==================== fuzz_stim_sequencer
fuzz_stim_sequencer/met2.png
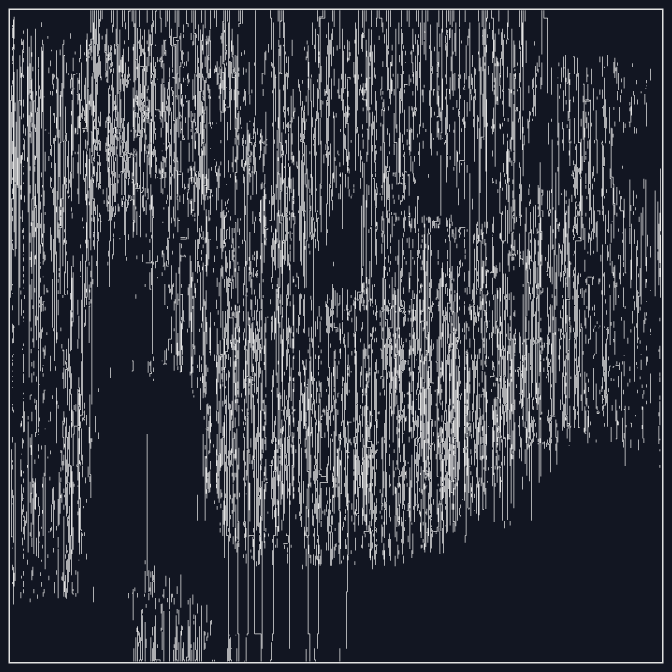
fuzz_stim_sequencer/gate_families.png
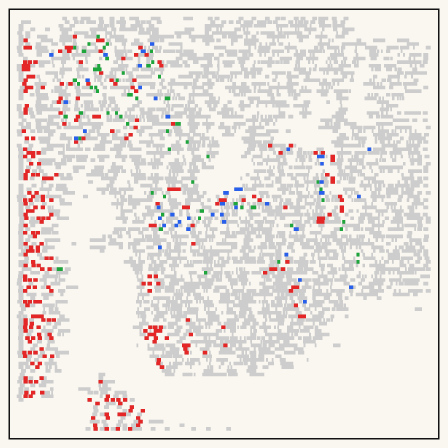
fuzz_stim_sequencer/density.png
32 x 32 tiles, from white (low) to dark blue (high), 0 to 100% covered.
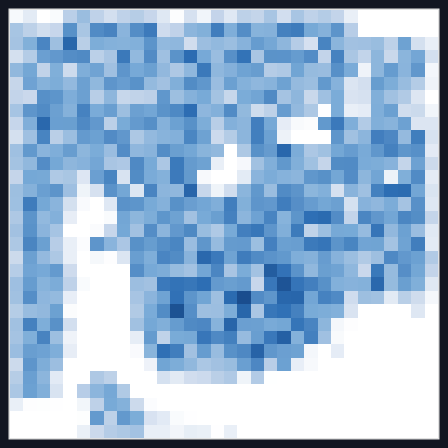
**src/rtl/fuzz_seq_pkg.sv**
```systemverilog
// Shared types and arithmetic for the fuzz stimulus sequencer.
// LCG step, response folding and sequencer state encoding.
package fuzz_seq_pkg;

  typedef enum logic [2:0] {
    IDLE,
    GEN0,
    RHOLD,
    GEN,
    APPLY,
    FIN
  } seq_state_e;

  localparam logic [31:0] LCG_MUL   = 32'h41C64E6D;
  localparam logic [31:0] LCG_INC   = 32'h3039;
  localparam logic [31:0] MISR_POLY = 32'h04C11DB7;
  localparam int          FOLD_MAX  = 512;

  function automatic logic [31:0] lcg_next(
    input logic [31:0] s
  );
    return s * LCG_MUL + LCG_INC;
  endfunction

  // Callers zero-extend narrower responses into FOLD_MAX bits.
  function automatic logic [31:0] fold32(
    input logic [FOLD_MAX-1:0] x
  );
    logic [31:0] r;
    r = '0;
    for (int i = 0; i < FOLD_MAX / 32; i++)
      r ^= x[i*32 +: 32];
    return r;
  endfunction

endpackage

```
**src/rtl/fuzz_misr32.sv**
```systemverilog
// 32-bit MISR compacting folded DUT responses.
// Clear has priority over enable.
module fuzz_misr32
  import fuzz_seq_pkg::*;
(
  input  logic        clk,
  input  logic        rst_n,
  input  logic        clr,
  input  logic        en,
  input  logic [31:0] din,
  output logic [31:0] sig
);

  logic [31:0] sig_q, sig_d;

  always_comb begin
    sig_d = sig_q;
    if (clr)
      sig_d = '0;
    else if (en)
      sig_d = {sig_q[30:0], 1'b0}
            ^ (sig_q[31] ? MISR_POLY : 32'h0)
            ^ din;
  end

  always_ff @(posedge clk or negedge rst_n) begin
    if (!rst_n)
      sig_q <= '0;
    else
      sig_q <= sig_d;
  end

  assign sig = sig_q;

endmodule

```
**src/rtl/fuzz_stim_sequencer.sv**
```systemverilog
// Replays the LCG stimulus stream into a flat DUT input vector,
// sequences DUT reset and compacts responses into a MISR signature.
module fuzz_stim_sequencer
  import fuzz_seq_pkg::*;
#(
  parameter int          IN_W     = 137,
  parameter int          OUT_W    = 159,
  parameter int          CNT_W    = 32,
  parameter int          RST_HOLD = 2,
  parameter logic [31:0] SEED_DEF = 32'd353789296
) (
  input  logic             clk,
  input  logic             rst_n,
  input  logic             start,
  input  logic             seed_vld,
  input  logic [31:0]      seed,
  input  logic [CNT_W-1:0] cycles,
  output logic             busy,
  output logic             done,
  output logic             dut_rst_n,
  output logic [IN_W-1:0]  dut_in,
  input  logic [OUT_W-1:0] dut_out,
  output logic [CNT_W-1:0] step_cnt,
  output logic [31:0]      signature
);

  localparam int NWORDS = (IN_W + 31) / 32;
  localparam int IDX_W  = (NWORDS > 1) ? $clog2(NWORDS) : 1;
  localparam int HOLD_W = (RST_HOLD > 1) ? $clog2(RST_HOLD) : 1;
  localparam logic [IDX_W-1:0]  LAST_IDX  = IDX_W'(NWORDS - 1);
  localparam logic [HOLD_W-1:0] HOLD_LAST = HOLD_W'(RST_HOLD - 1);

  seq_state_e        state_q;
  logic [31:0]       lcg_q;
  logic [IN_W-1:0]   stage_q;
  logic [IN_W-1:0]   stage_d;
  logic [IN_W-1:0]   din_q;
  logic [IDX_W-1:0]  idx_q;
  logic [HOLD_W-1:0] hold_q;
  logic [CNT_W-1:0]  cyc_q;
  logic [CNT_W-1:0]  step_q;
  logic              busy_q;
  logic              done_q;
  logic              drst_q;

  logic [31:0]         lcg_nx;
  logic [FOLD_MAX-1:0] fold_in;
  logic                accept;

  assign lcg_nx = lcg_next(lcg_q);
  assign accept = (state_q == IDLE) && start;

  // Bits past IN_W in the last word simply have no home, which truncates it.
  always_comb begin
    stage_d = stage_q;
    for (int b = 0; b < IN_W; b++)
      if (idx_q == IDX_W'(b / 32))
        stage_d[b] = lcg_nx[b % 32];
  end

  always_comb begin
    fold_in = '0;
    fold_in[OUT_W-1:0] = dut_out;
  end

  always_ff @(posedge clk or negedge rst_n) begin
    if (!rst_n) begin
      state_q <= IDLE;
      lcg_q   <= '0;
      stage_q <= '0;
      din_q   <= '0;
      idx_q   <= '0;
      hold_q  <= '0;
      cyc_q   <= '0;
      step_q  <= '0;
      busy_q  <= 1'b0;
      done_q  <= 1'b0;
      drst_q  <= 1'b0;
    end else begin
      done_q <= 1'b0;
      unique case (state_q)
        IDLE: begin
          if (start) begin
            lcg_q   <= seed_vld ? seed : SEED_DEF;
            step_q  <= '0;
            idx_q   <= '0;
            cyc_q   <= cycles;
            busy_q  <= 1'b1;
            drst_q  <= 1'b0;
            state_q <= GEN0;
          end
        end
        GEN0, GEN: begin
          lcg_q   <= lcg_nx;
          stage_q <= stage_d;
          if (idx_q == LAST_IDX) begin
            idx_q <= '0;
            if (state_q == GEN0) begin
              din_q   <= stage_d;
              hold_q  <= '0;
              state_q <= RHOLD;
            end else begin
              state_q <= APPLY;
            end
          end else begin
            idx_q <= idx_q + IDX_W'(1);
          end
        end
        RHOLD: begin
          if (hold_q == HOLD_LAST) begin
            drst_q <= 1'b1;
            if (cyc_q != '0) begin
              state_q <= GEN;
            end else begin
              busy_q  <= 1'b0;
              done_q  <= 1'b1;
              state_q <= FIN;
            end
          end else begin
            hold_q <= hold_q + HOLD_W'(1);
          end
        end
        APPLY: begin
          din_q  <= stage_q;
          step_q <= step_q + CNT_W'(1);
          if (step_q + CNT_W'(1) == cyc_q) begin
            busy_q  <= 1'b0;
            done_q  <= 1'b1;
            state_q <= FIN;
          end else begin
            state_q <= GEN;
          end
        end
        FIN: state_q <= IDLE;
        default: state_q <= IDLE;
      endcase
    end
  end

  fuzz_misr32 u_misr (
    .clk   (clk),
    .rst_n (rst_n),
    .clr   (accept),
    .en    (state_q == APPLY),
    .din   (fold32(fold_in)),
    .sig   (signature)
  );

  assign busy      = busy_q;
  assign done      = done_q;
  assign dut_rst_n = drst_q;
  assign dut_in    = din_q;
  assign step_cnt  = step_q;

endmodule
```
**config.mk**
```make
export PLATFORM = sky130hd
export DESIGN_NAME = fuzz_stim_sequencer
export DESIGN_NICKNAME = d
export VERILOG_FILES = /design/src/rtl/fuzz_seq_pkg.sv /design/src/rtl/fuzz_misr32.sv /design/src/rtl/fuzz_stim_sequencer.sv
export SDC_FILE = /design/constraint.sdc
export NUM_CORES = 2
export LEC_CHECK = 0
export ABC_AREA = 0
export CORE_MARGIN = 5
export CORE_UTILIZATION = 30
export CTS_BUF_LIST = sky130_fd_sc_hd__clkbuf_8
export CTS_CLUSTER_DIAMETER = 60
export DETAILED_ROUTE_END_ITERATION = 16
export HOLD_SLACK_MARGIN = 0.05
export PLACE_DENSITY = 0.51
export REMOVE_ABC_BUFFERS = 1
export SLEW_MARGIN = 20
export SYNTH_ARGS = -nofsm -noshare
export SYNTH_HDL_FRONTEND = slang
export SYNTH_HIERARCHICAL = 1
export SYNTH_SLANG_ARGS = --single-unit
```
**constraint.sdc**
```tcl
create_clock -name clk -period 6.7 [get_ports clk]
set_input_delay 1.34 -clock clk [delete_from_list [all_inputs] [get_ports clk]]
set_output_delay 1.34 -clock clk [all_outputs]
set_load 0.02 [all_outputs]
```
==> impl_metrics.py <==
# Auto-generated metrics
metrics = {
    "logic_synthesis": {
        "edf_count": 0,
    },
    "cells_and_area": {
        "fillers": 9861,
        "largest_cell_class": "combinational gates",
        "clk_share_pct": 4.64,
    },
    "pwr": {
        "p_sw_share_pct": 27.6,
        "power.group.top": "clock",
    },
    "sta": {
        "rsz0062_at_grt": "true",
        "setup_viol": 0,
        "max_freq_mhz": 153,
        "hold_viol_final": 0,
    },
    "min_path": {
        "min_path_cells": 2,
    },
    "floorplanning": {
        "fp.dieH_microns": 321,
    },
    "status": {
        "status": "complete, no violations",
    },
    "global_route": {
        "grt_antenna_before_repair": 9,
    },
    "clock_tree": {
        "clkTransAtPathRegs_ns": 0.06,
    },
}
## Picture notes: fuzz_stim_sequencer/met2.png
main direction = vertical
share of all routed wire = 48%

## Picture notes: fuzz_stim_sequencer/gate_families.png
red -> XOR/XNOR gates  # cells 267, most used xnor2_1
blue -> AND-OR and OR-AND gates  # cells 42, most used a21o_1
green -> AND and OR gates  # cells 57, most used and3_1
most common logic cell in the routed design: inv_1
fin cells: 4940

## Picture notes: fuzz_stim_sequencer/density.png
mean over tiles = 35%
emptiest ninth of the die = bottom right
nearly empty tiles = 21%
fullest tile = 88%
initial core utilization: 30.1%
post-layout util: 39.2%
Core ar.: 96100 sq um

-- kinds of logic after synthesis --
family          Yosys count  synth area share, %
flops                   412                 35.6
xor+xnor                267                 8.13
simple gates            752                 11.8
mux                      83                 3.08
compound gates          598                 11.8
buf+inv                 562                 7.41
fa+ha+maj               399                 22.1
-- cells in the mapped netlist (all sizes together), types with 3 or more instances --
library cell / count
and2: 11
dfrtp: 412
xor2: 36
a21o: 14
a211o: 3
o31ai: 18
nor3b: 5
nand2: 367
and3: 16
and4: 8
a21oi: 139
o211ai: 10
o21ai: 301
nor2b: 11
nand2b: 19
mux2i: 35
or3: 10
inv: 409
buf: 22
a311oi: 8
nor4: 14
nor3: 22
o41ai: 4
clkbuf: 131
nand4: 26
nor2: 161
a22o: 3
a211oi: 23
xnor2: 230
o21a: 9
o311ai: 8
nand3: 62
a31oi: 30
mux2: 48
fa: 187
nand4b: 3
ha: 212
or2: 8
nor4b: 3
-- routing by layer --
metal  GRT usage [%]  vias up  share of wire, %  routed length, microns
met1            25.1    11300                44                   43900
met3            4.10      143               5.8                    5850
met2            32.8      689                48                   48000
li1                -    11100                 -                       -
met4            5.51        4               3.0                    3020
met5               0        -             0.027                      27

==================== pulse_cmd_ctrl
pulse_cmd_ctrl/density.png
8 x 8 tiles, from white (low) to dark blue (high), 0 to 100% covered.
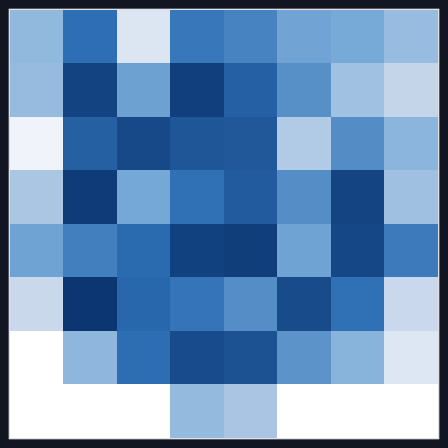
pulse_cmd_ctrl/metal_stack.png
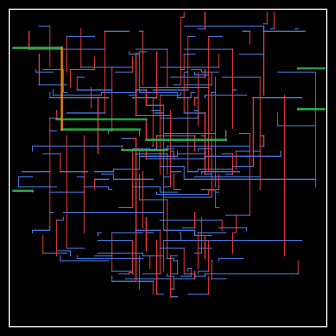
--- src/rtl/pulse_cmd_ctrl.sv ---
// pulse_cmd_ctrl: turns one bouncy push-button into clean start/stop/clr
// command pulses for the pulse counter. A short press toggles run/stop, a
// long press clears the counter, and halt forces the stopped state.
module pulse_cmd_ctrl #(
  parameter int unsigned SYNC_STAGES     = 2,
  parameter int unsigned DEBOUNCE_CYCLES = 4,
  parameter int unsigned LONG_CYCLES     = 16
) (
  input  logic clk_i,
  input  logic rst_ni,
  input  logic btn_raw_i,
  input  logic halt_i,
  output logic start_o,
  output logic stop_o,
  output logic clr_o,
  output logic running_o
);

  localparam int unsigned DB_W   = (DEBOUNCE_CYCLES > 1) ? $clog2(DEBOUNCE_CYCLES) : 1;
  localparam int unsigned HOLD_W = $clog2(LONG_CYCLES + 1);

  typedef enum logic [2:0] {
    IDLE,
    RUN,
    PRESS_IDLE,
    PRESS_RUN,
    LONG_WAIT
  } state_e;

  logic [SYNC_STAGES-1:0] sync_q;
  logic                   btn_s;
  logic                   db_q;
  logic                   db_d_q;
  logic [DB_W-1:0]        db_cnt_q;
  logic [HOLD_W-1:0]      hold_q;
  logic                   rise;
  logic                   rel;
  logic                   long_hit;

  state_e state_q, state_d;
  logic   start_q, stop_q, clr_q, running_q;
  logic   start_d, stop_d, clr_d, running_d;

  assign btn_s = sync_q[SYNC_STAGES-1];

  // Shift the raw button level through the metastability synchronizer
  always_ff @(posedge clk_i or negedge rst_ni) begin
    if (!rst_ni) begin
      sync_q <= '0;
    end else begin
      sync_q <= {sync_q[SYNC_STAGES-2:0], btn_raw_i};
    end
  end

  // Accept a new level only after it has differed for DEBOUNCE_CYCLES samples in a row
  always_ff @(posedge clk_i or negedge rst_ni) begin
    if (!rst_ni) begin
      db_q     <= 1'b0;
      db_d_q   <= 1'b0;
      db_cnt_q <= '0;
    end else begin
      db_d_q <= db_q;
      if (btn_s == db_q) begin
        db_cnt_q <= '0;
      end else if (db_cnt_q == DB_W'(DEBOUNCE_CYCLES - 1)) begin
        db_q     <= btn_s;
        db_cnt_q <= '0;
      end else begin
        db_cnt_q <= db_cnt_q + DB_W'(1);
      end
    end
  end

  // Measure how long the debounced button has been held, saturating at the long threshold
  always_ff @(posedge clk_i or negedge rst_ni) begin
    if (!rst_ni) begin
      hold_q <= '0;
    end else if (!db_q) begin
      hold_q <= '0;
    end else if (hold_q != HOLD_W'(LONG_CYCLES)) begin
      hold_q <= hold_q + HOLD_W'(1);
    end
  end

  assign rise     = db_q & ~db_d_q;
  assign rel      = db_d_q & ~db_q;
  assign long_hit = db_q & (hold_q == HOLD_W'(LONG_CYCLES - 1));

  // Hold FSM state and the registered command outputs
  always_ff @(posedge clk_i or negedge rst_ni) begin
    if (!rst_ni) begin
      state_q   <= IDLE;
      start_q   <= 1'b0;
      stop_q    <= 1'b0;
      clr_q     <= 1'b0;
      running_q <= 1'b0;
    end else begin
      state_q   <= state_d;
      start_q   <= start_d;
      stop_q    <= stop_d;
      clr_q     <= clr_d;
      running_q <= running_d;
    end
  end

  // Choose the next state; halt outranks any button event in the same cycle
  always_comb begin
    state_d = state_q;
    unique case (state_q)
      IDLE: begin
        if (rise) state_d = PRESS_IDLE;
      end
      RUN: begin
        if (halt_i)    state_d = IDLE;
        else if (rise) state_d = PRESS_RUN;
      end
      PRESS_IDLE: begin
        if (rel)           state_d = halt_i ? IDLE : RUN;
        else if (long_hit) state_d = LONG_WAIT;
      end
      PRESS_RUN: begin
        if (halt_i)        state_d = LONG_WAIT;
        else if (rel)      state_d = IDLE;
        else if (long_hit) state_d = LONG_WAIT;
      end
      LONG_WAIT: begin
        if (rel) state_d = IDLE;
      end
      default: state_d = IDLE;
    endcase
  end

  // Decide which command pulses fire on this transition
  always_comb begin
    start_d = 1'b0;
    stop_d  = 1'b0;
    clr_d   = 1'b0;
    unique case (state_q)
      RUN: begin
        if (halt_i) stop_d = 1'b1;
      end
      PRESS_IDLE: begin
        if (rel) begin
          start_d = ~halt_i;
        end else if (long_hit) begin
          clr_d = 1'b1;
        end
      end
      PRESS_RUN: begin
        if (halt_i || rel) begin
          stop_d = 1'b1;
        end else if (long_hit) begin
          stop_d = 1'b1;
          clr_d  = 1'b1;
        end
      end
      default: begin
        start_d = 1'b0;
      end
    endcase
    running_d = (state_d == RUN) || (state_d == PRESS_RUN);
  end

  assign start_o   = start_q;
  assign stop_o    = stop_q;
  assign clr_o     = clr_q;
  assign running_o = running_q;

endmodule

--- config.mk ---
export PLATFORM = sky130hd
export DESIGN_NAME = pulse_cmd_ctrl
export DESIGN_NICKNAME = d
export VERILOG_FILES = /design/src/rtl/pulse_cmd_ctrl.sv
export SDC_FILE = /design/constraint.sdc
export NUM_CORES = 1
export LEC_CHECK = 0
export CAP_MARGIN = 20
export CORE_UTILIZATION = 51
export CTS_BUF_LIST = sky130_fd_sc_hd__clkbuf_4 sky130_fd_sc_hd__clkbuf_8
export CTS_CLUSTER_SIZE = 40
export DETAILED_ROUTE_END_ITERATION = 7
export PLACE_DENSITY_LB_ADDON = 0.12
export SETUP_SLACK_MARGIN = 0.15
export SLEW_MARGIN = 10
export SYNTH_ARGS = -nofsm -noshare
export SYNTH_HDL_FRONTEND = slang
export SYNTH_SLANG_ARGS = --single-unit
--- constraint.sdc ---
create_clock -name clk_i -period 1.6 [get_ports clk_i]
set_input_delay 0.4 -clock clk_i [delete_from_list [all_inputs] [get_ports clk_i]]
set_output_delay 0.4 -clock clk_i [all_outputs]
set_load 0.02 [all_outputs]
==> impl_metrics.py <==
# Auto-generated metrics
metrics = {
    "status": {
        "status": "complete, no violations",
    },
    "clock_tree": {
        "insertion_delay_ns": 0.29,
        "cts-root-buf": "clkbuf_4",
        "clkTransAtPathRegs_ns": 0.10,
        "cts_sinks": 18,
    },
    "global_route": {
        "grt_pass1_vias": 499,
        "grt_max_degree": 19,
        "overflow": 0,
    },
    "sta": {
        "rsz0062_at_grt": "true",
    },
    "cells_and_area": {
        "finalNonFillerCells": 96,
        "area.growth.synth_to_final_pct": 21.3,
    },
    "min_path": {
        "min_path_cells": 0,
        "hp-start": "sync_q[0]$_DFF_PN0_",
    },
    "logic_synthesis": {
        "top_cell_area_share_pct": 54.9,
        "synth.largest_area_cell": "dfrtp_1",
        "ys_area_sq_um": 821,
    },
    "pwr": {
        "p_sw_uw": 523,
        "ir_drop_mv": 1.15,
    },
    "setup_path": {
        "r2r-end": "stop_o$_DFF_PN0_",
        "path_max_fanout": 5,
        "required_ns": 1.78,
        "worst-path-buf-inv": 0,
        "critPathTopFamily": "flip-flops",
        "slowest_delay_ns": 0.41,
    },
    "route": {
        "via_per_inst": 5.53,
    },
    "floorplanning": {
        "die-width_microns": 42.1,
    },
}
About pulse_cmd_ctrl/density.png:
densest ninth of the die = middle
nearly empty tiles = 11%
tiles over 75% full = 33%
Core ar.: 1510 sq um
initial core utilization: 54.5%
post-layout util: 66.1%

About pulse_cmd_ctrl/metal_stack.png:
blue -> met1  # wire length 609 microns
orange -> met4  # wire length 10.9 microns
red -> met2  # wire length 556 microns
green -> met3  # wire length 54.7 microns
DRT Wirelength: 1.23 mm
vias: 531
wire per inst: 12.8 microns
global-route usage over all layers: 17.2%

stage by stage:
step	hold slack, ns	power [uW]
finish	0.352	1520
global route	0.386	1640
CTS	0.369	1520
detailed placement	0.336	1220
global placement	0.352	1200
floorplan	0.104	1110
synthesized netlist by cell type, types with 2 or more instances:
| library cell | instances |
|---|---|
| a211oi_1 | 3 |
| and2_1 | 2 |
| nor2b_1 | 4 |
| nand3_1 | 2 |
| a22oi_1 | 2 |
| inv_1 | 4 |
| dfrtp_1 | 18 |
| ha_1 | 4 |
| xnor2_1 | 3 |
| nor2_1 | 3 |
| buf_2 | 2 |
| and3_1 | 2 |
| mux2i_1 | 2 |
| nor3_1 | 2 |
power by group through the flow:
stage                     logic [uW]  registers (uW)  clock network [uW]
after floorplan                  415             691                   0
after global placement           443             758                   0
after detailed placement         453             767                   0
after CTS                        491             743                 285
after global routing             569             771                 303
final                            507             749                 268
final cells by class:
cell class                      count  area [sq um]  area share [%]
Tap cell                           16          20.0            2.01
Inverter                            4          15.0            1.51
Sequential cell                    18           450            45.2
Timing Repair Buffer               11          95.1            9.55
Multi-Input combinational cell     43           379            38.1
Clock buffer                        4          36.3            3.64

==================== servo_channel_arbiter
servo_channel_arbiter/final_congestion.png
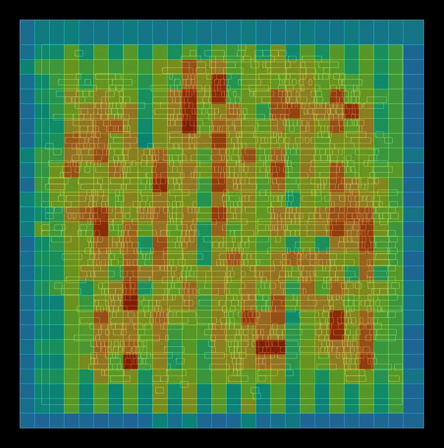
servo_channel_arbiter/gate_families.png
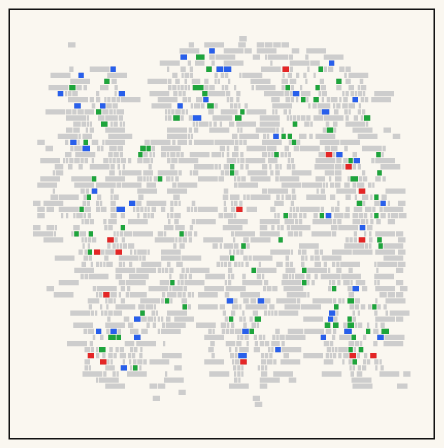
**src/rtl/servo_channel_arbiter.sv**
```systemverilog
// -----------------------------------------------------------------------------
// servo_channel_arbiter
//
// Purpose:
//   Drives N_CH servo PWM outputs. Each channel performs one fixed-length
//   "movement" (MOVE_PERIODS PWM periods of COUNT_LIMIT ticks, high for
//   DUTY_CYCLE ticks at the start of each period) per rising enable. The
//   channels are shared between two masters, a scanner and a user
//   controller. The arbiter hands ownership over only once every channel
//   has finished its movement, so a movement is never cut short by a
//   change of owner.
//
// Parameters:
//   N_CH          number of servo channels
//   COUNT_LIMIT   PWM period in ticks
//   DUTY_CYCLE    high ticks per PWM period
//   MOVE_PERIODS  PWM periods per movement
//   PRESCALE      sys clocks per tick (1 = tick every cycle)
//   DRAIN_TIMEOUT ticks a pending switch may wait before in-flight
//                 movements are aborted (only with SERVO_ARB_FORCE_SWITCH_EN)
//
// Optional feature:
//   SERVO_ARB_FORCE_SWITCH_EN  when defined, a switch waiting DRAIN_TIMEOUT
//                              ticks aborts all moving channels (PWM low,
//                              no done pulse) and then changes owner. When
//                              undefined the switch waits indefinitely.
//
// Ports:
//   I_sys_clk      clock, rising edge
//   I_rst_n        asynchronous active-low reset
//   I_sel_req      requested owner (0 scanner, 1 user controller)
//   I_scan_en      scanner per-channel movement enables
//   I_user_en      user controller per-channel movement enables
//   o_servo_pwm    registered PWM outputs
//   o_scan_done    one-cycle movement-done pulses to the scanner
//   o_user_done    one-cycle movement-done pulses to the user controller
//   o_owner        current owner (same encoding as I_sel_req)
//   o_switch_busy  high while an ownership change is pending (DRAIN)
// -----------------------------------------------------------------------------
module servo_channel_arbiter #(
    parameter int N_CH         = 8,
    parameter int COUNT_LIMIT  = 6429,
    parameter int DUTY_CYCLE   = 3,
    parameter int MOVE_PERIODS = 50,
    parameter int PRESCALE     = 1
`ifdef SERVO_ARB_FORCE_SWITCH_EN
    ,
    parameter int DRAIN_TIMEOUT = 1000
`endif
) (
    input  logic            I_sys_clk,
    input  logic            I_rst_n,
    input  logic            I_sel_req,
    input  logic [N_CH-1:0] I_scan_en,
    input  logic [N_CH-1:0] I_user_en,
    output logic [N_CH-1:0] o_servo_pwm,
    output logic [N_CH-1:0] o_scan_done,
    output logic [N_CH-1:0] o_user_done,
    output logic            o_owner,
    output logic            o_switch_busy
);

    localparam int CW = (COUNT_LIMIT > 1)  ? $clog2(COUNT_LIMIT)  : 1;
    localparam int IW = (MOVE_PERIODS > 1) ? $clog2(MOVE_PERIODS) : 1;
    localparam int PW = (PRESCALE > 1)     ? $clog2(PRESCALE)     : 1;

    typedef enum logic [1:0] {
        CH_IDLE     = 2'd0,
        CH_MOVING   = 2'd1,
        CH_WAIT_LOW = 2'd2
    } ch_state_e;

    typedef enum logic [1:0] {
        ARB_OWN_SCAN = 2'd0,
        ARB_DRAIN    = 2'd1,
        ARB_OWN_USER = 2'd2
    } arb_state_e;

    // ------------------------------------------------------------------
    // Shared tick prescaler
    // ------------------------------------------------------------------
    logic [PW-1:0] presc_q, presc_d;
    logic          tick;

    // With PRESCALE=1 the counter sits at 0 and every cycle is a tick.
    assign tick    = (presc_q == PW'(PRESCALE - 1));
    assign presc_d = tick ? '0 : presc_q + PW'(1);

    // ------------------------------------------------------------------
    // Arbiter state and effective enables
    // ------------------------------------------------------------------
    arb_state_e      arb_q, arb_d;
    logic            owner_q, owner_d;
    logic [N_CH-1:0] en_eff;
    logic [N_CH-1:0] moving;
    logic            any_moving;
    logic            abort;

    // Enables are masked while draining so no new movement can start and
    // channels parked in WAIT_LOW fall back to IDLE.
    assign en_eff     = (arb_q == ARB_DRAIN) ? '0 : (owner_q ? I_user_en : I_scan_en);
    assign any_moving = |moving;

`ifdef SERVO_ARB_FORCE_SWITCH_EN
    localparam int DW = $clog2(DRAIN_TIMEOUT + 1);

    logic [DW-1:0] drain_cnt_q, drain_cnt_d;

    always_comb begin
        drain_cnt_d = drain_cnt_q;
        if (arb_q != ARB_DRAIN) begin
            drain_cnt_d = '0;
        end else if (tick && (drain_cnt_q != DW'(DRAIN_TIMEOUT))) begin
            drain_cnt_d = drain_cnt_q + DW'(1);
        end
    end

    always_ff @(posedge I_sys_clk or negedge I_rst_n) begin
        if (!I_rst_n) begin
            drain_cnt_q <= '0;
        end else begin
            drain_cnt_q <= drain_cnt_d;
        end
    end

    // Fires on the tick that completes DRAIN_TIMEOUT ticks of draining.
    // A request that has already fallen back to the current owner wins.
    assign abort = (arb_q == ARB_DRAIN) && (I_sel_req != owner_q) && tick &&
                   (drain_cnt_q == DW'(DRAIN_TIMEOUT - 1));
`else
    assign abort = 1'b0;
`endif

    always_comb begin
        arb_d   = arb_q;
        owner_d = owner_q;
        case (arb_q)
            ARB_OWN_SCAN: if (I_sel_req)  arb_d = ARB_DRAIN;
            ARB_OWN_USER: if (!I_sel_req) arb_d = ARB_DRAIN;
            ARB_DRAIN: begin
                if (I_sel_req == owner_q) begin
                    arb_d = owner_q ? ARB_OWN_USER : ARB_OWN_SCAN;
                end else if (!any_moving || abort) begin
                    owner_d = I_sel_req;
                    arb_d   = I_sel_req ? ARB_OWN_USER : ARB_OWN_SCAN;
                end
            end
            default: arb_d = ARB_OWN_SCAN;
        endcase
    end

    // ------------------------------------------------------------------
    // Per-channel movement FSMs
    // ------------------------------------------------------------------
    logic [N_CH-1:0] pwm_d;
    logic [N_CH-1:0] done_d;

    for (genvar g = 0; g < N_CH; g++) begin : g_ch
        ch_state_e     st_q, st_d;
        logic [CW-1:0] cnt_q, cnt_d;
        logic [IW-1:0] idx_q, idx_d;
        logic          fin;

        always_comb begin
            st_d  = st_q;
            cnt_d = cnt_q;
            idx_d = idx_q;
            fin   = 1'b0;
            case (st_q)
                CH_IDLE: begin
                    if (en_eff[g]) begin
                        st_d  = CH_MOVING;
                        cnt_d = '0;
                        idx_d = '0;
                    end
                end
                CH_MOVING: begin
                    // Enable is ignored here: a started movement always runs out
                    // unless the forced switch aborts it.
                    if (abort) begin
                        st_d  = CH_IDLE;
                        cnt_d = '0;
                        idx_d = '0;
                    end else if (tick) begin
                        if (cnt_q == CW'(COUNT_LIMIT - 1)) begin
                            cnt_d = '0;
                            if (idx_q == IW'(MOVE_PERIODS - 1)) begin
                                st_d  = CH_WAIT_LOW;
                                idx_d = '0;
                                fin   = 1'b1;
                            end else begin
                                idx_d = idx_q + IW'(1);
                            end
                        end else begin
                            cnt_d = cnt_q + CW'(1);
                        end
                    end
                end
                CH_WAIT_LOW: begin
                    if (!en_eff[g]) st_d = CH_IDLE;
                end
                default: st_d = CH_IDLE;
            endcase
        end

        always_ff @(posedge I_sys_clk or negedge I_rst_n) begin
            if (!I_rst_n) begin
                st_q  <= CH_IDLE;
                cnt_q <= '0;
                idx_q <= '0;
            end else begin
                st_q  <= st_d;
                cnt_q <= cnt_d;
                idx_q <= idx_d;
            end
        end

        assign moving[g] = (st_q == CH_MOVING);
        assign done_d[g] = fin;
        // PWM register is loaded from next-state so it lines up with the
        // channel state it describes.
        assign pwm_d[g]  = (st_d == CH_MOVING) && (int'(cnt_d) < DUTY_CYCLE);
    end

    // ------------------------------------------------------------------
    // Output registers
    // ------------------------------------------------------------------
    logic [N_CH-1:0] pwm_q, scan_done_q, user_done_q;

    always_ff @(posedge I_sys_clk or negedge I_rst_n) begin
        if (!I_rst_n) begin
            presc_q     <= '0;
            arb_q       <= ARB_OWN_SCAN;
            owner_q     <= 1'b0;
            pwm_q       <= '0;
            scan_done_q <= '0;
            user_done_q <= '0;
        end else begin
            presc_q     <= presc_d;
            arb_q       <= arb_d;
            owner_q     <= owner_d;
            pwm_q       <= pwm_d;
            // owner_q has not changed yet on a completing edge, so pulses
            // finishing during DRAIN still go to the old owner.
            scan_done_q <= owner_q ? '0 : done_d;
            user_done_q <= owner_q ? done_d : '0;
        end
    end

    assign o_servo_pwm   = pwm_q;
    assign o_scan_done   = scan_done_q;
    assign o_user_done   = user_done_q;
    assign o_owner       = owner_q;
    assign o_switch_busy = (arb_q == ARB_DRAIN);

endmodule

```
**config.mk**
```make
export PLATFORM = sky130hd
export DESIGN_NAME = servo_channel_arbiter
export DESIGN_NICKNAME = d
export VERILOG_FILES = /design/src/rtl/servo_channel_arbiter.sv
export SDC_FILE = /design/constraint.sdc
export NUM_CORES = 1
export LEC_CHECK = 0
export ABC_AREA = 0
export ABC_CLOCK_PERIOD_IN_PS = 3000
export CAP_MARGIN = 20
export CORE_AREA = 10 10 179 181
export DETAILED_ROUTE_END_ITERATION = 8
export DIE_AREA = 0 0 189 191
export GPL_ROUTABILITY_DRIVEN = 0
export SYNTH_ARGS = -nofsm -noshare
export SYNTH_HDL_FRONTEND = slang
export SYNTH_SLANG_ARGS = --single-unit
```
**constraint.sdc**
```tcl
create_clock -name I_sys_clk -period 3 [get_ports I_sys_clk]
set_input_delay 0.3 -clock I_sys_clk [delete_from_list [all_inputs] [get_ports I_sys_clk]]
set_output_delay 0.3 -clock I_sys_clk [all_outputs]
set_load 0.05 [all_outputs]
```
==> impl_metrics.py <==
# Auto-generated metrics
metrics = {
    "cells_and_area": {
        "antenna-diode-count": 0,
        "drive_gt1_share_pct": 8.49,
        "fillers": 2756,
    },
    "placed_design": {
        "dp_hpwl_mm": 18.9,
    },
    "floorplanning": {
        "die-width_microns": 189,
        "ios": 45,
        "fp_util_pct": 39.6,
        "fp-row-count": 62,
    },
    "logic_synthesis": {
        "compound_area_share_pct": 20.9,
        "logic_family": "simple AND/OR/NAND/NOR gates",
        "async_reset_ff_share_pct": 100,
        "top_cell_area_share_pct": 43.3,
        "ys_area_sq_um": 11300,
        "yosysWarnings": 0,
        "synth.area.mux_share_pct": 1.29,
    },
    "global_route": {
        "grt_antenna_before_repair": 0,
        "grt_usage_pct": 14.8,
        "grt_max_degree": 80,
    },
    "clock_tree": {
        "cts_setup_buffers": 0,
        "cts_tree": "built",
        "htree_levels": 4,
        "hold_buffers": 1,
        "cts_buffers": 17,
    },
    "route": {
        "top_layer_used": "met4",
        "wl_per_cell_microns": 15.4,
        "routed_wl_mm": 26.6,
        "via_per_inst": 5.62,
        "ant_nets": 0,
        "first_pass_iters": 8,
    },
    "min_path": {
        "worstHoldPathType": "input pin to async pin",
    },
    "flow_run": {
        "maxCapViolCount": 0,
    },
    "setup_path": {
        "reg2reg_depth": 9,
        "required_ns": 3.34,
        "r2r-end": "o_servo_pwm[6]$_DFF_PN0_",
        "end_kind": "register",
        "r2r-start": "g_ch[6].cnt_q[1]$_DFF_PN0_",
    },
    "sta": {
        "period_needed_ns": 2.78,
        "max_freq_mhz": 359,
        "worst_pin_slew_ns": 0.990,
        "hold-worst-slack_ns": 0.470,
    },
    "pwr": {
        "pwr-share-seq_pct": 46.6,
    },
    "status": {
        "status": "complete, no violations",
    },
}
Notes on servo_channel_arbiter/final_congestion.png above:
grt met2 use: 23.4%
met3 Track Usage GR: 2.75%
met1 global-route usage: 20.4%

Notes on servo_channel_arbiter/gate_families.png above:
blue -> AND-OR and OR-AND gates  # cells 44, most used a21o_1, where widely spread
red -> XOR/XNOR gates  # cells 15, most used xnor2_1
green -> AND and OR gates  # cells 82, most used and3_1

## stage by stage
step,std cells,utilization (%),instance area (sq um)
floorplan,1270,-,11300
global placement,1694,43.3,12300
detailed placement,1694,43.3,12300
CTS,1727,45.3,12900
global route,1727,45.3,12900
finish,1727,45.3,12900
## final cells by class
cell class / count / area, sq um / share of cell area [%]
repair buffers: 82 / 757 / 5.86
flip-flops and latches: 195 / 4880 / 37.8
multi-input cells: 979 / 6020 / 46.6
clock inverters: 13 / 123 / 0.950
inverters: 55 / 206 / 1.60
clock buffers: 19 / 443 / 3.43
well taps: 384 / 480 / 3.72
## critical path, stage by stage, from the launching register on
cell	delay, ns
dfrtp_1	0.42
inv_1	0.09
ha_1	0.14
or3b_1	0.37
o41ai_2	0.43
buf_4	0.24
o21ai_0	0.09
a21o_1	0.20
or3b_2	0.46
nor4_1	0.25
## registers in the layout, summed over array words and instances, names as in the netlist
signal and count:
arb_q 2, o_owner 1, o_user_done 8, o_scan_done 8, g_ch.idx_q 48, g_ch.st_q 16
o_servo_pwm 8, g_ch.cnt_q 104

==================== reg_writeback
reg_writeback/met2.png
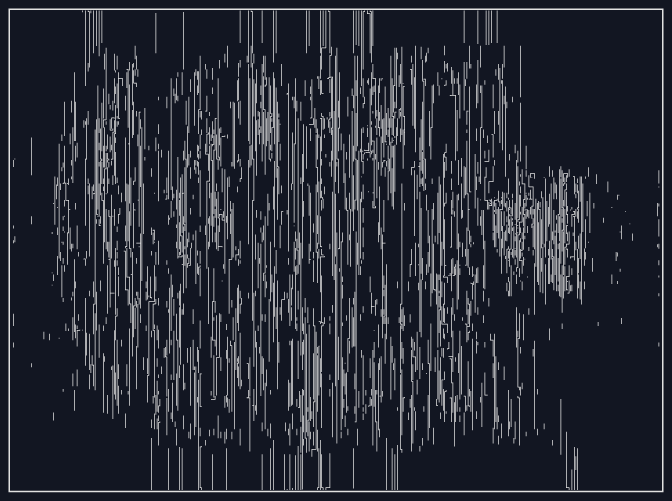
===== src/rtl/wb_pkg.sv =====
// Shared types for the register file write-back sequencer.
// Queue entry layout and default queue depth.
package wb_pkg;

  localparam int WB_DEPTH_DEFAULT = 4;

  typedef struct packed {
    logic [3:0]  dest;
    logic [31:0] data;
    logic        r0;
  } wb_entry_t;

endpackage


===== src/rtl/wb_fifo.sv =====
// Circular buffer of write-back entries.
// Two pushes (a before b) and one pop per cycle.
module wb_fifo
  import wb_pkg::*;
#(
  parameter int DEPTH = WB_DEPTH_DEFAULT
) (
  input  logic                   clk,
  input  logic                   rst,
  input  logic                   push_a,
  input  wb_entry_t              entry_a,
  input  logic                   push_b,
  input  wb_entry_t              entry_b,
  input  logic                   pop,
  output wb_entry_t              head,
  output logic [$clog2(DEPTH):0] count,
  output logic [DEPTH-1:0]       valid,
  output logic [3:0]             ent_dest [DEPTH],
  output logic [DEPTH-1:0]       ent_r0
);

  localparam int PW = $clog2(DEPTH);
  localparam int CW = PW + 1;

  wb_entry_t       mem [DEPTH];
  logic [PW-1:0]   wp;
  logic [PW-1:0]   rp;
  logic [PW-1:0]   wp_b;

  assign wp_b = wp + PW'(push_a);

  always_ff @(posedge clk) begin
    if (rst) begin
      wp    <= '0;
      rp    <= '0;
      count <= '0;
    end else begin
      if (push_a) mem[wp] <= entry_a;
      if (push_b) mem[wp_b] <= entry_b;
      wp    <= wp + PW'(push_a) + PW'(push_b);
      rp    <= rp + PW'(pop);
      count <= count + CW'(push_a)
             + CW'(push_b) - CW'(pop);
    end
  end

  assign head = mem[rp];

  // Slot g is live when its distance from the head is below count.
  for (genvar g = 0; g < DEPTH; g++) begin : g_valid
    logic [PW-1:0] off;
    assign off         = PW'(g) - rp;
    assign valid[g]    = {1'b0, off} < count;
    assign ent_dest[g] = mem[g].dest;
    assign ent_r0[g]   = mem[g].r0;
  end

endmodule


===== src/rtl/reg_writeback.sv =====
// Write-side sequencer for the 16x16 register file.
// Queues ALU and mul/div results and issues one write per cycle.
module reg_writeback
  import wb_pkg::*;
#(
  parameter int DEPTH = WB_DEPTH_DEFAULT
) (
  input  logic        clk,
  input  logic        rst,
  input  logic        halt_sys,
  input  logic        alu_valid,
  input  logic [3:0]  alu_dest,
  input  logic [15:0] alu_result,
  output logic        alu_stall,
  input  logic        md_valid,
  output logic        md_ready,
  input  logic [3:0]  md_dest,
  input  logic [31:0] md_result,
  output logic        write_en,
  output logic        R0_en,
  output logic [3:0]  write_address,
  output logic [31:0] write_data,
  output logic [15:0] pending,
  output logic        overflow
);

  localparam int CW = $clog2(DEPTH) + 1;

  logic [CW-1:0]    count;
  logic [DEPTH-1:0] valid;
  logic [3:0]       ent_dest [DEPTH];
  logic [DEPTH-1:0] ent_r0;
  wb_entry_t        head;
  wb_entry_t        alu_entry;
  wb_entry_t        md_entry;
  logic             push_a;
  logic             push_b;
  logic             pop;

  assign alu_stall = (count == CW'(DEPTH));
  assign md_ready  = (CW'(DEPTH) - count) >= CW'(2);

  assign push_a = alu_valid && !alu_stall;
  assign push_b = md_valid && md_ready;
  assign pop    = !halt_sys && (count != '0);

  assign alu_entry = '{dest: alu_dest,
                       data: {16'h0, alu_result},
                       r0:   1'b0};
  assign md_entry  = '{dest: md_dest,
                       data: md_result,
                       r0:   1'b1};

  wb_fifo #(.DEPTH(DEPTH)) u_fifo (
    .clk      (clk),
    .rst      (rst),
    .push_a   (push_a),
    .entry_a  (alu_entry),
    .push_b   (push_b),
    .entry_b  (md_entry),
    .pop      (pop),
    .head     (head),
    .count    (count),
    .valid    (valid),
    .ent_dest (ent_dest),
    .ent_r0   (ent_r0)
  );

  always_ff @(posedge clk) begin
    if (rst) begin
      write_en      <= 1'b0;
      R0_en         <= 1'b0;
      write_address <= '0;
      write_data    <= '0;
      overflow      <= 1'b0;
    end else begin
      write_en <= pop;
      R0_en    <= pop && head.r0;
      if (pop) begin
        write_address <= head.dest;
        write_data    <= head.data;
      end
      if (alu_valid && alu_stall) overflow <= 1'b1;
    end
  end

  // High word of a mul/div result also marks R0 as pending.
  always_comb begin
    pending = '0;
    for (int i = 0; i < DEPTH; i++) begin
      if (valid[i]) begin
        pending[ent_dest[i]] = 1'b1;
        if (ent_r0[i]) pending[0] = 1'b1;
      end
    end
    if (write_en) begin
      pending[write_address] = 1'b1;
      if (R0_en) pending[0] = 1'b1;
    end
  end

endmodule


===== config.mk =====
export PLATFORM = sky130hd
export DESIGN_NAME = reg_writeback
export DESIGN_NICKNAME = d
export VERILOG_FILES = /design/src/rtl/wb_pkg.sv /design/src/rtl/wb_fifo.sv /design/src/rtl/reg_writeback.sv
export SDC_FILE = /design/constraint.sdc
export NUM_CORES = 1
export LEC_CHECK = 0
export CORE_AREA = 10 10 207 150
export DETAILED_ROUTE_END_ITERATION = 7
export DIE_AREA = 0 0 217 160
export PLACE_DENSITY = 0.53
export SETUP_SLACK_MARGIN = 0.02
export SYNTH_ARGS = -nofsm -noshare
export SYNTH_HDL_FRONTEND = slang
export SYNTH_SLANG_ARGS = --single-unit

===== constraint.sdc =====
create_clock -name clk -period 3.64 [get_ports clk]
set_input_delay 0.728 -clock clk [delete_from_list [all_inputs] [get_ports clk]]
set_output_delay 0.728 -clock clk [all_outputs]
set_load 0.02 [all_outputs]

==> impl_metrics.py <==
# Auto-generated metrics
metrics = {
    "status": {
        "status": "complete, no violations",
    },
    "clock_tree": {
        "hold_buffers": 0,
        "cts_setup_buffers": 0,
        "htree_levels": 4,
        "cts_buffer_depth": 2,
        "cts_sinks": 194,
    },
    "sta": {
        "max_freq_mhz": 288,
        "slew_headroom_pct": 55.4,
        "worst_pin_slew_ns": 0.668,
        "hold-worst-slack_ns": 0.456,
        "fin_ws_ns": 0.165,
    },
    "setup_path": {
        "path_max_fanout": 8,
        "end_kind": "output pin",
        "reg2reg_depth": 12,
        "crit_chain": "xor2_2 > ha_1 > nor2b_1 > a2111oi_2 > buf_4 > a32oi_1 > nand3_1 > dlygate4sd2_1",
        "critPathKind": "register to output pin",
        "crit_end": "pending[1]",
        "critPathTopFamily": "buffers and inverters",
        "r2r-end": "u_fifo.count[2]$_SDFF_PP0_",
    },
    "floorplanning": {
        "fp_util_pct": 36.3,
        "ios": 118,
        "core_sq_um": 27300,
        "die-width_microns": 217,
    },
    "cells_and_area": {
        "fillers": 2599,
        "largest_register_ffs": 148,
        "layout_top_cell": "nand2_1",
        "seq_area_sq_um": 5330,
    },
    "global_route": {
        "grt_pass1_wl_mm": 45.5,
        "overflow": 0,
        "grt_antenna_before_repair": 0,
        "grt_usage_pct": 16.9,
    },
    "logic_synthesis": {
        "ys_area_sq_um": 9910,
        "async_reset_ff_share_pct": 0,
        "syn_inst": 887,
        "yosys.area_share.simple_pct": 18.9,
    },
    "route": {
        "drtIter0Drc": 555,
    },
    "placed_design": {
        "placed_cells": 1355,
        "place_area_sq_um": 11600,
    },
    "min_path": {
        "worstHoldPathType": "register to register",
    },
    "flow_run": {
        "warnings": 29,
    },
    "pwr": {
        "p_leak_uw": 0.00435,
    },
}
## Picture notes: reg_writeback/met2.png
longest straight run = 70.0 microns
nets with wire on the layer = 818
vias: 7260
DRT Wirelength: 29.6 mm
grt met2 use: 26.0%

[synth_stat cells (16+ instances only)]
library cell / n
a21oi_1: 40
and2_1: 39
and3_1: 34
buf_2: 19
clkbuf_1: 22
dfxtp_1: 50
edfxtp_1: 144
inv_1: 37
mux2i_1: 40
mux4_2: 37
nand2_1: 168
nand3_1: 56
nand4_1: 17
nor2_1: 16
nor2b_1: 25
o21ai_1: 40
[area by class of cell]
| type | count | area share (%) |
|---|---|---|
| clock buffers | 17 | 3.47 |
| flip-flops and latches | 194 | 43.5 |
| repair buffers | 157 | 12.1 |
| well taps | 371 | 3.78 |
| clock inverters | 15 | 1.54 |
| inverters | 38 | 1.16 |
| multi-input cells | 595 | 34.5 |
[metal layers]
layer  wire length (microns)  GRT usage, %  vias up  share of wire, %
li1                        -             -     3457                 -
met1                   14100          23.6     3549                48
met2                   13400          26.0      225                45
met3                    1760          3.70       29               5.9
met4                     338          3.96        0               1.1
met5                       0             0        -                 0
[power breakdown]
part	internal (uW)	leakage, uW	total (uW)	switching (uW)
logic	1390	0.00227	3380	1990
registers	2950	0.00178	3240	292
clock network	1050	0.000301	1970	917

==================== encoder_debounce_flat
encoder_debounce_flat/final_congestion.png
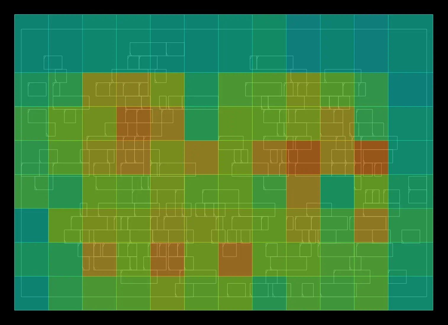
encoder_debounce_flat/metal_stack.png
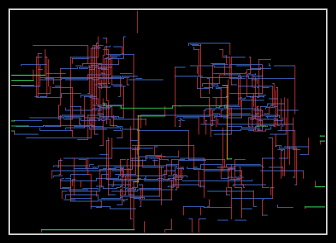
$ cat config.mk
export PLATFORM = sky130hd
export DESIGN_NAME = encoder_debounce_flat
export DESIGN_NICKNAME = d
export VERILOG_FILES = /design/src/rtl/encoder_debounce_pkg.sv /design/src/rtl/encoder_debounce_if.sv /design/src/rtl/encoder_debounce_channel.sv /design/src/rtl/encoder_debounce.sv /design/src/flat_wrapper.sv
export SDC_FILE = /design/constraint.sdc
export NUM_CORES = 1
export LEC_CHECK = 0
export CAP_MARGIN = 20
export CORE_ASPECT_RATIO = 0.7
export CORE_UTILIZATION = 30
export DETAILED_ROUTE_END_ITERATION = 8
export PLACE_DENSITY = 0.47
export SYNTH_ARGS = -nofsm -noshare
export SYNTH_HDL_FRONTEND = slang
export SYNTH_HIERARCHICAL = 1
export SYNTH_SLANG_ARGS = --single-unit
$ cat constraint.sdc
create_clock -name clk -period 4.7 [get_ports clk]
set_clock_uncertainty 0.05 [all_clocks]
set_input_delay 0.705 -clock clk [delete_from_list [all_inputs] [get_ports clk]]
set_output_delay 0.705 -clock clk [all_outputs]
set_load 0.01 [all_outputs]
$ cat src/rtl/encoder_debounce_pkg.sv
// Shared constants for the encoder input conditioning path.
// Latency: n/a (definitions only).
// Backpressure: n/a.
package encoder_debounce_pkg;

  // Default synchronizer depth and debounce window for the encoder contacts.
  localparam int ENC_SYNC_STAGES     = 2;
  localparam int ENC_DEBOUNCE_CYCLES = 255;

  // Diagnostic glitch counter width and its saturation value.
  localparam int GLITCH_W = 8;
  localparam logic [GLITCH_W-1:0] GLITCH_MAX = '1;

  // Stability counter width: max(1, clog2(cycles)).
  function automatic int cnt_width(input int cycles);
    return (cycles > 2) ? $clog2(cycles) : 1;
  endfunction

endpackage

$ cat src/rtl/encoder_debounce_if.sv
// Raw contact inputs and conditioned outputs of the encoder debouncer.
// Latency: n/a (wiring only).
// Backpressure: none; levels and strobes, no handshake.
interface encoder_debounce_if;
  import encoder_debounce_pkg::*;

  logic                a_raw;
  logic                b_raw;
  logic                a;
  logic                b;
  logic                a_edge;
  logic                b_edge;
  logic [GLITCH_W-1:0] glitch_count;

  // Pin side: drives the raw contacts, observes the conditioned outputs.
  modport master (
    output a_raw, b_raw,
    input  a, b, a_edge, b_edge, glitch_count
  );

  // Debouncer side.
  modport slave (
    input  a_raw, b_raw,
    output a, b, a_edge, b_edge, glitch_count
  );

endinterface

$ cat src/rtl/encoder_debounce_channel.sv
// One contact channel: synchronizer, stability-count debouncer, change strobe, glitch event.
// Latency: SYNC_STAGES + DEBOUNCE_CYCLES cycles from the first sampling edge to a new level.
// Backpressure: none; glitch is a combinational event off registered state only.
module debounce_channel
  import encoder_debounce_pkg::*;
#(
  parameter int SYNC_STAGES     = ENC_SYNC_STAGES,
  parameter int DEBOUNCE_CYCLES = ENC_DEBOUNCE_CYCLES
) (
  input  logic clk,
  input  logic reset,
  input  logic raw,
  output logic out,
  output logic edge_pulse,
  output logic glitch
);

  localparam int CNT_W = cnt_width(DEBOUNCE_CYCLES);
  localparam logic [CNT_W-1:0] CNT_MAX = CNT_W'(DEBOUNCE_CYCLES - 1);

  logic [SYNC_STAGES-1:0] sync;
  logic                   s;
  logic [CNT_W-1:0]       cnt;

  // Plain shift chain; the raw contact is asynchronous, so nothing sits between stages.
  always_ff @(posedge clk) begin
    if (reset) sync <= '0;
    else       sync <= {sync[SYNC_STAGES-2:0], raw};
  end

  assign s = sync[SYNC_STAGES-1];

  // Accept a new level only after it has disagreed with out for DEBOUNCE_CYCLES cycles in a row.
  always_ff @(posedge clk) begin
    if (reset) begin
      out        <= 1'b0;
      cnt        <= '0;
      edge_pulse <= 1'b0;
    end else begin
      edge_pulse <= 1'b0;
      if (s == out) begin
        cnt <= '0;
      end else if (cnt == CNT_MAX) begin
        out        <= s;
        cnt        <= '0;
        edge_pulse <= 1'b1;
      end else begin
        cnt <= cnt + CNT_W'(1);
      end
    end
  end

  // A pending transition that falls back to the current level before completing.
  assign glitch = (s == out) && (cnt != '0);

endmodule

$ cat src/rtl/encoder_debounce.sv
// Conditions raw quadrature contacts A/B into clean levels, change strobes and a glitch count.
// Latency: SYNC_STAGES + DEBOUNCE_CYCLES cycles per clean step; glitch_count one cycle after the event.
// Backpressure: none; outputs are free-running levels/strobes, glitch_count saturates.
module encoder_debounce
  import encoder_debounce_pkg::*;
#(
  parameter int SYNC_STAGES     = ENC_SYNC_STAGES,
  parameter int DEBOUNCE_CYCLES = ENC_DEBOUNCE_CYCLES
) (
  input  logic               clk,
  input  logic               reset,
  encoder_debounce_if.slave  bus
);

  localparam int SUM_W = GLITCH_W + 1;

  logic             glitch_a;
  logic             glitch_b;
  logic [SUM_W-1:0] glitch_sum;

  debounce_channel #(
    .SYNC_STAGES     (SYNC_STAGES),
    .DEBOUNCE_CYCLES (DEBOUNCE_CYCLES)
  ) u_chan_a (
    .clk        (clk),
    .reset      (reset),
    .raw        (bus.a_raw),
    .out        (bus.a),
    .edge_pulse (bus.a_edge),
    .glitch     (glitch_a)
  );

  debounce_channel #(
    .SYNC_STAGES     (SYNC_STAGES),
    .DEBOUNCE_CYCLES (DEBOUNCE_CYCLES)
  ) u_chan_b (
    .clk        (clk),
    .reset      (reset),
    .raw        (bus.b_raw),
    .out        (bus.b),
    .edge_pulse (bus.b_edge),
    .glitch     (glitch_b)
  );

  // One extra bit so a simultaneous +2 near the top is caught before clamping.
  always_comb begin
    glitch_sum = {1'b0, bus.glitch_count} + SUM_W'(glitch_a) + SUM_W'(glitch_b);
  end

  // Saturating accumulator of aborted transitions from both channels.
  always_ff @(posedge clk) begin
    if (reset)                   bus.glitch_count <= '0;
    else if (glitch_sum[GLITCH_W]) bus.glitch_count <= GLITCH_MAX;
    else                         bus.glitch_count <= glitch_sum[GLITCH_W-1:0];
  end

endmodule
$ cat src/flat_wrapper.sv
// flat-port wrapper written by rule: the top's interface ports become plain ports
module encoder_debounce_flat import encoder_debounce_pkg::*;
#(
  parameter int SYNC_STAGES     = ENC_SYNC_STAGES,
  parameter int DEBOUNCE_CYCLES = ENC_DEBOUNCE_CYCLES
)
  (clk, reset, bus_a_raw, bus_b_raw, bus_a, bus_b, bus_a_edge, bus_b_edge, bus_glitch_count);
  encoder_debounce_if bus_i ();
  input  logic clk;
  input  logic reset;
  input wire logic [$bits(bus_i.a_raw)-1:0] bus_a_raw;
  input wire logic [$bits(bus_i.b_raw)-1:0] bus_b_raw;
  output wire logic [$bits(bus_i.a)-1:0] bus_a;
  output wire logic [$bits(bus_i.b)-1:0] bus_b;
  output wire logic [$bits(bus_i.a_edge)-1:0] bus_a_edge;
  output wire logic [$bits(bus_i.b_edge)-1:0] bus_b_edge;
  output wire logic [$bits(bus_i.glitch_count)-1:0] bus_glitch_count;
  assign bus_i.a_raw = bus_a_raw;
  assign bus_i.b_raw = bus_b_raw;
  assign bus_a = bus_i.a;
  assign bus_b = bus_i.b;
  assign bus_a_edge = bus_i.a_edge;
  assign bus_b_edge = bus_i.b_edge;
  assign bus_glitch_count = bus_i.glitch_count;
  encoder_debounce #(.SYNC_STAGES(SYNC_STAGES), .DEBOUNCE_CYCLES(DEBOUNCE_CYCLES)) u_core (.clk(clk), .reset(reset), .bus(bus_i));
endmodule
==> impl_metrics.py <==
# Auto-generated metrics
metrics = {
    "status": {
        "status": "complete, no violations",
    },
    "logic_synthesis": {
        "yosysMostFrequentCell": "dfxtp_1",
        "yosysWarnings": 6,
        "dominantRegCellSynth": "dfxtp_1",
    },
    "clock_tree": {
        "cts_buffers": 5,
        "cts-root-buf": "clkbuf_8",
    },
    "setup_path": {
        "path_max_fanout": 8,
        "end_kind": "register",
    },
    "min_path": {
        "worstHoldPathType": "register to register",
        "holdPathEnd": "u_core/u_chan_a/sync[1]$_SDFF_PP0_",
    },
    "placed_design": {
        "port_buffers": 15,
        "dp_hpwl_mm": 2.05,
    },
    "flow_run": {
        "warnings": 30,
    },
    "pwr": {
        "finalPower_uw": 508,
        "p_per_area_nw_per_um2": 292,
        "p_int_uw": 398,
        "p_clk_share_pct": 42.5,
    },
    "route": {
        "ant_nets": 0,
    },
    "sta": {
        "max_freq_mhz": 393,
    },
}
Notes on encoder_debounce_flat/final_congestion.png above:
post-layout util: 38.9%
layer carrying the most global-route usage: met2

Notes on encoder_debounce_flat/metal_stack.png above:
red -> met2  # wire length 1220 microns
green -> met3  # wire length 110 microns
blue -> met1  # wire length 1560 microns
orange -> met4  # wire length 37.4 microns

==> worst register-to-register path: stages (launching register included) <==
cell and delay (ns):
dfxtp_1 0.36, inv_1 0.09, ha_1 0.14, nor4b_1 0.27
a21oi_1 0.13, fa_1 0.46, ha_1 0.26, and3_1 0.24
nor4b_1 0.33, nor3b_1 0.08
==> area by class of cell <==
class	count	area share [%]
inverter	11	2.37
clock inverter	2	0.574
tap	55	3.95
clock buffer	6	4.74
timing repair buffer	15	8.61
multi-input combinational	111	43.0
sequential	32	36.8
==> cell families (layout without fill, tap and decap cells) <==
| kind of cell | after synthesis | after routing |
|---|---|---|
| simple gates | 62 | 62 |
| flops | 32 | 32 |
| compound gates | 30 | 30 |
| buf+inv | 13 | 34 |
| xor+xnor | 9 | 9 |
| fa+ha+maj | 8 | 8 |
| mux | 2 | 2 |
==> registers in the layout, summed over array words and instances (netlist names) <==
name	cells
u_core/bus.glitch_count	8
u_core/u_chan_a/cnt	8
u_core/u_chan_b/cnt	8
u_core/u_chan_a/sync	2
u_core/u_chan_b/sync	2
u_core/u_chan_a/edge_pulse	1
u_core/u_chan_a/out	1
u_core/u_chan_b/edge_pulse	1
u_core/u_chan_b/out	1

==================== reservation_station
`config.mk`:
```
export PLATFORM = sky130hd
export DESIGN_NAME = reservation_station
export DESIGN_NICKNAME = d
export VERILOG_FILES = /design/src/rtl/reservation_station.sv
export SDC_FILE = /design/constraint.sdc
export NUM_CORES = 1
export LEC_CHECK = 0
export ABC_CLOCK_PERIOD_IN_PS = 6470
export CAP_MARGIN = 20
export CORE_MARGIN = 5
export CORE_UTILIZATION = 60
export CTS_BUF_LIST = sky130_fd_sc_hd__clkbuf_16
export CTS_CLUSTER_DIAMETER = 100
export DETAILED_ROUTE_END_ITERATION = 8
export PLACE_DENSITY = 0.8
export SLEW_MARGIN = 5
export SYNTH_ARGS = -nofsm -noshare
export SYNTH_HDL_FRONTEND = slang
export SYNTH_SLANG_ARGS = --single-unit
```
`constraint.sdc`:
```
create_clock -name i_clk -period 6.47 [get_ports i_clk]
set_clock_uncertainty 0.1 [all_clocks]
set_input_delay 1.941 -clock i_clk [delete_from_list [all_inputs] [get_ports i_clk]]
set_output_delay 1.941 -clock i_clk [all_outputs]
set_load 0.01 [all_outputs]
```
`src/rtl/reservation_station.sv`:
```
// reservation_station: Tomasulo unified reservation station that buffers micro-ops, snoops the CDB and issues one ready op per cycle
// Ports:
//   i_clk, i_rst (sync active-high), i_pause (freeze), i_flush (clear all entries)
//   i_in_*   : dispatched micro-op (i_in_op == 5'b11111 means none)
//   i_cdb_*  : result broadcast (valid, tag, value)
//   i_alu_ready : ALU accepts an issue this cycle
//   o_rs_full   : registered, occupancy >= DEPTH-1
//   o_issue_*   : registered issue to the ALU
// Optional feature: define RS_WAKEUP_BYPASS_EN to let an entry woken by this cycle's CDB issue on the same edge.
module reservation_station #(
    parameter int DEPTH = 8,
    parameter int TAG_W = 4
) (
    input  logic             i_clk,
    input  logic             i_rst,
    input  logic             i_pause,
    input  logic             i_flush,
    input  logic [4:0]       i_in_op,
    input  logic [31:0]      i_in_vj,
    input  logic [31:0]      i_in_vk,
    input  logic [TAG_W-1:0] i_in_qj,
    input  logic [TAG_W-1:0] i_in_qk,
    input  logic             i_in_qj_busy,
    input  logic             i_in_qk_busy,
    input  logic [TAG_W-1:0] i_in_dest,
    input  logic             i_cdb_valid,
    input  logic [TAG_W-1:0] i_cdb_tag,
    input  logic [31:0]      i_cdb_value,
    input  logic             i_alu_ready,
    output logic             o_rs_full,
    output logic [4:0]       o_issue_op,
    output logic [31:0]      o_issue_vj,
    output logic [31:0]      o_issue_vk,
    output logic [TAG_W-1:0] o_issue_dest,
    output logic             o_issue_valid
);
    localparam int IW = $clog2(DEPTH);
    localparam logic [4:0] NOP = 5'b11111;
    localparam logic [DEPTH-1:0] ONE = {{(DEPTH-1){1'b0}}, 1'b1};

    logic [DEPTH-1:0] r_busy, r_qj_busy, r_qk_busy;
    logic [4:0]       r_op   [DEPTH];
    logic [31:0]      r_vj   [DEPTH];
    logic [31:0]      r_vk   [DEPTH];
    logic [TAG_W-1:0] r_qj   [DEPTH];
    logic [TAG_W-1:0] r_qk   [DEPTH];
    logic [TAG_W-1:0] r_dest [DEPTH];

    logic             r_rs_full, r_issue_valid;
    logic [4:0]       r_issue_op;
    logic [31:0]      r_issue_vj, r_issue_vk;
    logic [TAG_W-1:0] r_issue_dest;

    logic [DEPTH-1:0] w_j_hit, w_k_hit, w_ready, w_busy_nxt, w_iss_mask, w_ins_mask;
    logic [IW-1:0]    w_free_idx, w_sel_idx;
    logic             w_has_free, w_any_ready, w_sel, w_ins, w_in_j_cap, w_in_k_cap;

    always_comb begin
        for (int i = 0; i < DEPTH; i++) begin
            w_j_hit[i] = i_cdb_valid && r_busy[i] && r_qj_busy[i] && r_qj[i] == i_cdb_tag;
            w_k_hit[i] = i_cdb_valid && r_busy[i] && r_qk_busy[i] && r_qk[i] == i_cdb_tag;
`ifdef RS_WAKEUP_BYPASS_EN
            w_ready[i] = r_busy[i] && (!r_qj_busy[i] || w_j_hit[i]) && (!r_qk_busy[i] || w_k_hit[i]);
`else
            w_ready[i] = r_busy[i] && !r_qj_busy[i] && !r_qk_busy[i];
`endif
        end
    end

    // Descending scan so the last assignment wins: lowest free slot, lowest ready slot.
    always_comb begin
        w_free_idx  = '0;
        w_has_free  = 1'b0;
        w_sel_idx   = '0;
        w_any_ready = 1'b0;
        for (int i = DEPTH - 1; i >= 0; i--) begin
            if (!r_busy[i]) begin
                w_free_idx = IW'(i);
                w_has_free = 1'b1;
            end
            if (w_ready[i]) begin
                w_sel_idx   = IW'(i);
                w_any_ready = 1'b1;
            end
        end
    end

    assign w_sel      = w_any_ready && i_alu_ready;
    assign w_ins      = i_in_op != NOP && w_has_free;
    assign w_in_j_cap = i_in_qj_busy && i_cdb_valid && i_cdb_tag == i_in_qj;
    assign w_in_k_cap = i_in_qk_busy && i_cdb_valid && i_cdb_tag == i_in_qk;
    assign w_iss_mask = w_sel ? ONE << w_sel_idx : '0;
    assign w_ins_mask = w_ins ? ONE << w_free_idx : '0;
    // The insert slot was free before the edge, so it never collides with the issuing slot.
    assign w_busy_nxt = (r_busy & ~w_iss_mask) | w_ins_mask;

    always_ff @(posedge i_clk) begin
        if (i_rst) begin
            r_busy        <= '0;
            r_rs_full     <= 1'b0;
            r_issue_valid <= 1'b0;
            r_issue_op    <= NOP;
            r_issue_vj    <= '0;
            r_issue_vk    <= '0;
            r_issue_dest  <= '0;
        end else if (i_flush) begin
            r_busy        <= '0;
            r_rs_full     <= 1'b0;
            r_issue_valid <= 1'b0;
            r_issue_op    <= NOP;
        end else if (!i_pause) begin
            for (int i = 0; i < DEPTH; i++) begin
                if (w_j_hit[i]) begin
                    r_vj[i]      <= i_cdb_value;
                    r_qj_busy[i] <= 1'b0;
                end
                if (w_k_hit[i]) begin
                    r_vk[i]      <= i_cdb_value;
                    r_qk_busy[i] <= 1'b0;
                end
            end
            if (w_ins) begin
                r_op[w_free_idx]      <= i_in_op;
                r_vj[w_free_idx]      <= w_in_j_cap ? i_cdb_value : i_in_vj;
                r_vk[w_free_idx]      <= w_in_k_cap ? i_cdb_value : i_in_vk;
                r_qj[w_free_idx]      <= i_in_qj;
                r_qk[w_free_idx]      <= i_in_qk;
                r_qj_busy[w_free_idx] <= i_in_qj_busy && !w_in_j_cap;
                r_qk_busy[w_free_idx] <= i_in_qk_busy && !w_in_k_cap;
                r_dest[w_free_idx]    <= i_in_dest;
            end
            r_issue_valid <= w_sel;
            r_issue_op    <= w_sel ? r_op[w_sel_idx] : NOP;
            if (w_sel) begin
                // A hit on the selected entry only occurs with bypass; then the CDB value is the operand.
                r_issue_vj   <= w_j_hit[w_sel_idx] ? i_cdb_value : r_vj[w_sel_idx];
                r_issue_vk   <= w_k_hit[w_sel_idx] ? i_cdb_value : r_vk[w_sel_idx];
                r_issue_dest <= r_dest[w_sel_idx];
            end
            r_busy    <= w_busy_nxt;
            r_rs_full <= $countones(w_busy_nxt) >= DEPTH - 1;
        end
    end

    assign o_rs_full     = r_rs_full;
    assign o_issue_valid = r_issue_valid;
    assign o_issue_op    = r_issue_op;
    assign o_issue_vj    = r_issue_vj;
    assign o_issue_vk    = r_issue_vk;
    assign o_issue_dest  = r_issue_dest;
endmodule
```
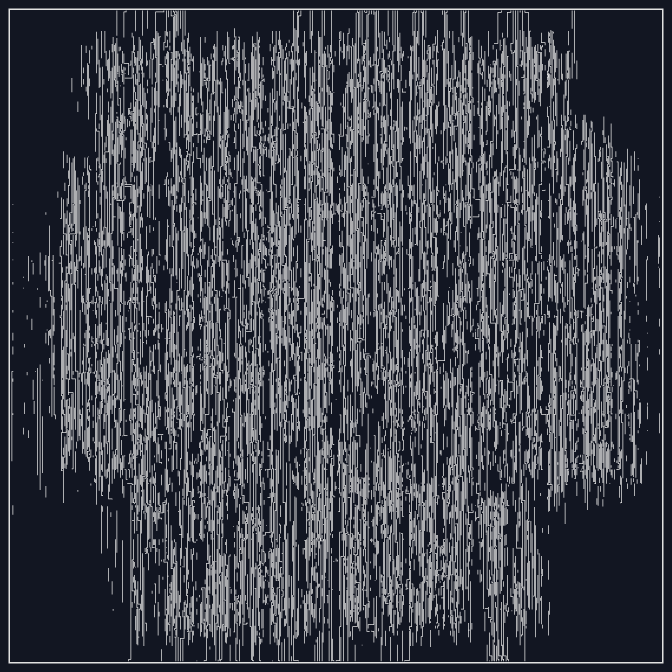
reservation_station/met2.png
longest straight run = 100 microns
share of all routed wire = 48%
wire length on this layer = 49.5 mm
nets with wire on the layer = 2688

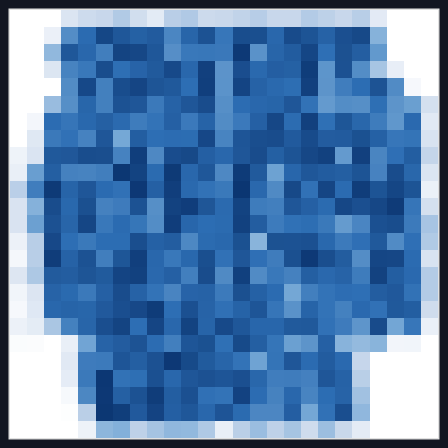
reservation_station/density.png
25 x 25 tiles, from white (low) to dark blue (high), 0 to 100% covered.
nearly empty tiles = 11%
mean over tiles = 62%
tiles over 75% full = 50%
fullest tile = 98%

==> impl_metrics.py <==
# Auto-generated metrics
metrics = {
    "min_path": {
        "holdPathEnd": "o_issue_valid$_SDFFE_PP0N_",
    },
    "sta": {
        "period_needed_ns": 5.76,
    },
    "logic_synthesis": {
        "synth_area_sq_um": 35800,
        "yosys.stat.seqShare_pct": 60.4,
        "dominantRegCellSynth": "edfxtp_1",
        "logic_family": "multiplexers",
    },
    "cells_and_area": {
        "num-nets-final": 3139,
        "top_regs": "r_vj: 256 flops, r_vk: 256 flops, r_op: 40 flops",
    },
    "placed_design": {
        "placed_cells": 3702,
    },
    "status": {
        "status": "complete, no violations",
    },
    "global_route": {
        "grt_pass1_vias": 25200,
        "grt_antenna_before_repair": 19,
    },
    "route": {
        "drc": 0,
    },
    "setup_path": {
        "r2r-start": "r_busy[3]$_SDFFE_PP0N_",
        "arrival_ns": 6.16,
        "r2r_slack_ns": 1.44,
    },
}
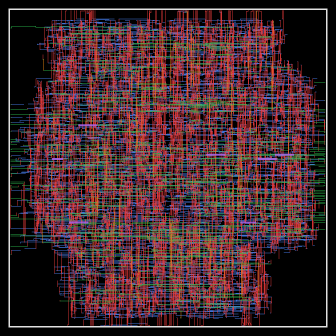
reservation_station/metal_stack.png
green -> met3  # wire length 11500 microns
purple -> met5  # wire length 87.4 microns
orange -> met4  # wire length 2770 microns
blue -> met1  # wire length 38.4 mm
red -> met2  # wire length 49.5 mm
wire per inst: 26.5 microns
vias: 25.4k
global-route usage over all layers: 30.8%
DRT Wirelength: 102 mm

layout make-up:
type / instances / area (sq um) / share of cell area, %
Antenna cell: 13 / 32.5 / 0.0796
Sequential cell: 747 / 21600 / 52.9
Inverter: 10 / 37.5 / 0.0919
Clock buffer: 77 / 1930 / 4.72
Tap cell: 773 / 967 / 2.37
Timing Repair Buffer: 273 / 2650 / 6.48
Clock inverter: 64 / 335 / 0.821
Multi-Input combinational cell: 1899 / 13300 / 32.6
routing by layer:
metal,vias up,track usage (%)
li1,11000,-
met4,14,11.3
met3,222,6.16
met1,12600,41.4
met2,1558,50.4
met5,-,0
worst max-delay path by stage:
stage / start / slack (ns) / depth (start not counted) / to
finish: i_in_op[2] / 0.71 / 19 / o_rs_full$_SDFFE_PP0N_
floorplan: i_in_op[2] / 0.92 / 18 / o_rs_full$_SDFFE_PP0N_
global placement: i_in_op[2] / 0.16 / 19 / o_rs_full$_SDFFE_PP0N_
CTS: i_in_op[0] / 0.77 / 19 / o_rs_full$_SDFFE_PP0N_
detailed placement: i_in_op[2] / 0.09 / 19 / o_rs_full$_SDFFE_PP0N_
global route: i_in_op[0] / 0.48 / 19 / o_rs_full$_SDFFE_PP0N_

==================== shift_pipe_16bit
### src/rtl/shift_pkg.sv
// Shared definitions for the 16-bit shift pipeline: operation encoding and widths.
package shift_pkg;

  localparam int DATA_W = 16;
  localparam int AMT_W  = 4;

  typedef enum logic [1:0] {
    OP_LSR = 2'b00,
    OP_LSL = 2'b01,
    OP_ASR = 2'b10,
    OP_ROR = 2'b11
  } op_e;

endpackage

### src/rtl/shift_core_16bit.sv
// Combinational 16-bit shifter: four mux levels (8, 4, 2, 1) with op-selected fill,
// plus the "last bit shifted out" carry.
// Build option: SHIFT_PIPE_ROTATE_EN enables ROR; without it op 11 behaves as LSR
// and no rotate path exists.
module shift_core_16bit
  import shift_pkg::*;
(
  input  logic [DATA_W-1:0] data,
  input  logic [AMT_W-1:0]  amt,
  input  op_e               op,
  output logic [DATA_W-1:0] result,
  output logic              carry
);

  // One mux level: shift by n when en is set; returns {carry, value}.
  // The carry of the last enabled level is the overall last bit shifted out,
  // since each level sees the value already shifted by the earlier levels.
  function automatic logic [DATA_W:0] shift_level(
    input logic [DATA_W-1:0] v,
    input logic              c_in,
    input logic              en,
    input op_e               lop,
    input logic [4:0]        n
  );
    logic [DATA_W-1:0] r_s;
    logic [DATA_W-1:0] t_s;
    logic              c_s;
    r_s = v;
    t_s = {DATA_W{1'b0}};
    c_s = c_in;
    if (en) begin
      case (lop)
        OP_LSL: begin
          t_s = v << (n - 5'd1);
          c_s = t_s[DATA_W-1];
          r_s = v << n;
        end
        OP_ASR: begin
          t_s = v >> (n - 5'd1);
          c_s = t_s[0];
          r_s = (v >> n) | ((~({DATA_W{1'b1}} >> n)) & {DATA_W{v[DATA_W-1]}});
        end
`ifdef SHIFT_PIPE_ROTATE_EN
        OP_ROR: begin
          t_s = v >> (n - 5'd1);
          c_s = t_s[0];
          r_s = (v >> n) | (v << (5'd16 - n));
        end
`endif
        default: begin
          // LSR, and op 11 when rotate is not built in
          t_s = v >> (n - 5'd1);
          c_s = t_s[0];
          r_s = v >> n;
        end
      endcase
    end else begin
      r_s = v;
      c_s = c_in;
    end
    return {c_s, r_s};
  endfunction

  logic [DATA_W:0] l8_s;
  logic [DATA_W:0] l4_s;
  logic [DATA_W:0] l2_s;
  logic [DATA_W:0] l1_s;

  // Chain the four levels; carry starts at 0 so amt=0 yields carry 0.
  always_comb begin
    l8_s   = shift_level(data,               1'b0,         amt[3], op, 5'd8);
    l4_s   = shift_level(l8_s[DATA_W-1:0],   l8_s[DATA_W], amt[2], op, 5'd4);
    l2_s   = shift_level(l4_s[DATA_W-1:0],   l4_s[DATA_W], amt[1], op, 5'd2);
    l1_s   = shift_level(l2_s[DATA_W-1:0],   l2_s[DATA_W], amt[0], op, 5'd1);
    result = l1_s[DATA_W-1:0];
    carry  = l1_s[DATA_W];
  end

endmodule

### src/rtl/shift_pipe_16bit.sv
// Two-stage valid/ready shift pipeline. S1 holds operands, S2 holds the result
// and flags; the shifter sits between them.
// Build option: SHIFT_PIPE_ROTATE_EN (see shift_core_16bit) enables ROR on op 11.
module shift_pipe_16bit
  import shift_pkg::*;
#(
  parameter int WIDTH = 16
) (
  input  logic             clk,
  input  logic             rst_n,
  input  logic             in_valid,
  output logic             in_ready,
  input  logic [WIDTH-1:0] in_data,
  input  logic [3:0]       in_amt,
  input  logic [1:0]       in_op,
  output logic             out_valid,
  input  logic             out_ready,
  output logic [WIDTH-1:0] out_data,
  output logic             out_carry,
  output logic             out_zero
);

  logic             s1_valid_r;
  logic [WIDTH-1:0] s1_data_r;
  logic [3:0]       s1_amt_r;
  op_e              s1_op_r;

  logic             s2_valid_r;
  logic [WIDTH-1:0] s2_data_r;
  logic             s2_carry_r;
  logic             s2_zero_r;

  logic             s1_adv_s;
  logic             in_xfer_s;
  logic             out_xfer_s;
  logic [WIDTH-1:0] core_result_s;
  logic             core_carry_s;

  // Handshake control: S1 moves on when S2 is empty or draining this cycle.
  always_comb begin
    out_xfer_s = s2_valid_r && out_ready;
    s1_adv_s   = s1_valid_r && (!s2_valid_r || out_ready);
    in_ready   = !s1_valid_r || s1_adv_s;
    in_xfer_s  = in_valid && in_ready;
  end

  shift_core_16bit u_core (
    .data   (s1_data_r),
    .amt    (s1_amt_r),
    .op     (s1_op_r),
    .result (core_result_s),
    .carry  (core_carry_s)
  );

  // Stage 1: capture operands on transfer in, otherwise hold or empty.
  always_ff @(posedge clk) begin
    if (!rst_n) begin
      s1_valid_r <= 1'b0;
      s1_data_r  <= {WIDTH{1'b0}};
      s1_amt_r   <= 4'd0;
      s1_op_r    <= OP_LSR;
    end else if (in_xfer_s) begin
      s1_valid_r <= 1'b1;
      s1_data_r  <= in_data;
      s1_amt_r   <= in_amt;
      s1_op_r    <= op_e'(in_op);
    end else if (s1_adv_s) begin
      s1_valid_r <= 1'b0;
    end else begin
      s1_valid_r <= s1_valid_r;
    end
  end

  // Stage 2: register result and flags together; hold them while stalled.
  always_ff @(posedge clk) begin
    if (!rst_n) begin
      s2_valid_r <= 1'b0;
      s2_data_r  <= {WIDTH{1'b0}};
      s2_carry_r <= 1'b0;
      s2_zero_r  <= 1'b0;
    end else if (s1_adv_s) begin
      s2_valid_r <= 1'b1;
      s2_data_r  <= core_result_s;
      s2_carry_r <= core_carry_s;
      s2_zero_r  <= (core_result_s == {WIDTH{1'b0}});
    end else if (out_xfer_s) begin
      s2_valid_r <= 1'b0;
    end else begin
      s2_valid_r <= s2_valid_r;
    end
  end

  assign out_valid = s2_valid_r;
  assign out_data  = s2_data_r;
  assign out_carry = s2_carry_r;
  assign out_zero  = s2_zero_r;

endmodule
### config.mk
export PLATFORM = sky130hd
export DESIGN_NAME = shift_pipe_16bit
export DESIGN_NICKNAME = d
export VERILOG_FILES = /design/src/rtl/shift_pkg.sv /design/src/rtl/shift_core_16bit.sv /design/src/rtl/shift_pipe_16bit.sv
export SDC_FILE = /design/constraint.sdc
export NUM_CORES = 1
export LEC_CHECK = 0
export CAP_MARGIN = 20
export CORE_MARGIN = 10
export CORE_UTILIZATION = 55
export DETAILED_ROUTE_END_ITERATION = 7
export HOLD_SLACK_MARGIN = 0.15
export PLACE_DENSITY = 0.88
export REMOVE_ABC_BUFFERS = 1
export SLEW_MARGIN = 25
export SYNTH_ARGS = -nofsm -noshare
export SYNTH_HDL_FRONTEND = slang
export SYNTH_HIERARCHICAL = 1
export SYNTH_SLANG_ARGS = --single-unit
### constraint.sdc
create_clock -name clk -period 3.29 [get_ports clk]
set_clock_uncertainty 0.05 [all_clocks]
set_input_delay 0.658 -clock clk [delete_from_list [all_inputs] [get_ports clk]]
set_output_delay 0.658 -clock clk [all_outputs]
set_load 0.01 [all_outputs]
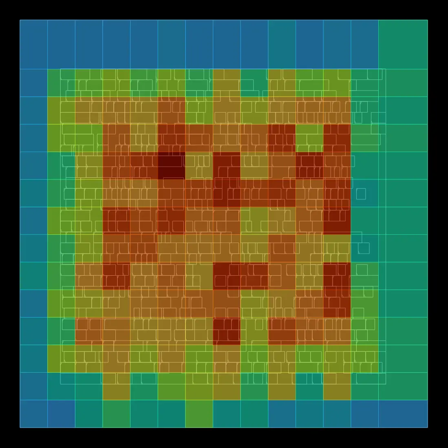
shift_pipe_16bit/final_congestion.png
global-route usage over all layers: 23.3%
met1 global-route usage: 32.2%
grt met2 use: 35.3%
post-layout util: 69.4%

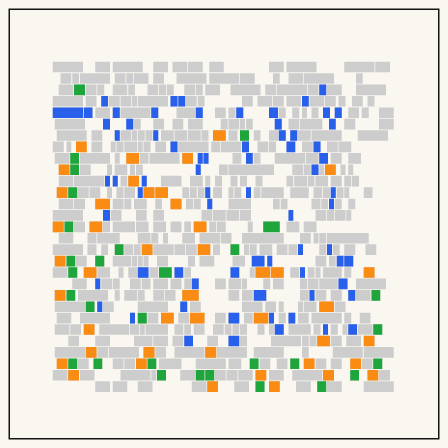
shift_pipe_16bit/gate_families.png
orange -> AND-OR and OR-AND gates  # cells 44, most used o21a_1
blue -> NAND gates  # cells 70, most used nand3_1
green -> AND and OR gates  # cells 30, most used and3_1
fin cells: 613
most common logic cell in the routed design: clkdlybuf4s50_1
Comb area share: 57.7%

-- worst max-delay path: stages, from the launching register on --
cell and delay [ns]:
dfxtp_1 0.40, inv_1 0.07, ha_2 0.45, nor2b_1 0.13, buf_4 0.19, o21a_1 0.15
o311ai_0 0.56, nand2_1 0.19, a21oi_1 0.17, o211ai_1 0.16, nor4_1 0.30, nand3_1 0.10
o21ai_0 0.18
-- sequential cells by signal, summed over array words and instances, names as in the netlist --
name,flops
out_carry,1
out_data,16
out_valid,1
out_zero,1
s1_amt_r,4
s1_data_r,16
s1_op_r,2
s1_valid_r,1
-- logic make-up after synthesis --
family | synth area share (%)
compound gates | 45.2
simple gates | 21.5
mux | 0.812
fa+ha+maj | 1.02
buf+inv | 8.76
flops | 22.7
-- per-stage QoR --
stage	util (%)	instance area [sq um]	std cells	hold slack, ns	setup WS [ns]
2_1_floorplan	-	3430	443	0.447	0.240
3_3_place_gp	66.9	4300	604	0.412	0.205
3_5_place_dp	66.9	4300	604	0.416	-0.00760
4_1_cts	68.7	4410	612	0.429	0.0744
5_1_grt	69.4	4460	613	0.448	0.00628
6_report	69.4	4460	613	0.430	0.127
==> impl_metrics.py <==
# Auto-generated metrics
metrics = {
    "cells_and_area": {
        "num-multi-input-gates": 385,
    },
    "setup_path": {
        "reg2reg_depth": 12,
        "startpoint": "s1_op_r[0]$_SDFFE_PN0P_",
        "cp-start-kind": "register",
    },
    "sta": {
        "worst_pin_slew_ns": 0.719,
        "rsz0062_at_grt": "false",
    },
    "flow_run": {
        "warnings": 27,
        "maxCapViolCount": 0,
    },
    "logic_synthesis": {
        "yosys.cell_types.count": 64,
        "yosysCellCount": 491,
    },
    "status": {
        "status": "complete, no violations",
    },
    "clock_tree": {
        "hold_buffers": 0,
        "insertion_delay_ns": 0.31,
    },
    "pwr": {
        "p_clk_uw": 430,
    },
    "placed_design": {
        "port_buffers": 45,
    },
    "route": {
        "via_count": 4241,
        "met2_length_mm": 5.46,
        "first_pass_iters": 6,
        "drtIter0Drc": 388,
    },
    "floorplanning": {
        "ios": 46,
        "fp_util_pct": 57.6,
    },
    "min_path": {
        "worstHoldPathType": "register to register",
    },
}

==================== mem_port_arbiter
mem_port_arbiter/met2.png
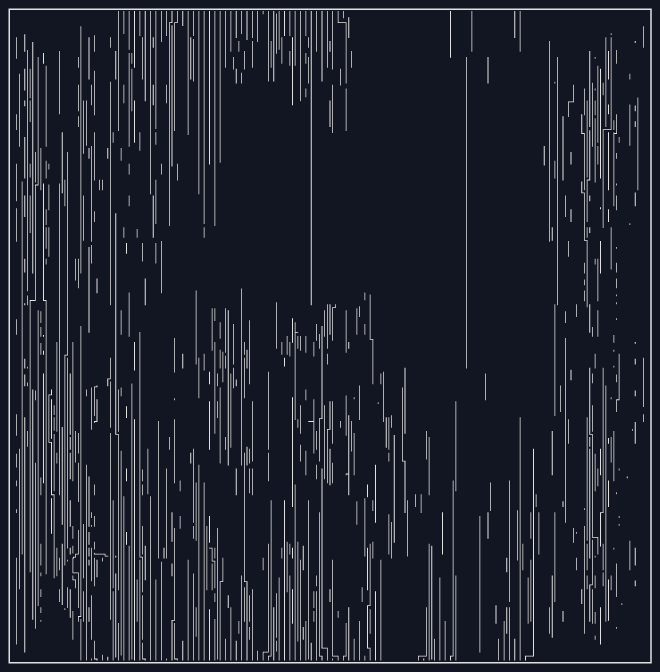
mem_port_arbiter/metal_stack.png
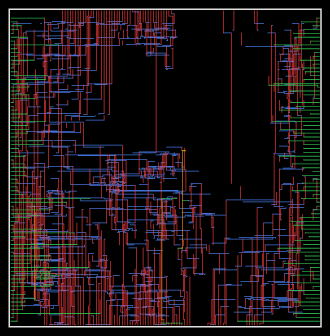
**src/rtl/mem_port_arbiter.sv**
```systemverilog
// Arbiter for one single-ported, pipelined memory shared between instruction
// fetch and the data stage. Data wins by default. Fetch is forced through after
// STARVE_LIMIT consecutive data grants. Read responses return to their issuer
// in order, using a small owner FIFO.
module mem_port_arbiter #(
    parameter int unsigned MAX_OUTSTANDING = 2,
    parameter int unsigned STARVE_LIMIT    = 4
) (
    input  logic        clk_i,
    input  logic        rstn_i,
    // fetch side
    input  logic        ireq_i,
    input  logic [31:0] iaddr_i,
    output logic        igrant_o,
    output logic        irvalid_o,
    output logic [31:0] irdata_o,
    // data side
    input  logic        dreq_i,
    input  logic        dwe_i,
    input  logic [31:0] daddr_i,
    input  logic [31:0] dwdata_i,
    input  logic [3:0]  dbe_i,
    output logic        dgrant_o,
    output logic        drvalid_o,
    output logic [31:0] drdata_o,
    // shared memory port
    output logic        mem_req_o,
    output logic        mem_we_o,
    output logic [31:0] mem_addr_o,
    output logic [31:0] mem_wdata_o,
    output logic [3:0]  mem_be_o,
    input  logic        mem_gnt_i,
    input  logic        mem_rvalid_i,
    input  logic [31:0] mem_rdata_i,
    output logic        err_o
);

    localparam int unsigned CntW = $clog2(MAX_OUTSTANDING + 1);
    localparam int unsigned PtrW = (MAX_OUTSTANDING > 1) ? $clog2(MAX_OUTSTANDING) : 1;
    localparam int unsigned StW  = $clog2(STARVE_LIMIT + 1);

    localparam logic [CntW-1:0] MaxCnt    = CntW'(MAX_OUTSTANDING);
    localparam logic [PtrW-1:0] LastPtr   = PtrW'(MAX_OUTSTANDING - 1);
    localparam logic [StW-1:0]  StarveMax = StW'(STARVE_LIMIT);

    logic [CntW-1:0]            r_count;
    logic [PtrW-1:0]            r_wptr;
    logic [PtrW-1:0]            r_rptr;
    logic [MAX_OUTSTANDING-1:0] r_owner;   // 0 = fetch, 1 = data
    logic [StW-1:0]             r_starve;
    logic                       r_err;

    logic w_full;
    logic w_i_ok;
    logic w_d_ok;
    logic w_sel_i;
    logic w_sel_d;
    logic w_acc;
    logic w_push;
    logic w_pop;
    logic w_head;

    // Request selection; a full owner FIFO blocks reads from either side, never writes.
    always_comb begin
        w_full  = (r_count == MaxCnt);
        w_i_ok  = ireq_i & ~w_full;
        w_d_ok  = dreq_i & (dwe_i | ~w_full);
        w_sel_i = w_i_ok & (~dreq_i | (r_starve == StarveMax));
        w_sel_d = w_d_ok & ~w_sel_i;
    end

    // Memory port mux and grants; all fields idle at zero when nothing is selected.
    always_comb begin
        mem_req_o   = w_sel_i | w_sel_d;
        mem_we_o    = w_sel_d & dwe_i;
        mem_addr_o  = '0;
        mem_wdata_o = '0;
        mem_be_o    = '0;
        if (w_sel_d) begin
            mem_addr_o  = daddr_i;
            mem_wdata_o = dwe_i ? dwdata_i : '0;
            mem_be_o    = dwe_i ? dbe_i : 4'hF;
        end else if (w_sel_i) begin
            mem_addr_o  = iaddr_i;
            mem_be_o    = 4'hF;
        end
        igrant_o = w_sel_i & mem_gnt_i;
        dgrant_o = w_sel_d & mem_gnt_i;
    end

    // Response routing: the FIFO head picks the destination in the same cycle.
    always_comb begin
        w_acc     = mem_req_o & mem_gnt_i;
        w_push    = w_acc & ~mem_we_o;
        w_pop     = mem_rvalid_i & (r_count != '0);
        w_head    = r_owner[r_rptr];
        irvalid_o = w_pop & ~w_head;
        drvalid_o = w_pop & w_head;
        irdata_o  = mem_rvalid_i ? mem_rdata_i : '0;
        drdata_o  = mem_rvalid_i ? mem_rdata_i : '0;
        err_o     = r_err;
    end

    // Owner FIFO, outstanding count and sticky error flag.
    always_ff @(posedge clk_i or negedge rstn_i) begin
        if (!rstn_i) begin
            r_count <= '0;
            r_wptr  <= '0;
            r_rptr  <= '0;
            r_owner <= '0;
            r_err   <= 1'b0;
        end else begin
            if (w_push) begin
                r_owner[r_wptr] <= w_sel_d;
                r_wptr          <= (r_wptr == LastPtr) ? '0 : r_wptr + 1'b1;
            end
            if (w_pop) begin
                r_rptr <= (r_rptr == LastPtr) ? '0 : r_rptr + 1'b1;
            end
            if (w_push && !w_pop) begin
                r_count <= r_count + 1'b1;
            end else if (!w_push && w_pop) begin
                r_count <= r_count - 1'b1;
            end
            if (mem_rvalid_i && (r_count == '0)) begin
                r_err <= 1'b1;
            end
        end
    end

    // Starvation guard: counts data grants taken while fetch is waiting.
    always_ff @(posedge clk_i or negedge rstn_i) begin
        if (!rstn_i) begin
            r_starve <= '0;
        end else if (!ireq_i || igrant_o) begin
            r_starve <= '0;
        end else if (dgrant_o && (r_starve != StarveMax)) begin
            r_starve <= r_starve + 1'b1;
        end
    end

endmodule

```
**config.mk**
```make
export PLATFORM = sky130hd
export DESIGN_NAME = mem_port_arbiter
export DESIGN_NICKNAME = d
export VERILOG_FILES = /design/src/rtl/mem_port_arbiter.sv
export SDC_FILE = /design/constraint.sdc
export NUM_CORES = 1
export LEC_CHECK = 0
export CORE_AREA = 2 2 108 110
export CTS_BUF_LIST = sky130_fd_sc_hd__clkbuf_4 sky130_fd_sc_hd__clkbuf_8 sky130_fd_sc_hd__clkbuf_16
export CTS_CLUSTER_DIAMETER = 60
export DETAILED_ROUTE_END_ITERATION = 8
export DIE_AREA = 0 0 110 112
export SLEW_MARGIN = 40
export SYNTH_ARGS = -nofsm -noshare
export SYNTH_HDL_FRONTEND = slang
export SYNTH_SLANG_ARGS = --single-unit
```
**constraint.sdc**
```tcl
create_clock -name clk_i -period 3.75 [get_ports clk_i]
set_input_delay 0.75 -clock clk_i [delete_from_list [all_inputs] [get_ports clk_i]]
set_output_delay 0.75 -clock clk_i [all_outputs]
set_load 0.03 [all_outputs]
```
==> impl_metrics.py <==
# Auto-generated metrics
metrics = {
    "status": {
        "status": "complete, no violations",
    },
    "flow_run": {
        "maxCapViolCount": 0,
    },
    "floorplanning": {
        "fp.dieH_microns": 112,
        "fp_util_pct": 14.7,
        "fp-row-count": 39,
        "ios": 278,
        "die_area_sq_um": 12300,
    },
    "cells_and_area": {
        "antenna-diode-count": 0,
        "sh_seq_area_pct": 5.75,
        "clk_share_pct": 1.73,
        "bufAreaShareNonClock_pct": 63.7,
        "num-multi-input-gates": 153,
        "area.growth.synth_to_final_pct": 166,
        "regMostFlops": "r_starve",
        "fillers": 1157,
    },
    "sta": {
        "slew_viol_final": 0,
        "max_freq_mhz": 300,
    },
    "placed_design": {
        "placed_cells": 592,
        "place_area_sq_um": 4280,
    },
    "setup_path": {
        "worst-path-buf-inv": 3,
        "cp_slowest_cell": "clkdlybuf4s50_1",
        "path_max_fanout": 32,
        "cp.depth": 5,
    },
    "logic_synthesis": {
        "ys_area_sq_um": 1640,
        "syn_area_per_cell_sq_um": 7.69,
        "yosys-top-cells-count": "and2_1, a22o_1, buf_4",
        "fp_nets": 355,
        "top_cells_by_area": "and2_1, a22o_1, dfrtp_1",
    },
    "clock_tree": {
        "hold_buffers": 0,
        "cts_buffers": 3,
        "cts_buffer_depth": 2,
        "cts_setup_buffers": 0,
    },
    "min_path": {
        "worstHoldPathType": "register to register",
        "hp-start": "err_o$_DFFE_PN0P_",
    },
    "pwr": {
        "p_clk_share_pct": 12.9,
    },
    "global_route": {
        "grt_pass1_vias": 2452,
    },
}
Notes on mem_port_arbiter/met2.png above:
longest straight run = 63.9 microns
nets with wire on the layer = 545
share of all routed wire = 57%
main direction = vertical
wire length on this layer = 5550 microns
vias: 2485
DRT Wirelength: 9.81 mm
grt met2 use: 31.2%

Notes on mem_port_arbiter/metal_stack.png above:
blue -> met1  # wire length 2970 microns
orange -> met4  # wire length 113 microns
red -> met2  # wire length 5550 microns
green -> met3  # wire length 1170 microns

==> worst max-delay path by stage <==
stage,slack (ns),end,from
finish,0.42,mem_addr_o[25],dreq_i
global route,0.31,mem_addr_o[25],dreq_i
CTS,0.42,mem_addr_o[25],dreq_i
detailed placement,0.42,mem_addr_o[25],dreq_i
global placement,0.48,mem_addr_o[27],dreq_i
floorplan,1.12,dgrant_o,ireq_i
==> routing by layer <==
metal / vias to the layer above / share of wire, % / global-route usage [%]
met1: 1129 / 30 / 13.3
met5: - / 0 / 0
met2: 178 / 57 / 31.2
li1: 1171 / - / -
met4: 0 / 1.2 / 3.04
met3: 7 / 12 / 3.92
==> cell usage in the layout, fill, tap and decap left out <==
master / count
a211oi_4: 1
nor2_4: 1
nor2_1: 6
and3_1: 1
ha_1: 3
o21ai_0: 7
o2111ai_1: 1
clkdlybuf4s50_1: 210
dfrtp_1: 10
buf_12: 11
nand3_1: 1
nand2_1: 8
mux2_2: 1
nand2b_1: 2
buf_4: 60
nor2b_1: 6
a21o_1: 3
mux2i_1: 1
xnor2_1: 3
a221oi_1: 1
o21ai_2: 1
a21oi_1: 5
clkbuf_16: 3
xor2_1: 2
and2_1: 64
a22o_1: 33
nor3_1: 2
inv_1: 5

==================== seq_restoring_divider
seq_restoring_divider/metal_stack.png
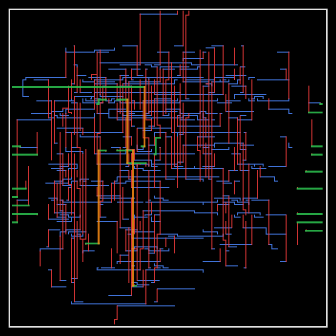
seq_restoring_divider/final_congestion.png
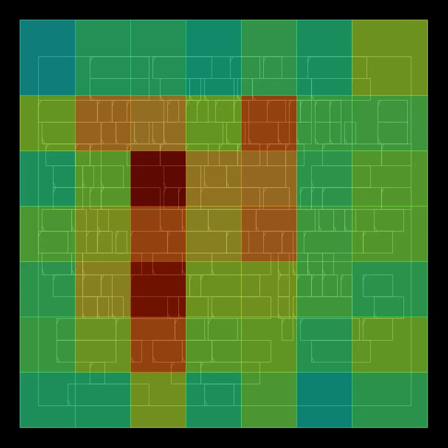
seq_restoring_divider/density.png
10 x 10 tiles, from white (low) to dark blue (high), 0 to 100% covered.
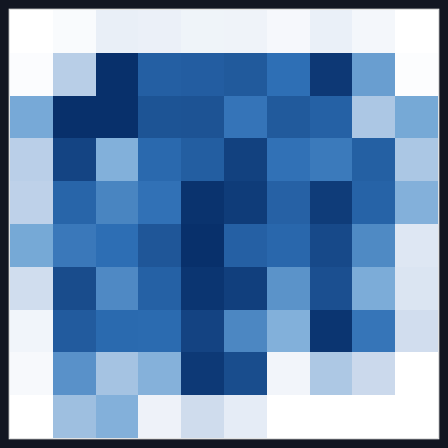
===== config.mk =====
export PLATFORM = sky130hd
export DESIGN_NAME = seq_restoring_divider
export DESIGN_NICKNAME = d
export VERILOG_FILES = /design/src/rtl/div_pkg.sv /design/src/rtl/addsub_nbit.sv /design/src/rtl/seq_restoring_divider.sv
export SDC_FILE = /design/constraint.sdc
export NUM_CORES = 1
export LEC_CHECK = 0
export CORE_MARGIN = 2
export CORE_UTILIZATION = 54
export DETAILED_ROUTE_END_ITERATION = 10
export PLACE_DENSITY = 0.89
export SLEW_MARGIN = 20
export SYNTH_ARGS = -nofsm -noshare
export SYNTH_HDL_FRONTEND = slang
export SYNTH_SLANG_ARGS = --single-unit

===== constraint.sdc =====
create_clock -name clk -period 7.6 [get_ports clk]
set_clock_uncertainty 0.05 [all_clocks]
set_input_delay 1.52 -clock clk [delete_from_list [all_inputs] [get_ports clk]]
set_output_delay 1.52 -clock clk [all_outputs]
set_load 0.02 [all_outputs]

===== src/rtl/div_pkg.sv =====
// Shared definitions for the sequential restoring divider: state encoding
// and counter sizing.
package div_pkg;

  typedef enum logic [1:0] {
    ST_IDLE = 2'd0,
    ST_RUN  = 2'd1,
    ST_DONE = 2'd2
  } div_state_t;

  localparam int DIV_WIDTH = 4;
  localparam int CNT_W     = $clog2(DIV_WIDTH + 1);

  // Counter width for an arbitrary operand width.
  function automatic int cnt_width(input int width);
    return $clog2(width + 1);
  endfunction

endpackage


===== src/rtl/addsub_nbit.sv =====
// Parameterised ripple adder/subtractor: sum = a + (b ^ {N{sub}}) + sub.
// Built as a chain of full-adder cells; carry out of the top cell is not needed.
module addsub_nbit #(
  parameter int N = 5
) (
  input  logic [N-1:0] a,
  input  logic [N-1:0] b,
  input  logic         sub,
  output logic [N-1:0] sum
);

  logic [N-1:0] b_x;
  logic [N-1:0] carry;

  assign b_x      = b ^ {N{sub}};
  assign carry[0] = sub;

  for (genvar i = 0; i < N; i++) begin : g_fa
    assign sum[i] = a[i] ^ b_x[i] ^ carry[i];
    if (i < N - 1) begin : g_carry
      assign carry[i+1] = (a[i] & b_x[i]) | (a[i] & carry[i]) | (b_x[i] & carry[i]);
    end
  end

endmodule


===== src/rtl/seq_restoring_divider.sv =====
// Multicycle unsigned restoring divider: one trial subtract per clock,
// start/done handshake, results and status held in registered outputs.
module seq_restoring_divider
  import div_pkg::*;
#(
  parameter int WIDTH = 4
) (
  input  logic             clk,
  input  logic             rst,
  input  logic             start,
  input  logic [WIDTH-1:0] dividend,
  input  logic [WIDTH-1:0] divisor,
  output logic             busy,
  output logic             done,
  output logic [WIDTH-1:0] quotient,
  output logic [WIDTH-1:0] remainder,
  output logic             dvz
);

  localparam int CW = cnt_width(WIDTH);

  div_state_t       state_q, state_d;
  logic [WIDTH-1:0] p_q, p_d;
  logic [WIDTH-1:0] a_q, a_d;
  logic [WIDTH-1:0] dvs_q, dvs_d;
  logic [CW-1:0]    cnt_q, cnt_d;
  logic             busy_q, busy_d;
  logic             done_q, done_d;
  logic [WIDTH-1:0] quo_q, quo_d;
  logic [WIDTH-1:0] rem_q, rem_d;
  logic             dvz_q, dvz_d;

  logic [WIDTH:0]   p_shift;
  logic [WIDTH:0]   diff;
  logic             qbit;

  // A restored partial remainder is always below the divisor, so the top bit
  // of the WIDTH+1-bit P is always zero and only the low WIDTH bits are kept.
  assign p_shift = {p_q, a_q[WIDTH-1]};

  addsub_nbit #(.N(WIDTH + 1)) u_addsub (
    .a   (p_shift),
    .b   ({1'b0, dvs_q}),
    .sub (1'b1),
    .sum (diff)
  );

  assign qbit = ~diff[WIDTH];

  always_comb begin
    state_d = state_q;
    p_d     = p_q;
    a_d     = a_q;
    dvs_d   = dvs_q;
    cnt_d   = cnt_q;
    quo_d   = quo_q;
    rem_d   = rem_q;
    dvz_d   = dvz_q;
    busy_d  = (state_q == ST_RUN);
    done_d  = (state_q == ST_DONE);

    case (state_q)
      ST_IDLE, ST_DONE: begin
        if (state_q == ST_DONE) begin
          quo_d = a_q;
          rem_d = p_q;
        end
        if (start) begin
          p_d     = '0;
          a_d     = dividend;
          dvs_d   = divisor;
          cnt_d   = '0;
          dvz_d   = (divisor == '0);
          state_d = ST_RUN;
        end else begin
          state_d = ST_IDLE;
        end
      end
      ST_RUN: begin
        p_d   = qbit ? diff[WIDTH-1:0] : p_shift[WIDTH-1:0];
        a_d   = {a_q[WIDTH-2:0], qbit};
        cnt_d = cnt_q + CW'(1);
        if (cnt_q == CW'(WIDTH - 1)) begin
          state_d = ST_DONE;
        end
      end
      default: state_d = ST_IDLE;
    endcase
  end

  always_ff @(posedge clk) begin
    if (rst) begin
      state_q <= ST_IDLE;
      p_q     <= '0;
      a_q     <= '0;
      dvs_q   <= '0;
      cnt_q   <= '0;
      busy_q  <= 1'b0;
      done_q  <= 1'b0;
      quo_q   <= '0;
      rem_q   <= '0;
      dvz_q   <= 1'b0;
    end else begin
      state_q <= state_d;
      p_q     <= p_d;
      a_q     <= a_d;
      dvs_q   <= dvs_d;
      cnt_q   <= cnt_d;
      busy_q  <= busy_d;
      done_q  <= done_d;
      quo_q   <= quo_d;
      rem_q   <= rem_d;
      dvz_q   <= dvz_d;
    end
  end

  assign busy      = busy_q;
  assign done      = done_q;
  assign quotient  = quo_q;
  assign remainder = rem_q;
  assign dvz       = dvz_q;

endmodule


==> impl_metrics.py <==
# Auto-generated metrics
metrics = {
    "logic_synthesis": {
        "fp_nets": 142,
        "yosys.cell_types.count": 28,
        "synth.area.mux_share_pct": 3.38,
        "xor_share_pct": 2.33,
        "yosysCellCount": 125,
        "yosysWarnings": 0,
        "ys_area_sq_um": 1180,
        "dominantRegCellSynth": "dfxtp_1",
    },
    "sta": {
        "max_freq_mhz": 351,
        "setup_viol": 0,
        "period_needed_ns": 2.85,
        "slew_headroom_pct": 40.1,
    },
    "clock_tree": {
        "cts_sinks": 28,
        "cts_tree": "built",
        "cts_setup_buffers": 0,
    },
    "setup_path": {
        "startpoint": "rst",
        "crit_end": "p_q[1]$_SDFFE_PP0P_",
        "r2r-end": "p_q[2]$_SDFFE_PP0P_",
        "end_kind": "register",
        "r2r_slack_ns": 4.94,
    },
    "placed_design": {
        "port_buffers": 21,
        "place_area_sq_um": 1390,
        "gp_congestion": 0.728,
    },
    "global_route": {
        "overflow": 0,
        "grt_pass1_wl_mm": 3.61,
    },
    "route": {
        "wl_per_cell_microns": 12.3,
        "via_count": 905,
        "drtIter0Drc": 20,
        "first_pass_iters": 6,
        "ant_nets": 0,
    },
    "pwr": {
        "power.group.top": "sequential cells",
        "p_clk_share_pct": 21.7,
        "p_leak_uw": 0.000521,
        "p_int_uw": 194,
    },
    "cells_and_area": {
        "buffers": 21,
        "n_all_inverters": 5,
        "antenna-diode-count": 0,
    },
    "status": {
        "status": "complete, no violations",
    },
    "floorplanning": {
        "core_sq_um": 2020,
        "fp-row-count": 16,
    },
}
About seq_restoring_divider/metal_stack.png:
blue -> met1  # wire length 898 microns
green -> met3  # wire length 74.9 microns
orange -> met4  # wire length 56.4 microns
red -> met2  # wire length 1060 microns
DRT Wirelength: 2.09 mm
global-route usage over all layers: 18.0%

About seq_restoring_divider/final_congestion.png:
grt met2 use: 33.1%
post-layout util: 69.9%
layer carrying the most global-route usage: met2
met1 global-route usage: 21.9%
met3 Track Usage GR: 2.05%

About seq_restoring_divider/density.png:
emptiest ninth of the die = bottom right
fullest tile = 100%
tiles over 75% full = 39%

-- cell usage in the layout (no fill, tap or decap) --
cell type        synthesis  layout
ha_1                     3       3
mux2i_1                  4       4
o22ai_1                  2       2
a21oi_1                 15      15
nor2_1                   3       3
xnor2_4                  1       1
o21a_1                   1       1
nor3_1                   3       3
clkdlybuf4s50_1          0      21
a311oi_1                 2       2
a22oi_1                  1       1
nand2b_1                 4       4
a22o_2                   4       4
a22o_1                   1       1
nand2_1                 28      28
dfxtp_1                 28      28
and2_1                   1       1
nor4_1                   1       1
fa_1                     3       3
nor2b_1                  2       2
clkbuf_4                 0       3
nor3_4                   1       1
inv_1                    5       5
nor2_4                   1       1
nand3_1                  2       2
and2b_1                  1       1
a21o_1                   1       1
-- per-layer routing --
| metal | global-route usage (%) | vias up | part of all wire [%] |
|---|---|---|---|
| li1 | - | 457 | - |
| met1 | 21.9 | 413 | 43 |
| met2 | 33.1 | 27 | 51 |
| met3 | 2.05 | 8 | 3.5 |
| met4 | 5.86 | 0 | 2.7 |
| met5 | 0 | - | 0 |
-- registers in the layout, summed over array words and instances, names as in the netlist --
name,count
p_q,4
busy,1
dvz,1
cnt_q,3
a_q,4
remainder,4
quotient,4
state_q,2
dvs_q,4
done,1

==================== pipe_d_path
pipe_d_path/metal_stack.png
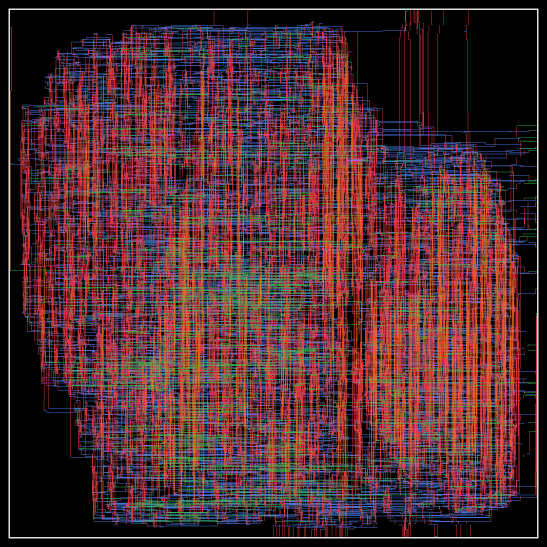
pipe_d_path/met2.png
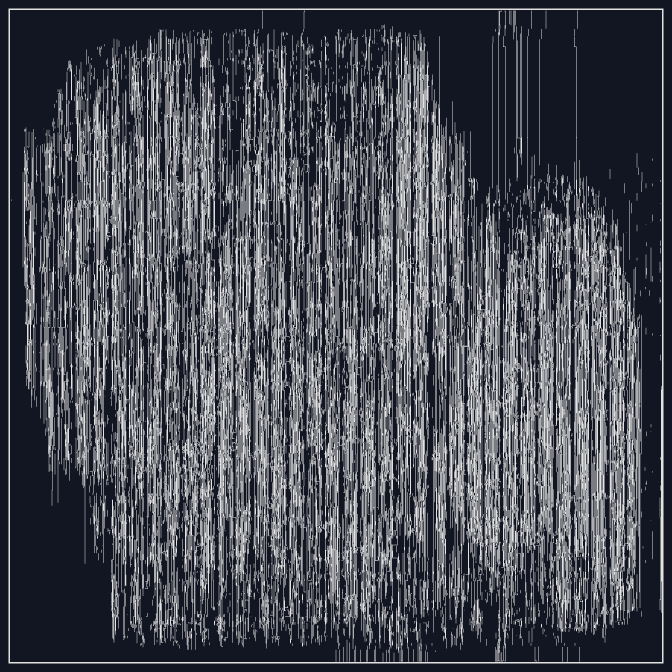
$ cat src/rtl/d_path_pkg.sv
// d_path_pkg: shared types for the pipe_d_path datapath.
// ALU opcodes, default sizes and the default-size EX bundle layout.
package d_path_pkg;

    localparam int N_DEF     = 32;
    localparam int NREGS_DEF = 32;
    localparam int AW_DEF    = $clog2(NREGS_DEF);

    typedef enum logic [3:0] {
        OP_ADD  = 4'd0,
        OP_SUB  = 4'd1,
        OP_AND  = 4'd2,
        OP_OR   = 4'd3,
        OP_XOR  = 4'd4,
        OP_SLL  = 4'd5,
        OP_SRL  = 4'd6,
        OP_SRA  = 4'd7,
        OP_SLT  = 4'd8,
        OP_SLTU = 4'd9
    } alu_op_e;

    // EX-stage bundle at the default sizes
    typedef struct packed {
        logic              valid;
        logic              write_en;
        logic [AW_DEF-1:0] rd;
        alu_op_e           op;
        logic [N_DEF-1:0]  a;
        logic [N_DEF-1:0]  b;
    } ex_stage_t;

endpackage

$ cat src/rtl/alu_core.sv
// alu_core: combinational ALU, (a, b, op) -> (y, zero).
// Shift amounts use the low $clog2(N) bits of b; unknown ops give 0.
module alu_core
    import d_path_pkg::*;
#(
    parameter int N = N_DEF
) (
    input  logic [N-1:0] a,
    input  logic [N-1:0] b,
    input  alu_op_e      op,
    output logic [N-1:0] y,
    output logic         zero
);

    localparam int SW = $clog2(N);

    logic [SW-1:0] sh;

    assign sh   = b[SW-1:0];
    assign zero = (y == '0);

    // Operation select
    always_comb begin
        y = '0;
        case (op)
            OP_ADD:  y = a + b;
            OP_SUB:  y = a - b;
            OP_AND:  y = a & b;
            OP_OR:   y = a | b;
            OP_XOR:  y = a ^ b;
            OP_SLL:  y = a << sh;
            OP_SRL:  y = a >> sh;
            OP_SRA:  y = $unsigned($signed(a) >>> sh);
            OP_SLT:  y = {{(N-1){1'b0}}, ($signed(a) < $signed(b))};
            OP_SLTU: y = {{(N-1){1'b0}}, (a < b)};
            default: y = '0;
        endcase
    end

endmodule

$ cat src/rtl/pipe_d_path.sv
// pipe_d_path: ISSUE/EX/WB datapath, register file + ALU, valid/ready issue.
// FORWARD_EN defined: EX/WB bypass, never stalls; undefined: RAW stalls issue.
module pipe_d_path
    import d_path_pkg::*;
#(
    parameter  int N     = N_DEF,
    parameter  int NREGS = NREGS_DEF,
    localparam int AW    = $clog2(NREGS)
) (
    input  logic          clk,
    input  logic          reset,
    input  logic          in_valid,
    output logic          in_ready,
    input  logic [AW-1:0] rs1,
    input  logic [AW-1:0] rs2,
    input  logic [AW-1:0] rd,
    input  logic [3:0]    OpCode,
    input  logic          write_en,
    input  logic          use_imm,
    input  logic [N-1:0]  imm,
    output logic          out_valid,
    output logic [N-1:0]  out_data,
    output logic [AW-1:0] out_rd,
    output logic          zero_f
);

    typedef struct packed {
        logic          valid;
        logic          write_en;
        logic [AW-1:0] rd;
        alu_op_e       op;
        logic [N-1:0]  a;
        logic [N-1:0]  b;
    } ex_t;

    typedef struct packed {
        logic          valid;
        logic          write_en;
        logic [AW-1:0] rd;
        logic [N-1:0]  data;
        logic          zero;
    } wb_t;

    ex_t          ex_q;
    wb_t          wb_q;
    logic [N-1:0] rf [NREGS];

    logic [N-1:0] alu_y;
    logic         alu_zero;
    logic         fire;
    logic         stall;
    logic         wb_we;
    logic         ex_hit1;
    logic         ex_hit2;
    logic         wb_hit1;
    logic         wb_hit2;
    logic [N-1:0] rf1;
    logic [N-1:0] rf2;
    logic [N-1:0] opa;
    logic [N-1:0] src2;
    logic [N-1:0] opb;

    alu_core #(.N(N)) u_alu (
        .a    (ex_q.a),
        .b    (ex_q.b),
        .op   (ex_q.op),
        .y    (alu_y),
        .zero (alu_zero)
    );

    assign wb_we = wb_q.valid & wb_q.write_en & (wb_q.rd != '0);

    // Producer matches and write-through register reads
    always_comb begin
        ex_hit1 = ex_q.valid & ex_q.write_en
                & (rs1 != '0) & (ex_q.rd == rs1);
        ex_hit2 = ex_q.valid & ex_q.write_en
                & (rs2 != '0) & (ex_q.rd == rs2);
        wb_hit1 = wb_q.valid & wb_q.write_en
                & (rs1 != '0) & (wb_q.rd == rs1);
        wb_hit2 = wb_q.valid & wb_q.write_en
                & (rs2 != '0) & (wb_q.rd == rs2);
        rf1 = rf[rs1];
        if (rs1 == '0)
            rf1 = '0;
        else if (wb_we && (wb_q.rd == rs1))
            rf1 = wb_q.data;
        rf2 = rf[rs2];
        if (rs2 == '0)
            rf2 = '0;
        else if (wb_we && (wb_q.rd == rs2))
            rf2 = wb_q.data;
    end

`ifdef FORWARD_EN
    // Bypass: EX result beats WB result beats the register file
    always_comb begin
        stall = 1'b0;
        opa   = rf1;
        if (wb_hit1)
            opa = wb_q.data;
        if (ex_hit1)
            opa = alu_y;
        src2 = rf2;
        if (wb_hit2)
            src2 = wb_q.data;
        if (ex_hit2)
            src2 = alu_y;
    end
`else
    // Interlock: hold the request while a used source is in flight
    always_comb begin
        stall = in_valid
              & (ex_hit1 | wb_hit1
              | (~use_imm & (ex_hit2 | wb_hit2)));
        opa   = rf1;
        src2  = rf2;
    end
`endif

    assign opb       = use_imm ? imm : src2;
    assign in_ready  = reset & ~stall;
    assign fire      = in_valid & in_ready;
    assign out_valid = wb_q.valid;
    assign out_data  = wb_q.data;
    assign out_rd    = wb_q.rd;
    assign zero_f    = wb_q.zero;

    // Issue -> EX pipeline register; bubble when nothing is accepted
    always_ff @(posedge clk) begin
        if (!reset) begin
            ex_q <= '0;
        end else begin
            ex_q.valid <= fire;
            if (fire) begin
                ex_q.write_en <= write_en;
                ex_q.rd       <= rd;
                ex_q.op       <= alu_op_e'(OpCode);
                ex_q.a        <= opa;
                ex_q.b        <= opb;
            end
        end
    end

    // EX -> WB pipeline register
    always_ff @(posedge clk) begin
        if (!reset) begin
            wb_q <= '0;
        end else begin
            wb_q.valid    <= ex_q.valid;
            wb_q.write_en <= ex_q.write_en;
            wb_q.rd       <= ex_q.rd;
            wb_q.data     <= alu_y;
            wb_q.zero     <= ex_q.valid & alu_zero;
        end
    end

    // Register file write at the end of WB; reg 0 never written
    always_ff @(posedge clk) begin
        if (!reset) begin
            for (int i = 0; i < NREGS; i++)
                rf[i] <= '0;
        end else if (wb_we) begin
            rf[wb_q.rd] <= wb_q.data;
        end
    end

endmodule

$ cat config.mk
export PLATFORM = sky130hd
export DESIGN_NAME = pipe_d_path
export DESIGN_NICKNAME = d
export VERILOG_FILES = /design/src/rtl/d_path_pkg.sv /design/src/rtl/alu_core.sv /design/src/rtl/pipe_d_path.sv
export SDC_FILE = /design/constraint.sdc
export NUM_CORES = 2
export LEC_CHECK = 0
export CAP_MARGIN = 20
export CELL_PAD_IN_SITES_DETAIL_PLACEMENT = 0
export CELL_PAD_IN_SITES_GLOBAL_PLACEMENT = 1
export CORE_MARGIN = 8
export CORE_UTILIZATION = 30
export CTS_CLUSTER_DIAMETER = 120
export CTS_CLUSTER_SIZE = 16
export DETAILED_ROUTE_END_ITERATION = 8
export GPL_TIMING_DRIVEN = 0
export PLACE_DENSITY_LB_ADDON = 0.12
export SYNTH_ARGS = -nofsm -noshare
export SYNTH_HDL_FRONTEND = slang
export SYNTH_SLANG_ARGS = --single-unit
$ cat constraint.sdc
create_clock -name clk -period 14.8 [get_ports clk]
set_clock_uncertainty 0.15 [all_clocks]
set_input_delay 2.96 -clock clk [delete_from_list [all_inputs] [get_ports clk]]
set_output_delay 2.96 -clock clk [all_outputs]
set_load 0.05 [all_outputs]
==> impl_metrics.py <==
# Auto-generated metrics
metrics = {
    "logic_synthesis": {
        "ys_sh_adder_pct": 1.80,
        "compound_area_share_pct": 9.88,
        "yosysCellCount": 5696,
        "ys_area_sq_um": 69500,
    },
    "clock_tree": {
        "cts_buffer_depth": 3,
        "ctsResizeCount": 0,
        "insertion_delay_ns": 0.80,
    },
    "pwr": {
        "p_sw_uw": 2670,
        "p_clk_uw": 2400,
        "pg_seq_uw": 3760,
    },
    "cells_and_area": {
        "layout_top_cell": "and2_1",
        "area.growth.synth_to_final_pct": 15.4,
        "utilization_pct": 34.8,
        "finalNonFillerCells": 9131,
        "drive_gt1_share_pct": 17.2,
    },
    "global_route": {
        "grt_max_degree": 33,
        "overflow": 0,
    },
    "status": {
        "status": "complete, no violations",
    },
    "setup_path": {
        "critPathKind": "input pin to output pin",
        "r2r-start": "ex_q[4]$_SDFFE_PN0P_",
        "crit_end": "in_ready",
        "end_kind": "output pin",
    },
    "sta": {
        "fin_crit_sh_pct": 68.9,
        "hold-worst-slack_ns": 0.347,
        "slew_headroom_pct": 12.3,
        "fin_ws_ns": 4.60,
    },
    "min_path": {
        "min_path_cells": 2,
        "worstHoldPathType": "register to register",
        "holdPathEnd": "ex_q[30]$_SDFFE_PN0P_",
    },
    "floorplanning": {
        "ios": 96,
    },
}
## Picture notes: pipe_d_path/metal_stack.png
orange -> met4  # wire length 23.8 mm
green -> met3  # wire length 30.7 mm
purple -> met5  # wire length 13.8 microns
red -> met2  # wire length 181 mm
blue -> met1  # wire length 148 mm
vias: 54.7k
global-route usage over all layers: 29.7%

## Picture notes: pipe_d_path/met2.png
longest straight run = 297 microns
main direction = vertical

-- routing by layer --
layer / part of all wire, % / vias to the layer above / global-route usage [%]
met4: 6.2 / 2 / 14.8
li1: - / 22300 / -
met2: 47 / 2979 / 49.6
met5: 0.0034 / - / 0
met3: 8.0 / 729 / 5.78
met1: 39 / 28700 / 36.9
-- worst max-delay path, cell delays in order --
cell,delay [ns]
clkbuf_1,0.35
or2_2,0.42
clkbuf_1,0.50
or4_1,0.68
nand2b_1,0.11
clkbuf_1,0.45
a21oi_1,0.08
o21ai_0,0.16
and2_1,0.32
clkdlybuf4s50_1,1.02
-- final cells by class --
class | count | area, sq um | area share (%)
timing repair buffer | 259 | 3900 | 4.86
inverter | 100 | 375 | 0.468
clock buffer | 97 | 2160 | 2.69
antenna | 7 | 17.5 | 0.0218
tap | 3026 | 3790 | 4.72
clock inverter | 15 | 303 | 0.378
multi-input combinational | 3867 | 33900 | 42.3
sequential | 1139 | 33100 | 41.2
buffer | 621 | 2640 | 3.30
-- flip-flops by register name, indices dropped and copies added (netlist names) --
signal and count:
wb_q 1, rf 1024, out_rd 5, out_valid 1, ex_q 75, zero_f 1
out_data 32

==================== sram_nxm_2w2r
**config.mk**
```make
export PLATFORM = sky130hd
export DESIGN_NAME = sram_nxm_2w2r
export DESIGN_NICKNAME = d
export VERILOG_FILES = /design/src/rtl/sram_nxm_2w2r.sv
export SDC_FILE = /design/constraint.sdc
export NUM_CORES = 1
export LEC_CHECK = 0
export ABC_AREA = 1
export CAP_MARGIN = 20
export CORE_MARGIN = 2
export CORE_UTILIZATION = 34
export DETAILED_ROUTE_END_ITERATION = 8
export GPL_TIMING_DRIVEN = 0
export MAX_ROUTING_LAYER = met4
export PLACE_DENSITY = 0.61
export SLEW_MARGIN = 20
export SYNTH_ARGS = -nofsm -noshare
export SYNTH_HDL_FRONTEND = slang
export SYNTH_SLANG_ARGS = --single-unit
```
**constraint.sdc**
```tcl
create_clock -name clk_i -period 3.01 [get_ports clk_i]
set_input_delay 0.602 -clock clk_i [delete_from_list [all_inputs] [get_ports clk_i]]
set_output_delay 0.602 -clock clk_i [all_outputs]
set_load 0.01 [all_outputs]
```
**src/rtl/sram_nxm_2w2r.sv**
```systemverilog
// sram_nxm_2w2r
//   Parametrised register-file SRAM that serves as the architectural register
//   file. It has two write ports and two registered read ports. Same-cycle
//   writes are bypassed to the read ports. On a dual-write collision, port 1
//   wins. Out-of-range writes are dropped and out-of-range reads return 0.
//   After every reset a clear sweep zeroes the whole array, and BUSY is high
//   while the sweep runs.
//
// Ports
//   clk_i            clock; all state changes on the rising edge
//   rst_i            synchronous active-high reset
//   ra1_i, ra2_i     read addresses
//   wa1_i/wd1_i/we1_i  write port 1 (address, data, enable)
//   wa2_i/wd2_i/we2_i  write port 2 (address, data, enable)
//   rd1_o, rd2_o     registered read data (1-cycle latency)
//   busy_o           clear sweep in progress; writes ignored, reads return 0
//
// States
//   ST_CLEAR | sweeping mem[ptr] <= 0, one entry per edge; busy_o = 1
//   ST_IDLE  | normal read/write operation
module sram_nxm_2w2r #(
    parameter int DATA_W    = 15,
    parameter int ADDR_W    = 3,
    parameter int DEPTH     = 7,
    parameter bit ZERO_REG0 = 1'b0
) (
    input  logic              clk_i,
    input  logic              rst_i,
    input  logic [ADDR_W-1:0] ra1_i,
    input  logic [ADDR_W-1:0] ra2_i,
    input  logic [ADDR_W-1:0] wa1_i,
    input  logic [DATA_W-1:0] wd1_i,
    input  logic              we1_i,
    input  logic [ADDR_W-1:0] wa2_i,
    input  logic [DATA_W-1:0] wd2_i,
    input  logic              we2_i,
    output logic [DATA_W-1:0] rd1_o,
    output logic [DATA_W-1:0] rd2_o,
    output logic              busy_o
);

    typedef enum logic {ST_CLEAR, ST_IDLE} state_e;

    // One extra bit so that DEPTH == 2**ADDR_W compares correctly.
    localparam logic [ADDR_W:0]   DEPTH_L = (ADDR_W+1)'(DEPTH);
    localparam logic [ADDR_W-1:0] LAST    = ADDR_W'(DEPTH - 1);

    state_e            state_q, state_d;
    logic [ADDR_W-1:0] ptr_q, ptr_d;
    logic [DATA_W-1:0] rd1_q, rd1_d;
    logic [DATA_W-1:0] rd2_q, rd2_d;
    logic [DATA_W-1:0] mem_q [DEPTH];

    logic acc1, acc2;
    logic wa1_ok, wa2_ok, ra1_ok, ra2_ok;

    // An address is usable when it is inside the array and is not the
    // hard-wired zero entry.
    assign wa1_ok = ({1'b0, wa1_i} < DEPTH_L) && !(ZERO_REG0 && (wa1_i == '0));
    assign wa2_ok = ({1'b0, wa2_i} < DEPTH_L) && !(ZERO_REG0 && (wa2_i == '0));
    assign ra1_ok = ({1'b0, ra1_i} < DEPTH_L) && !(ZERO_REG0 && (ra1_i == '0));
    assign ra2_ok = ({1'b0, ra2_i} < DEPTH_L) && !(ZERO_REG0 && (ra2_i == '0));

    // Port 2 is dropped when port 1 writes the same entry in the same cycle.
    assign acc1 = (state_q == ST_IDLE) && we1_i && wa1_ok;
    assign acc2 = (state_q == ST_IDLE) && we2_i && wa2_ok &&
                  !(acc1 && (wa1_i == wa2_i));

    assign busy_o = (state_q == ST_CLEAR);
    assign rd1_o  = rd1_q;
    assign rd2_o  = rd2_q;

    always_comb begin
        state_d = state_q;
        ptr_d   = ptr_q;
        case (state_q)
            ST_CLEAR: begin
                ptr_d = ptr_q + 1'b1;
                if (ptr_q == LAST) begin
                    state_d = ST_IDLE;
                end
            end
            default: begin
                state_d = ST_IDLE;
            end
        endcase
    end

    // Read data: an accepted same-cycle write takes precedence over the
    // stored entry, and port 1 has priority over port 2.
    always_comb begin
        rd1_d = '0;
        rd2_d = '0;
        if (state_q == ST_IDLE) begin
            if (ra1_ok) begin
                if (acc1 && (wa1_i == ra1_i))      rd1_d = wd1_i;
                else if (acc2 && (wa2_i == ra1_i)) rd1_d = wd2_i;
                else                               rd1_d = mem_q[ra1_i];
            end
            if (ra2_ok) begin
                if (acc1 && (wa1_i == ra2_i))      rd2_d = wd1_i;
                else if (acc2 && (wa2_i == ra2_i)) rd2_d = wd2_i;
                else                               rd2_d = mem_q[ra2_i];
            end
        end
    end

    always_ff @(posedge clk_i) begin
        if (rst_i) begin
            state_q <= ST_CLEAR;
            ptr_q   <= '0;
            rd1_q   <= '0;
            rd2_q   <= '0;
        end else begin
            state_q <= state_d;
            ptr_q   <= ptr_d;
            rd1_q   <= rd1_d;
            rd2_q   <= rd2_d;
        end
    end

    // Storage is deliberately left alone on the reset edge itself.
    // The sweep that follows reset clears it.
    always_ff @(posedge clk_i) begin
        if (!rst_i) begin
            if (state_q == ST_CLEAR) begin
                mem_q[ptr_q] <= '0;
            end else begin
                if (acc1) mem_q[wa1_i] <= wd1_i;
                if (acc2) mem_q[wa2_i] <= wd2_i;
            end
        end
    end

endmodule

```
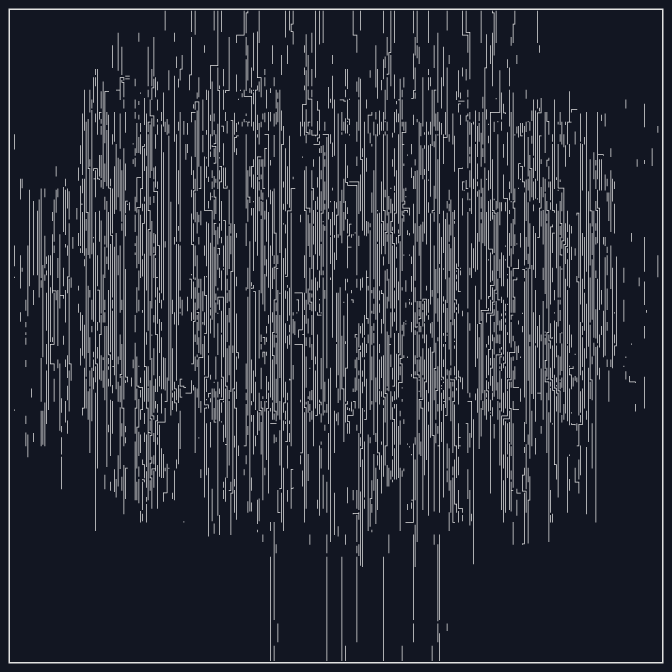
sram_nxm_2w2r/met2.png
share of all routed wire = 46%
longest straight run = 84.1 microns
grt met2 use: 41.0%
DRT Wirelength: 32.0 mm
vias: 8620

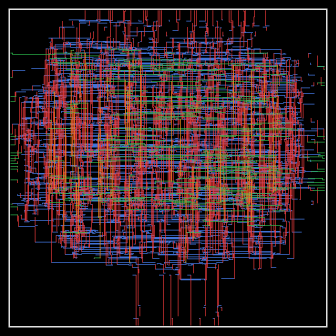
sram_nxm_2w2r/metal_stack.png
green -> met3  # wire length 3130 microns
orange -> met4  # wire length 1500 microns
blue -> met1  # wire length 12700 microns
red -> met2  # wire length 14700 microns

==> impl_metrics.py <==
# Auto-generated metrics
metrics = {
    "pwr": {
        "ir_drop_mv": 0.298,
        "p_per_area_nw_per_um2": 484,
    },
    "logic_synthesis": {
        "yosys.cell_types.count": 37,
        "synth_area_sq_um": 8220,
        "yosys.stat.seqShare_pct": 46.6,
        "yosysCellCount": 1100,
    },
    "status": {
        "status": "complete, no violations",
    },
    "route": {
        "ant_nets": 0,
        "via_per_inst": 5.65,
    },
    "setup_path": {
        "r2r-start": "state_q$_SDFF_PP0_",
        "cp-start-kind": "input pin",
        "r2r-end": "mem_q[5][11]$_DFFE_PP_",
        "arrival_ns": 3.01,
    },
    "min_path": {
        "hp-start": "ptr_q[2]$_SDFFE_PP0N_",
    },
    "global_route": {
        "grt_max_degree": 17,
        "grt_pass1_wl_mm": 49.4,
    },
    "sta": {
        "slew_headroom_pct": 42.9,
        "slew_viol_final": 0,
    },
    "placed_design": {
        "dp_hpwl_mm": 24.2,
    },
    "floorplanning": {
        "core_sq_um": 23600,
    },
    "clock_tree": {
        "cts_tree": "built",
    },
    "cells_and_area": {
        "fillers": 2439,
        "num-nets-final": 1243,
    },
}
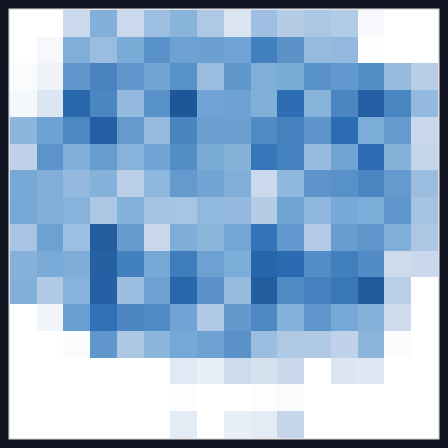
sram_nxm_2w2r/density.png
16 x 16 tiles, from white (low) to dark blue (high), 0 to 100% covered.
nearly empty tiles = 20%
mean over tiles = 38%
tiles over 75% full = 5.9%
fullest tile = 85%

metrics by stage:
stage | power [uW] | cells
floorplan | 2450 | 1100
detailed placement | 2700 | 1495
finish | 4850 | 1527
global route | 4980 | 1527
CTS | 4820 | 1527
global placement | 2690 | 1489
worst max-delay path, stage by stage:
cell and delay [ns]:
clkdlybuf4s50_1 0.46, nor2_2 0.31, nand2_1 0.09, a31oi_1 0.15
and2_1 0.14, buf_4 0.15, nand4_1 0.25, clkbuf_1 0.39
o21ai_2 0.23, buf_6 0.23
cells in the mapped netlist, drive strengths merged:
cell type / instances / share of area [%]
a211oi: 1 / 0.091
a21oi: 55 / 3.5
a2bb2oi: 1 / 0.11
a31oi: 9 / 0.68
a32oi: 4 / 0.43
and2: 1 / 0.076
buf: 20 / 1.4
clkbuf: 56 / 2.6
clkinv: 3 / 0.15
dfxtp: 34 / 8.3
edfxtp: 105 / 38
ha: 2 / 0.30
inv: 87 / 4.0
mux2i: 4 / 0.49
nand2: 280 / 13
nand3: 66 / 4.2
nand4: 14 / 1.1
nor2: 89 / 4.2
nor3: 2 / 0.12
o21ai: 237 / 14
o22ai: 20 / 1.5
o31ai: 1 / 0.091
xnor2: 3 / 0.32
xor2: 6 / 0.64


==> layout pictures side by side <==
Selected gate families.
shot_01.png
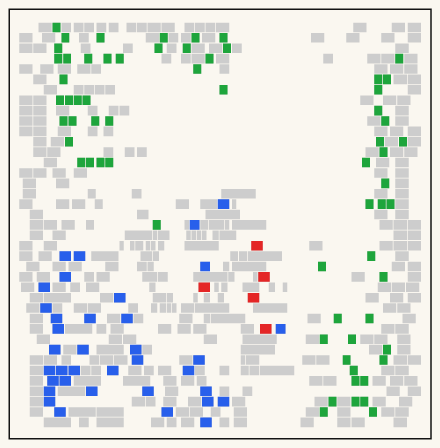
shot_02.png
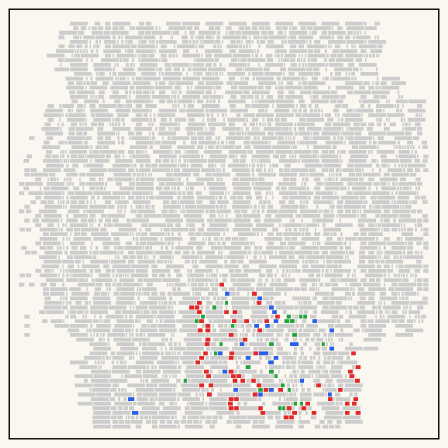
shot_03.png
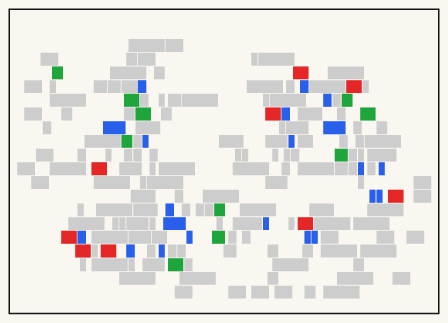
shot_04.png
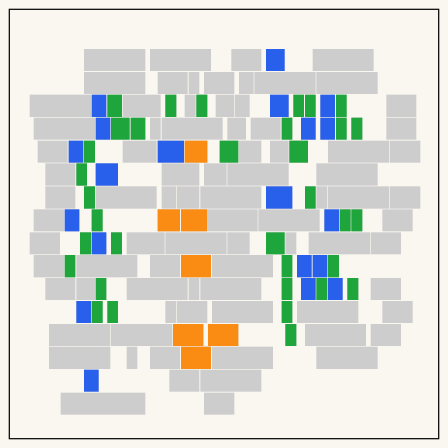
shot_05.png
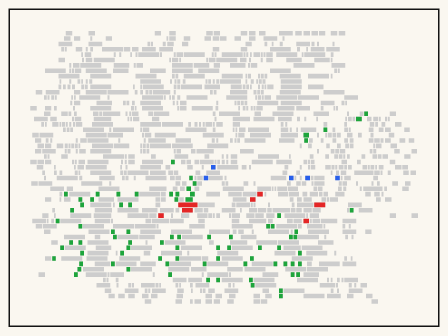
shot_06.png
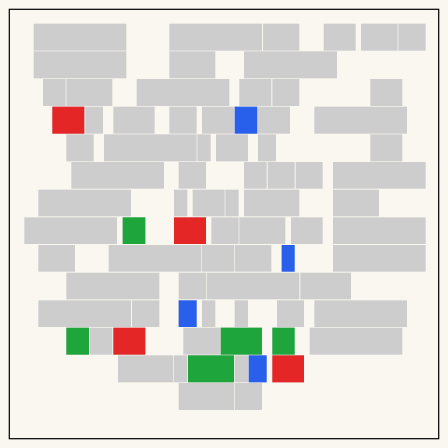
shot_03.png: encoder_debounce_flat
shot_06.png: pulse_cmd_ctrl
shot_04.png: seq_restoring_divider
shot_05.png: reg_writeback
shot_01.png: mem_port_arbiter
shot_02.png: reservation_station
The one with the most cells is shot_02.png.
The one with the fewest cells is shot_06.png.


## Gallery

Signal wires on met2.
Plate I
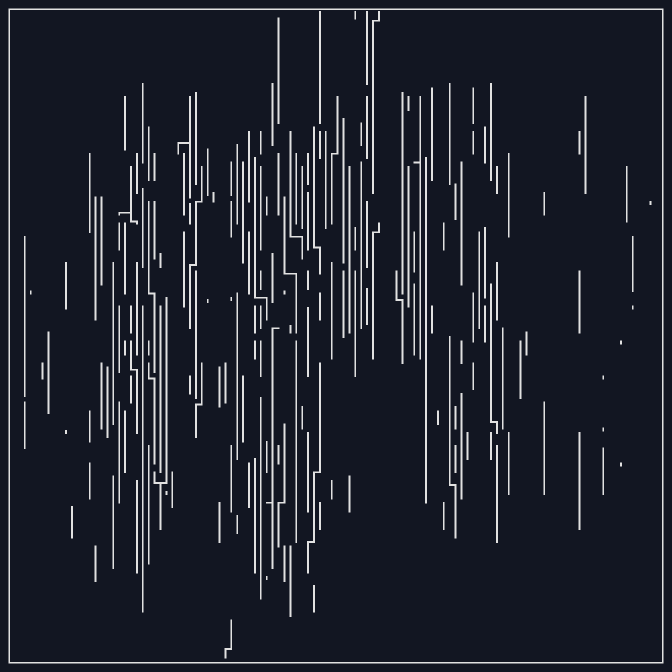
Plate II
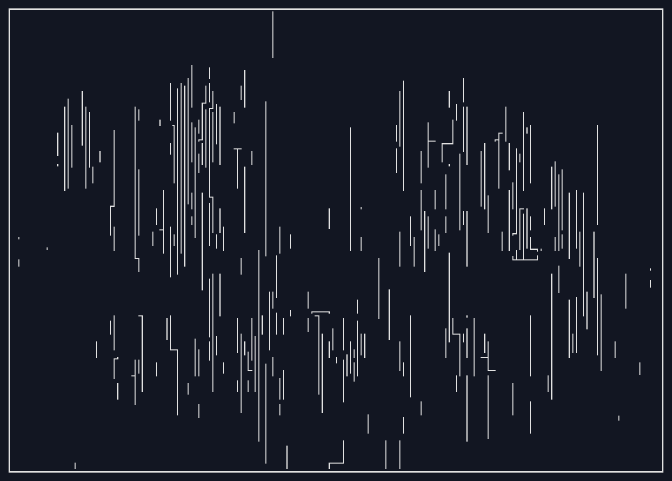
Plate III
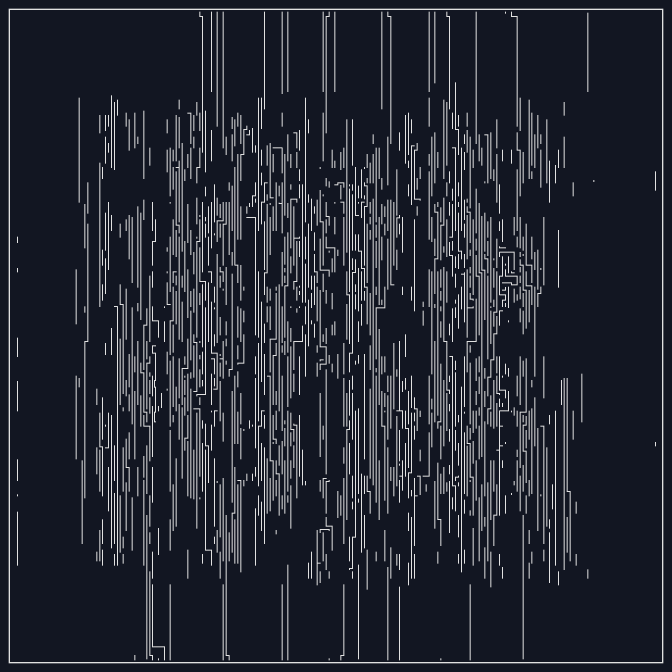
Plate IV
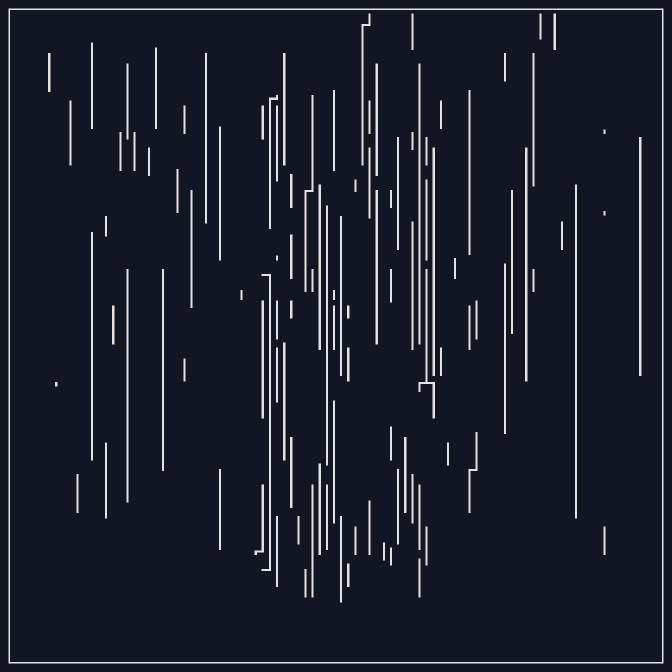
Plate V
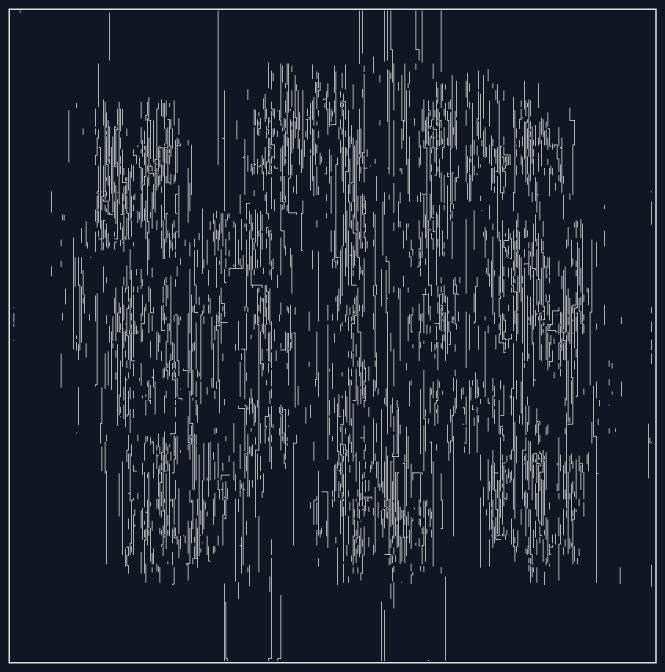
- Plate II = encoder_debounce_flat
- Plate V = servo_channel_arbiter
- Plate III = shift_pipe_16bit
- Plate I = seq_restoring_divider
- Plate IV = pulse_cmd_ctrl

Key to Plate IV:
share of all routed wire = 45%
main direction = vertical
wire length on this layer = 556 microns
nets with wire on the layer = 73

Power figures rest on the tool's default switching activity, not on a simulated workload.
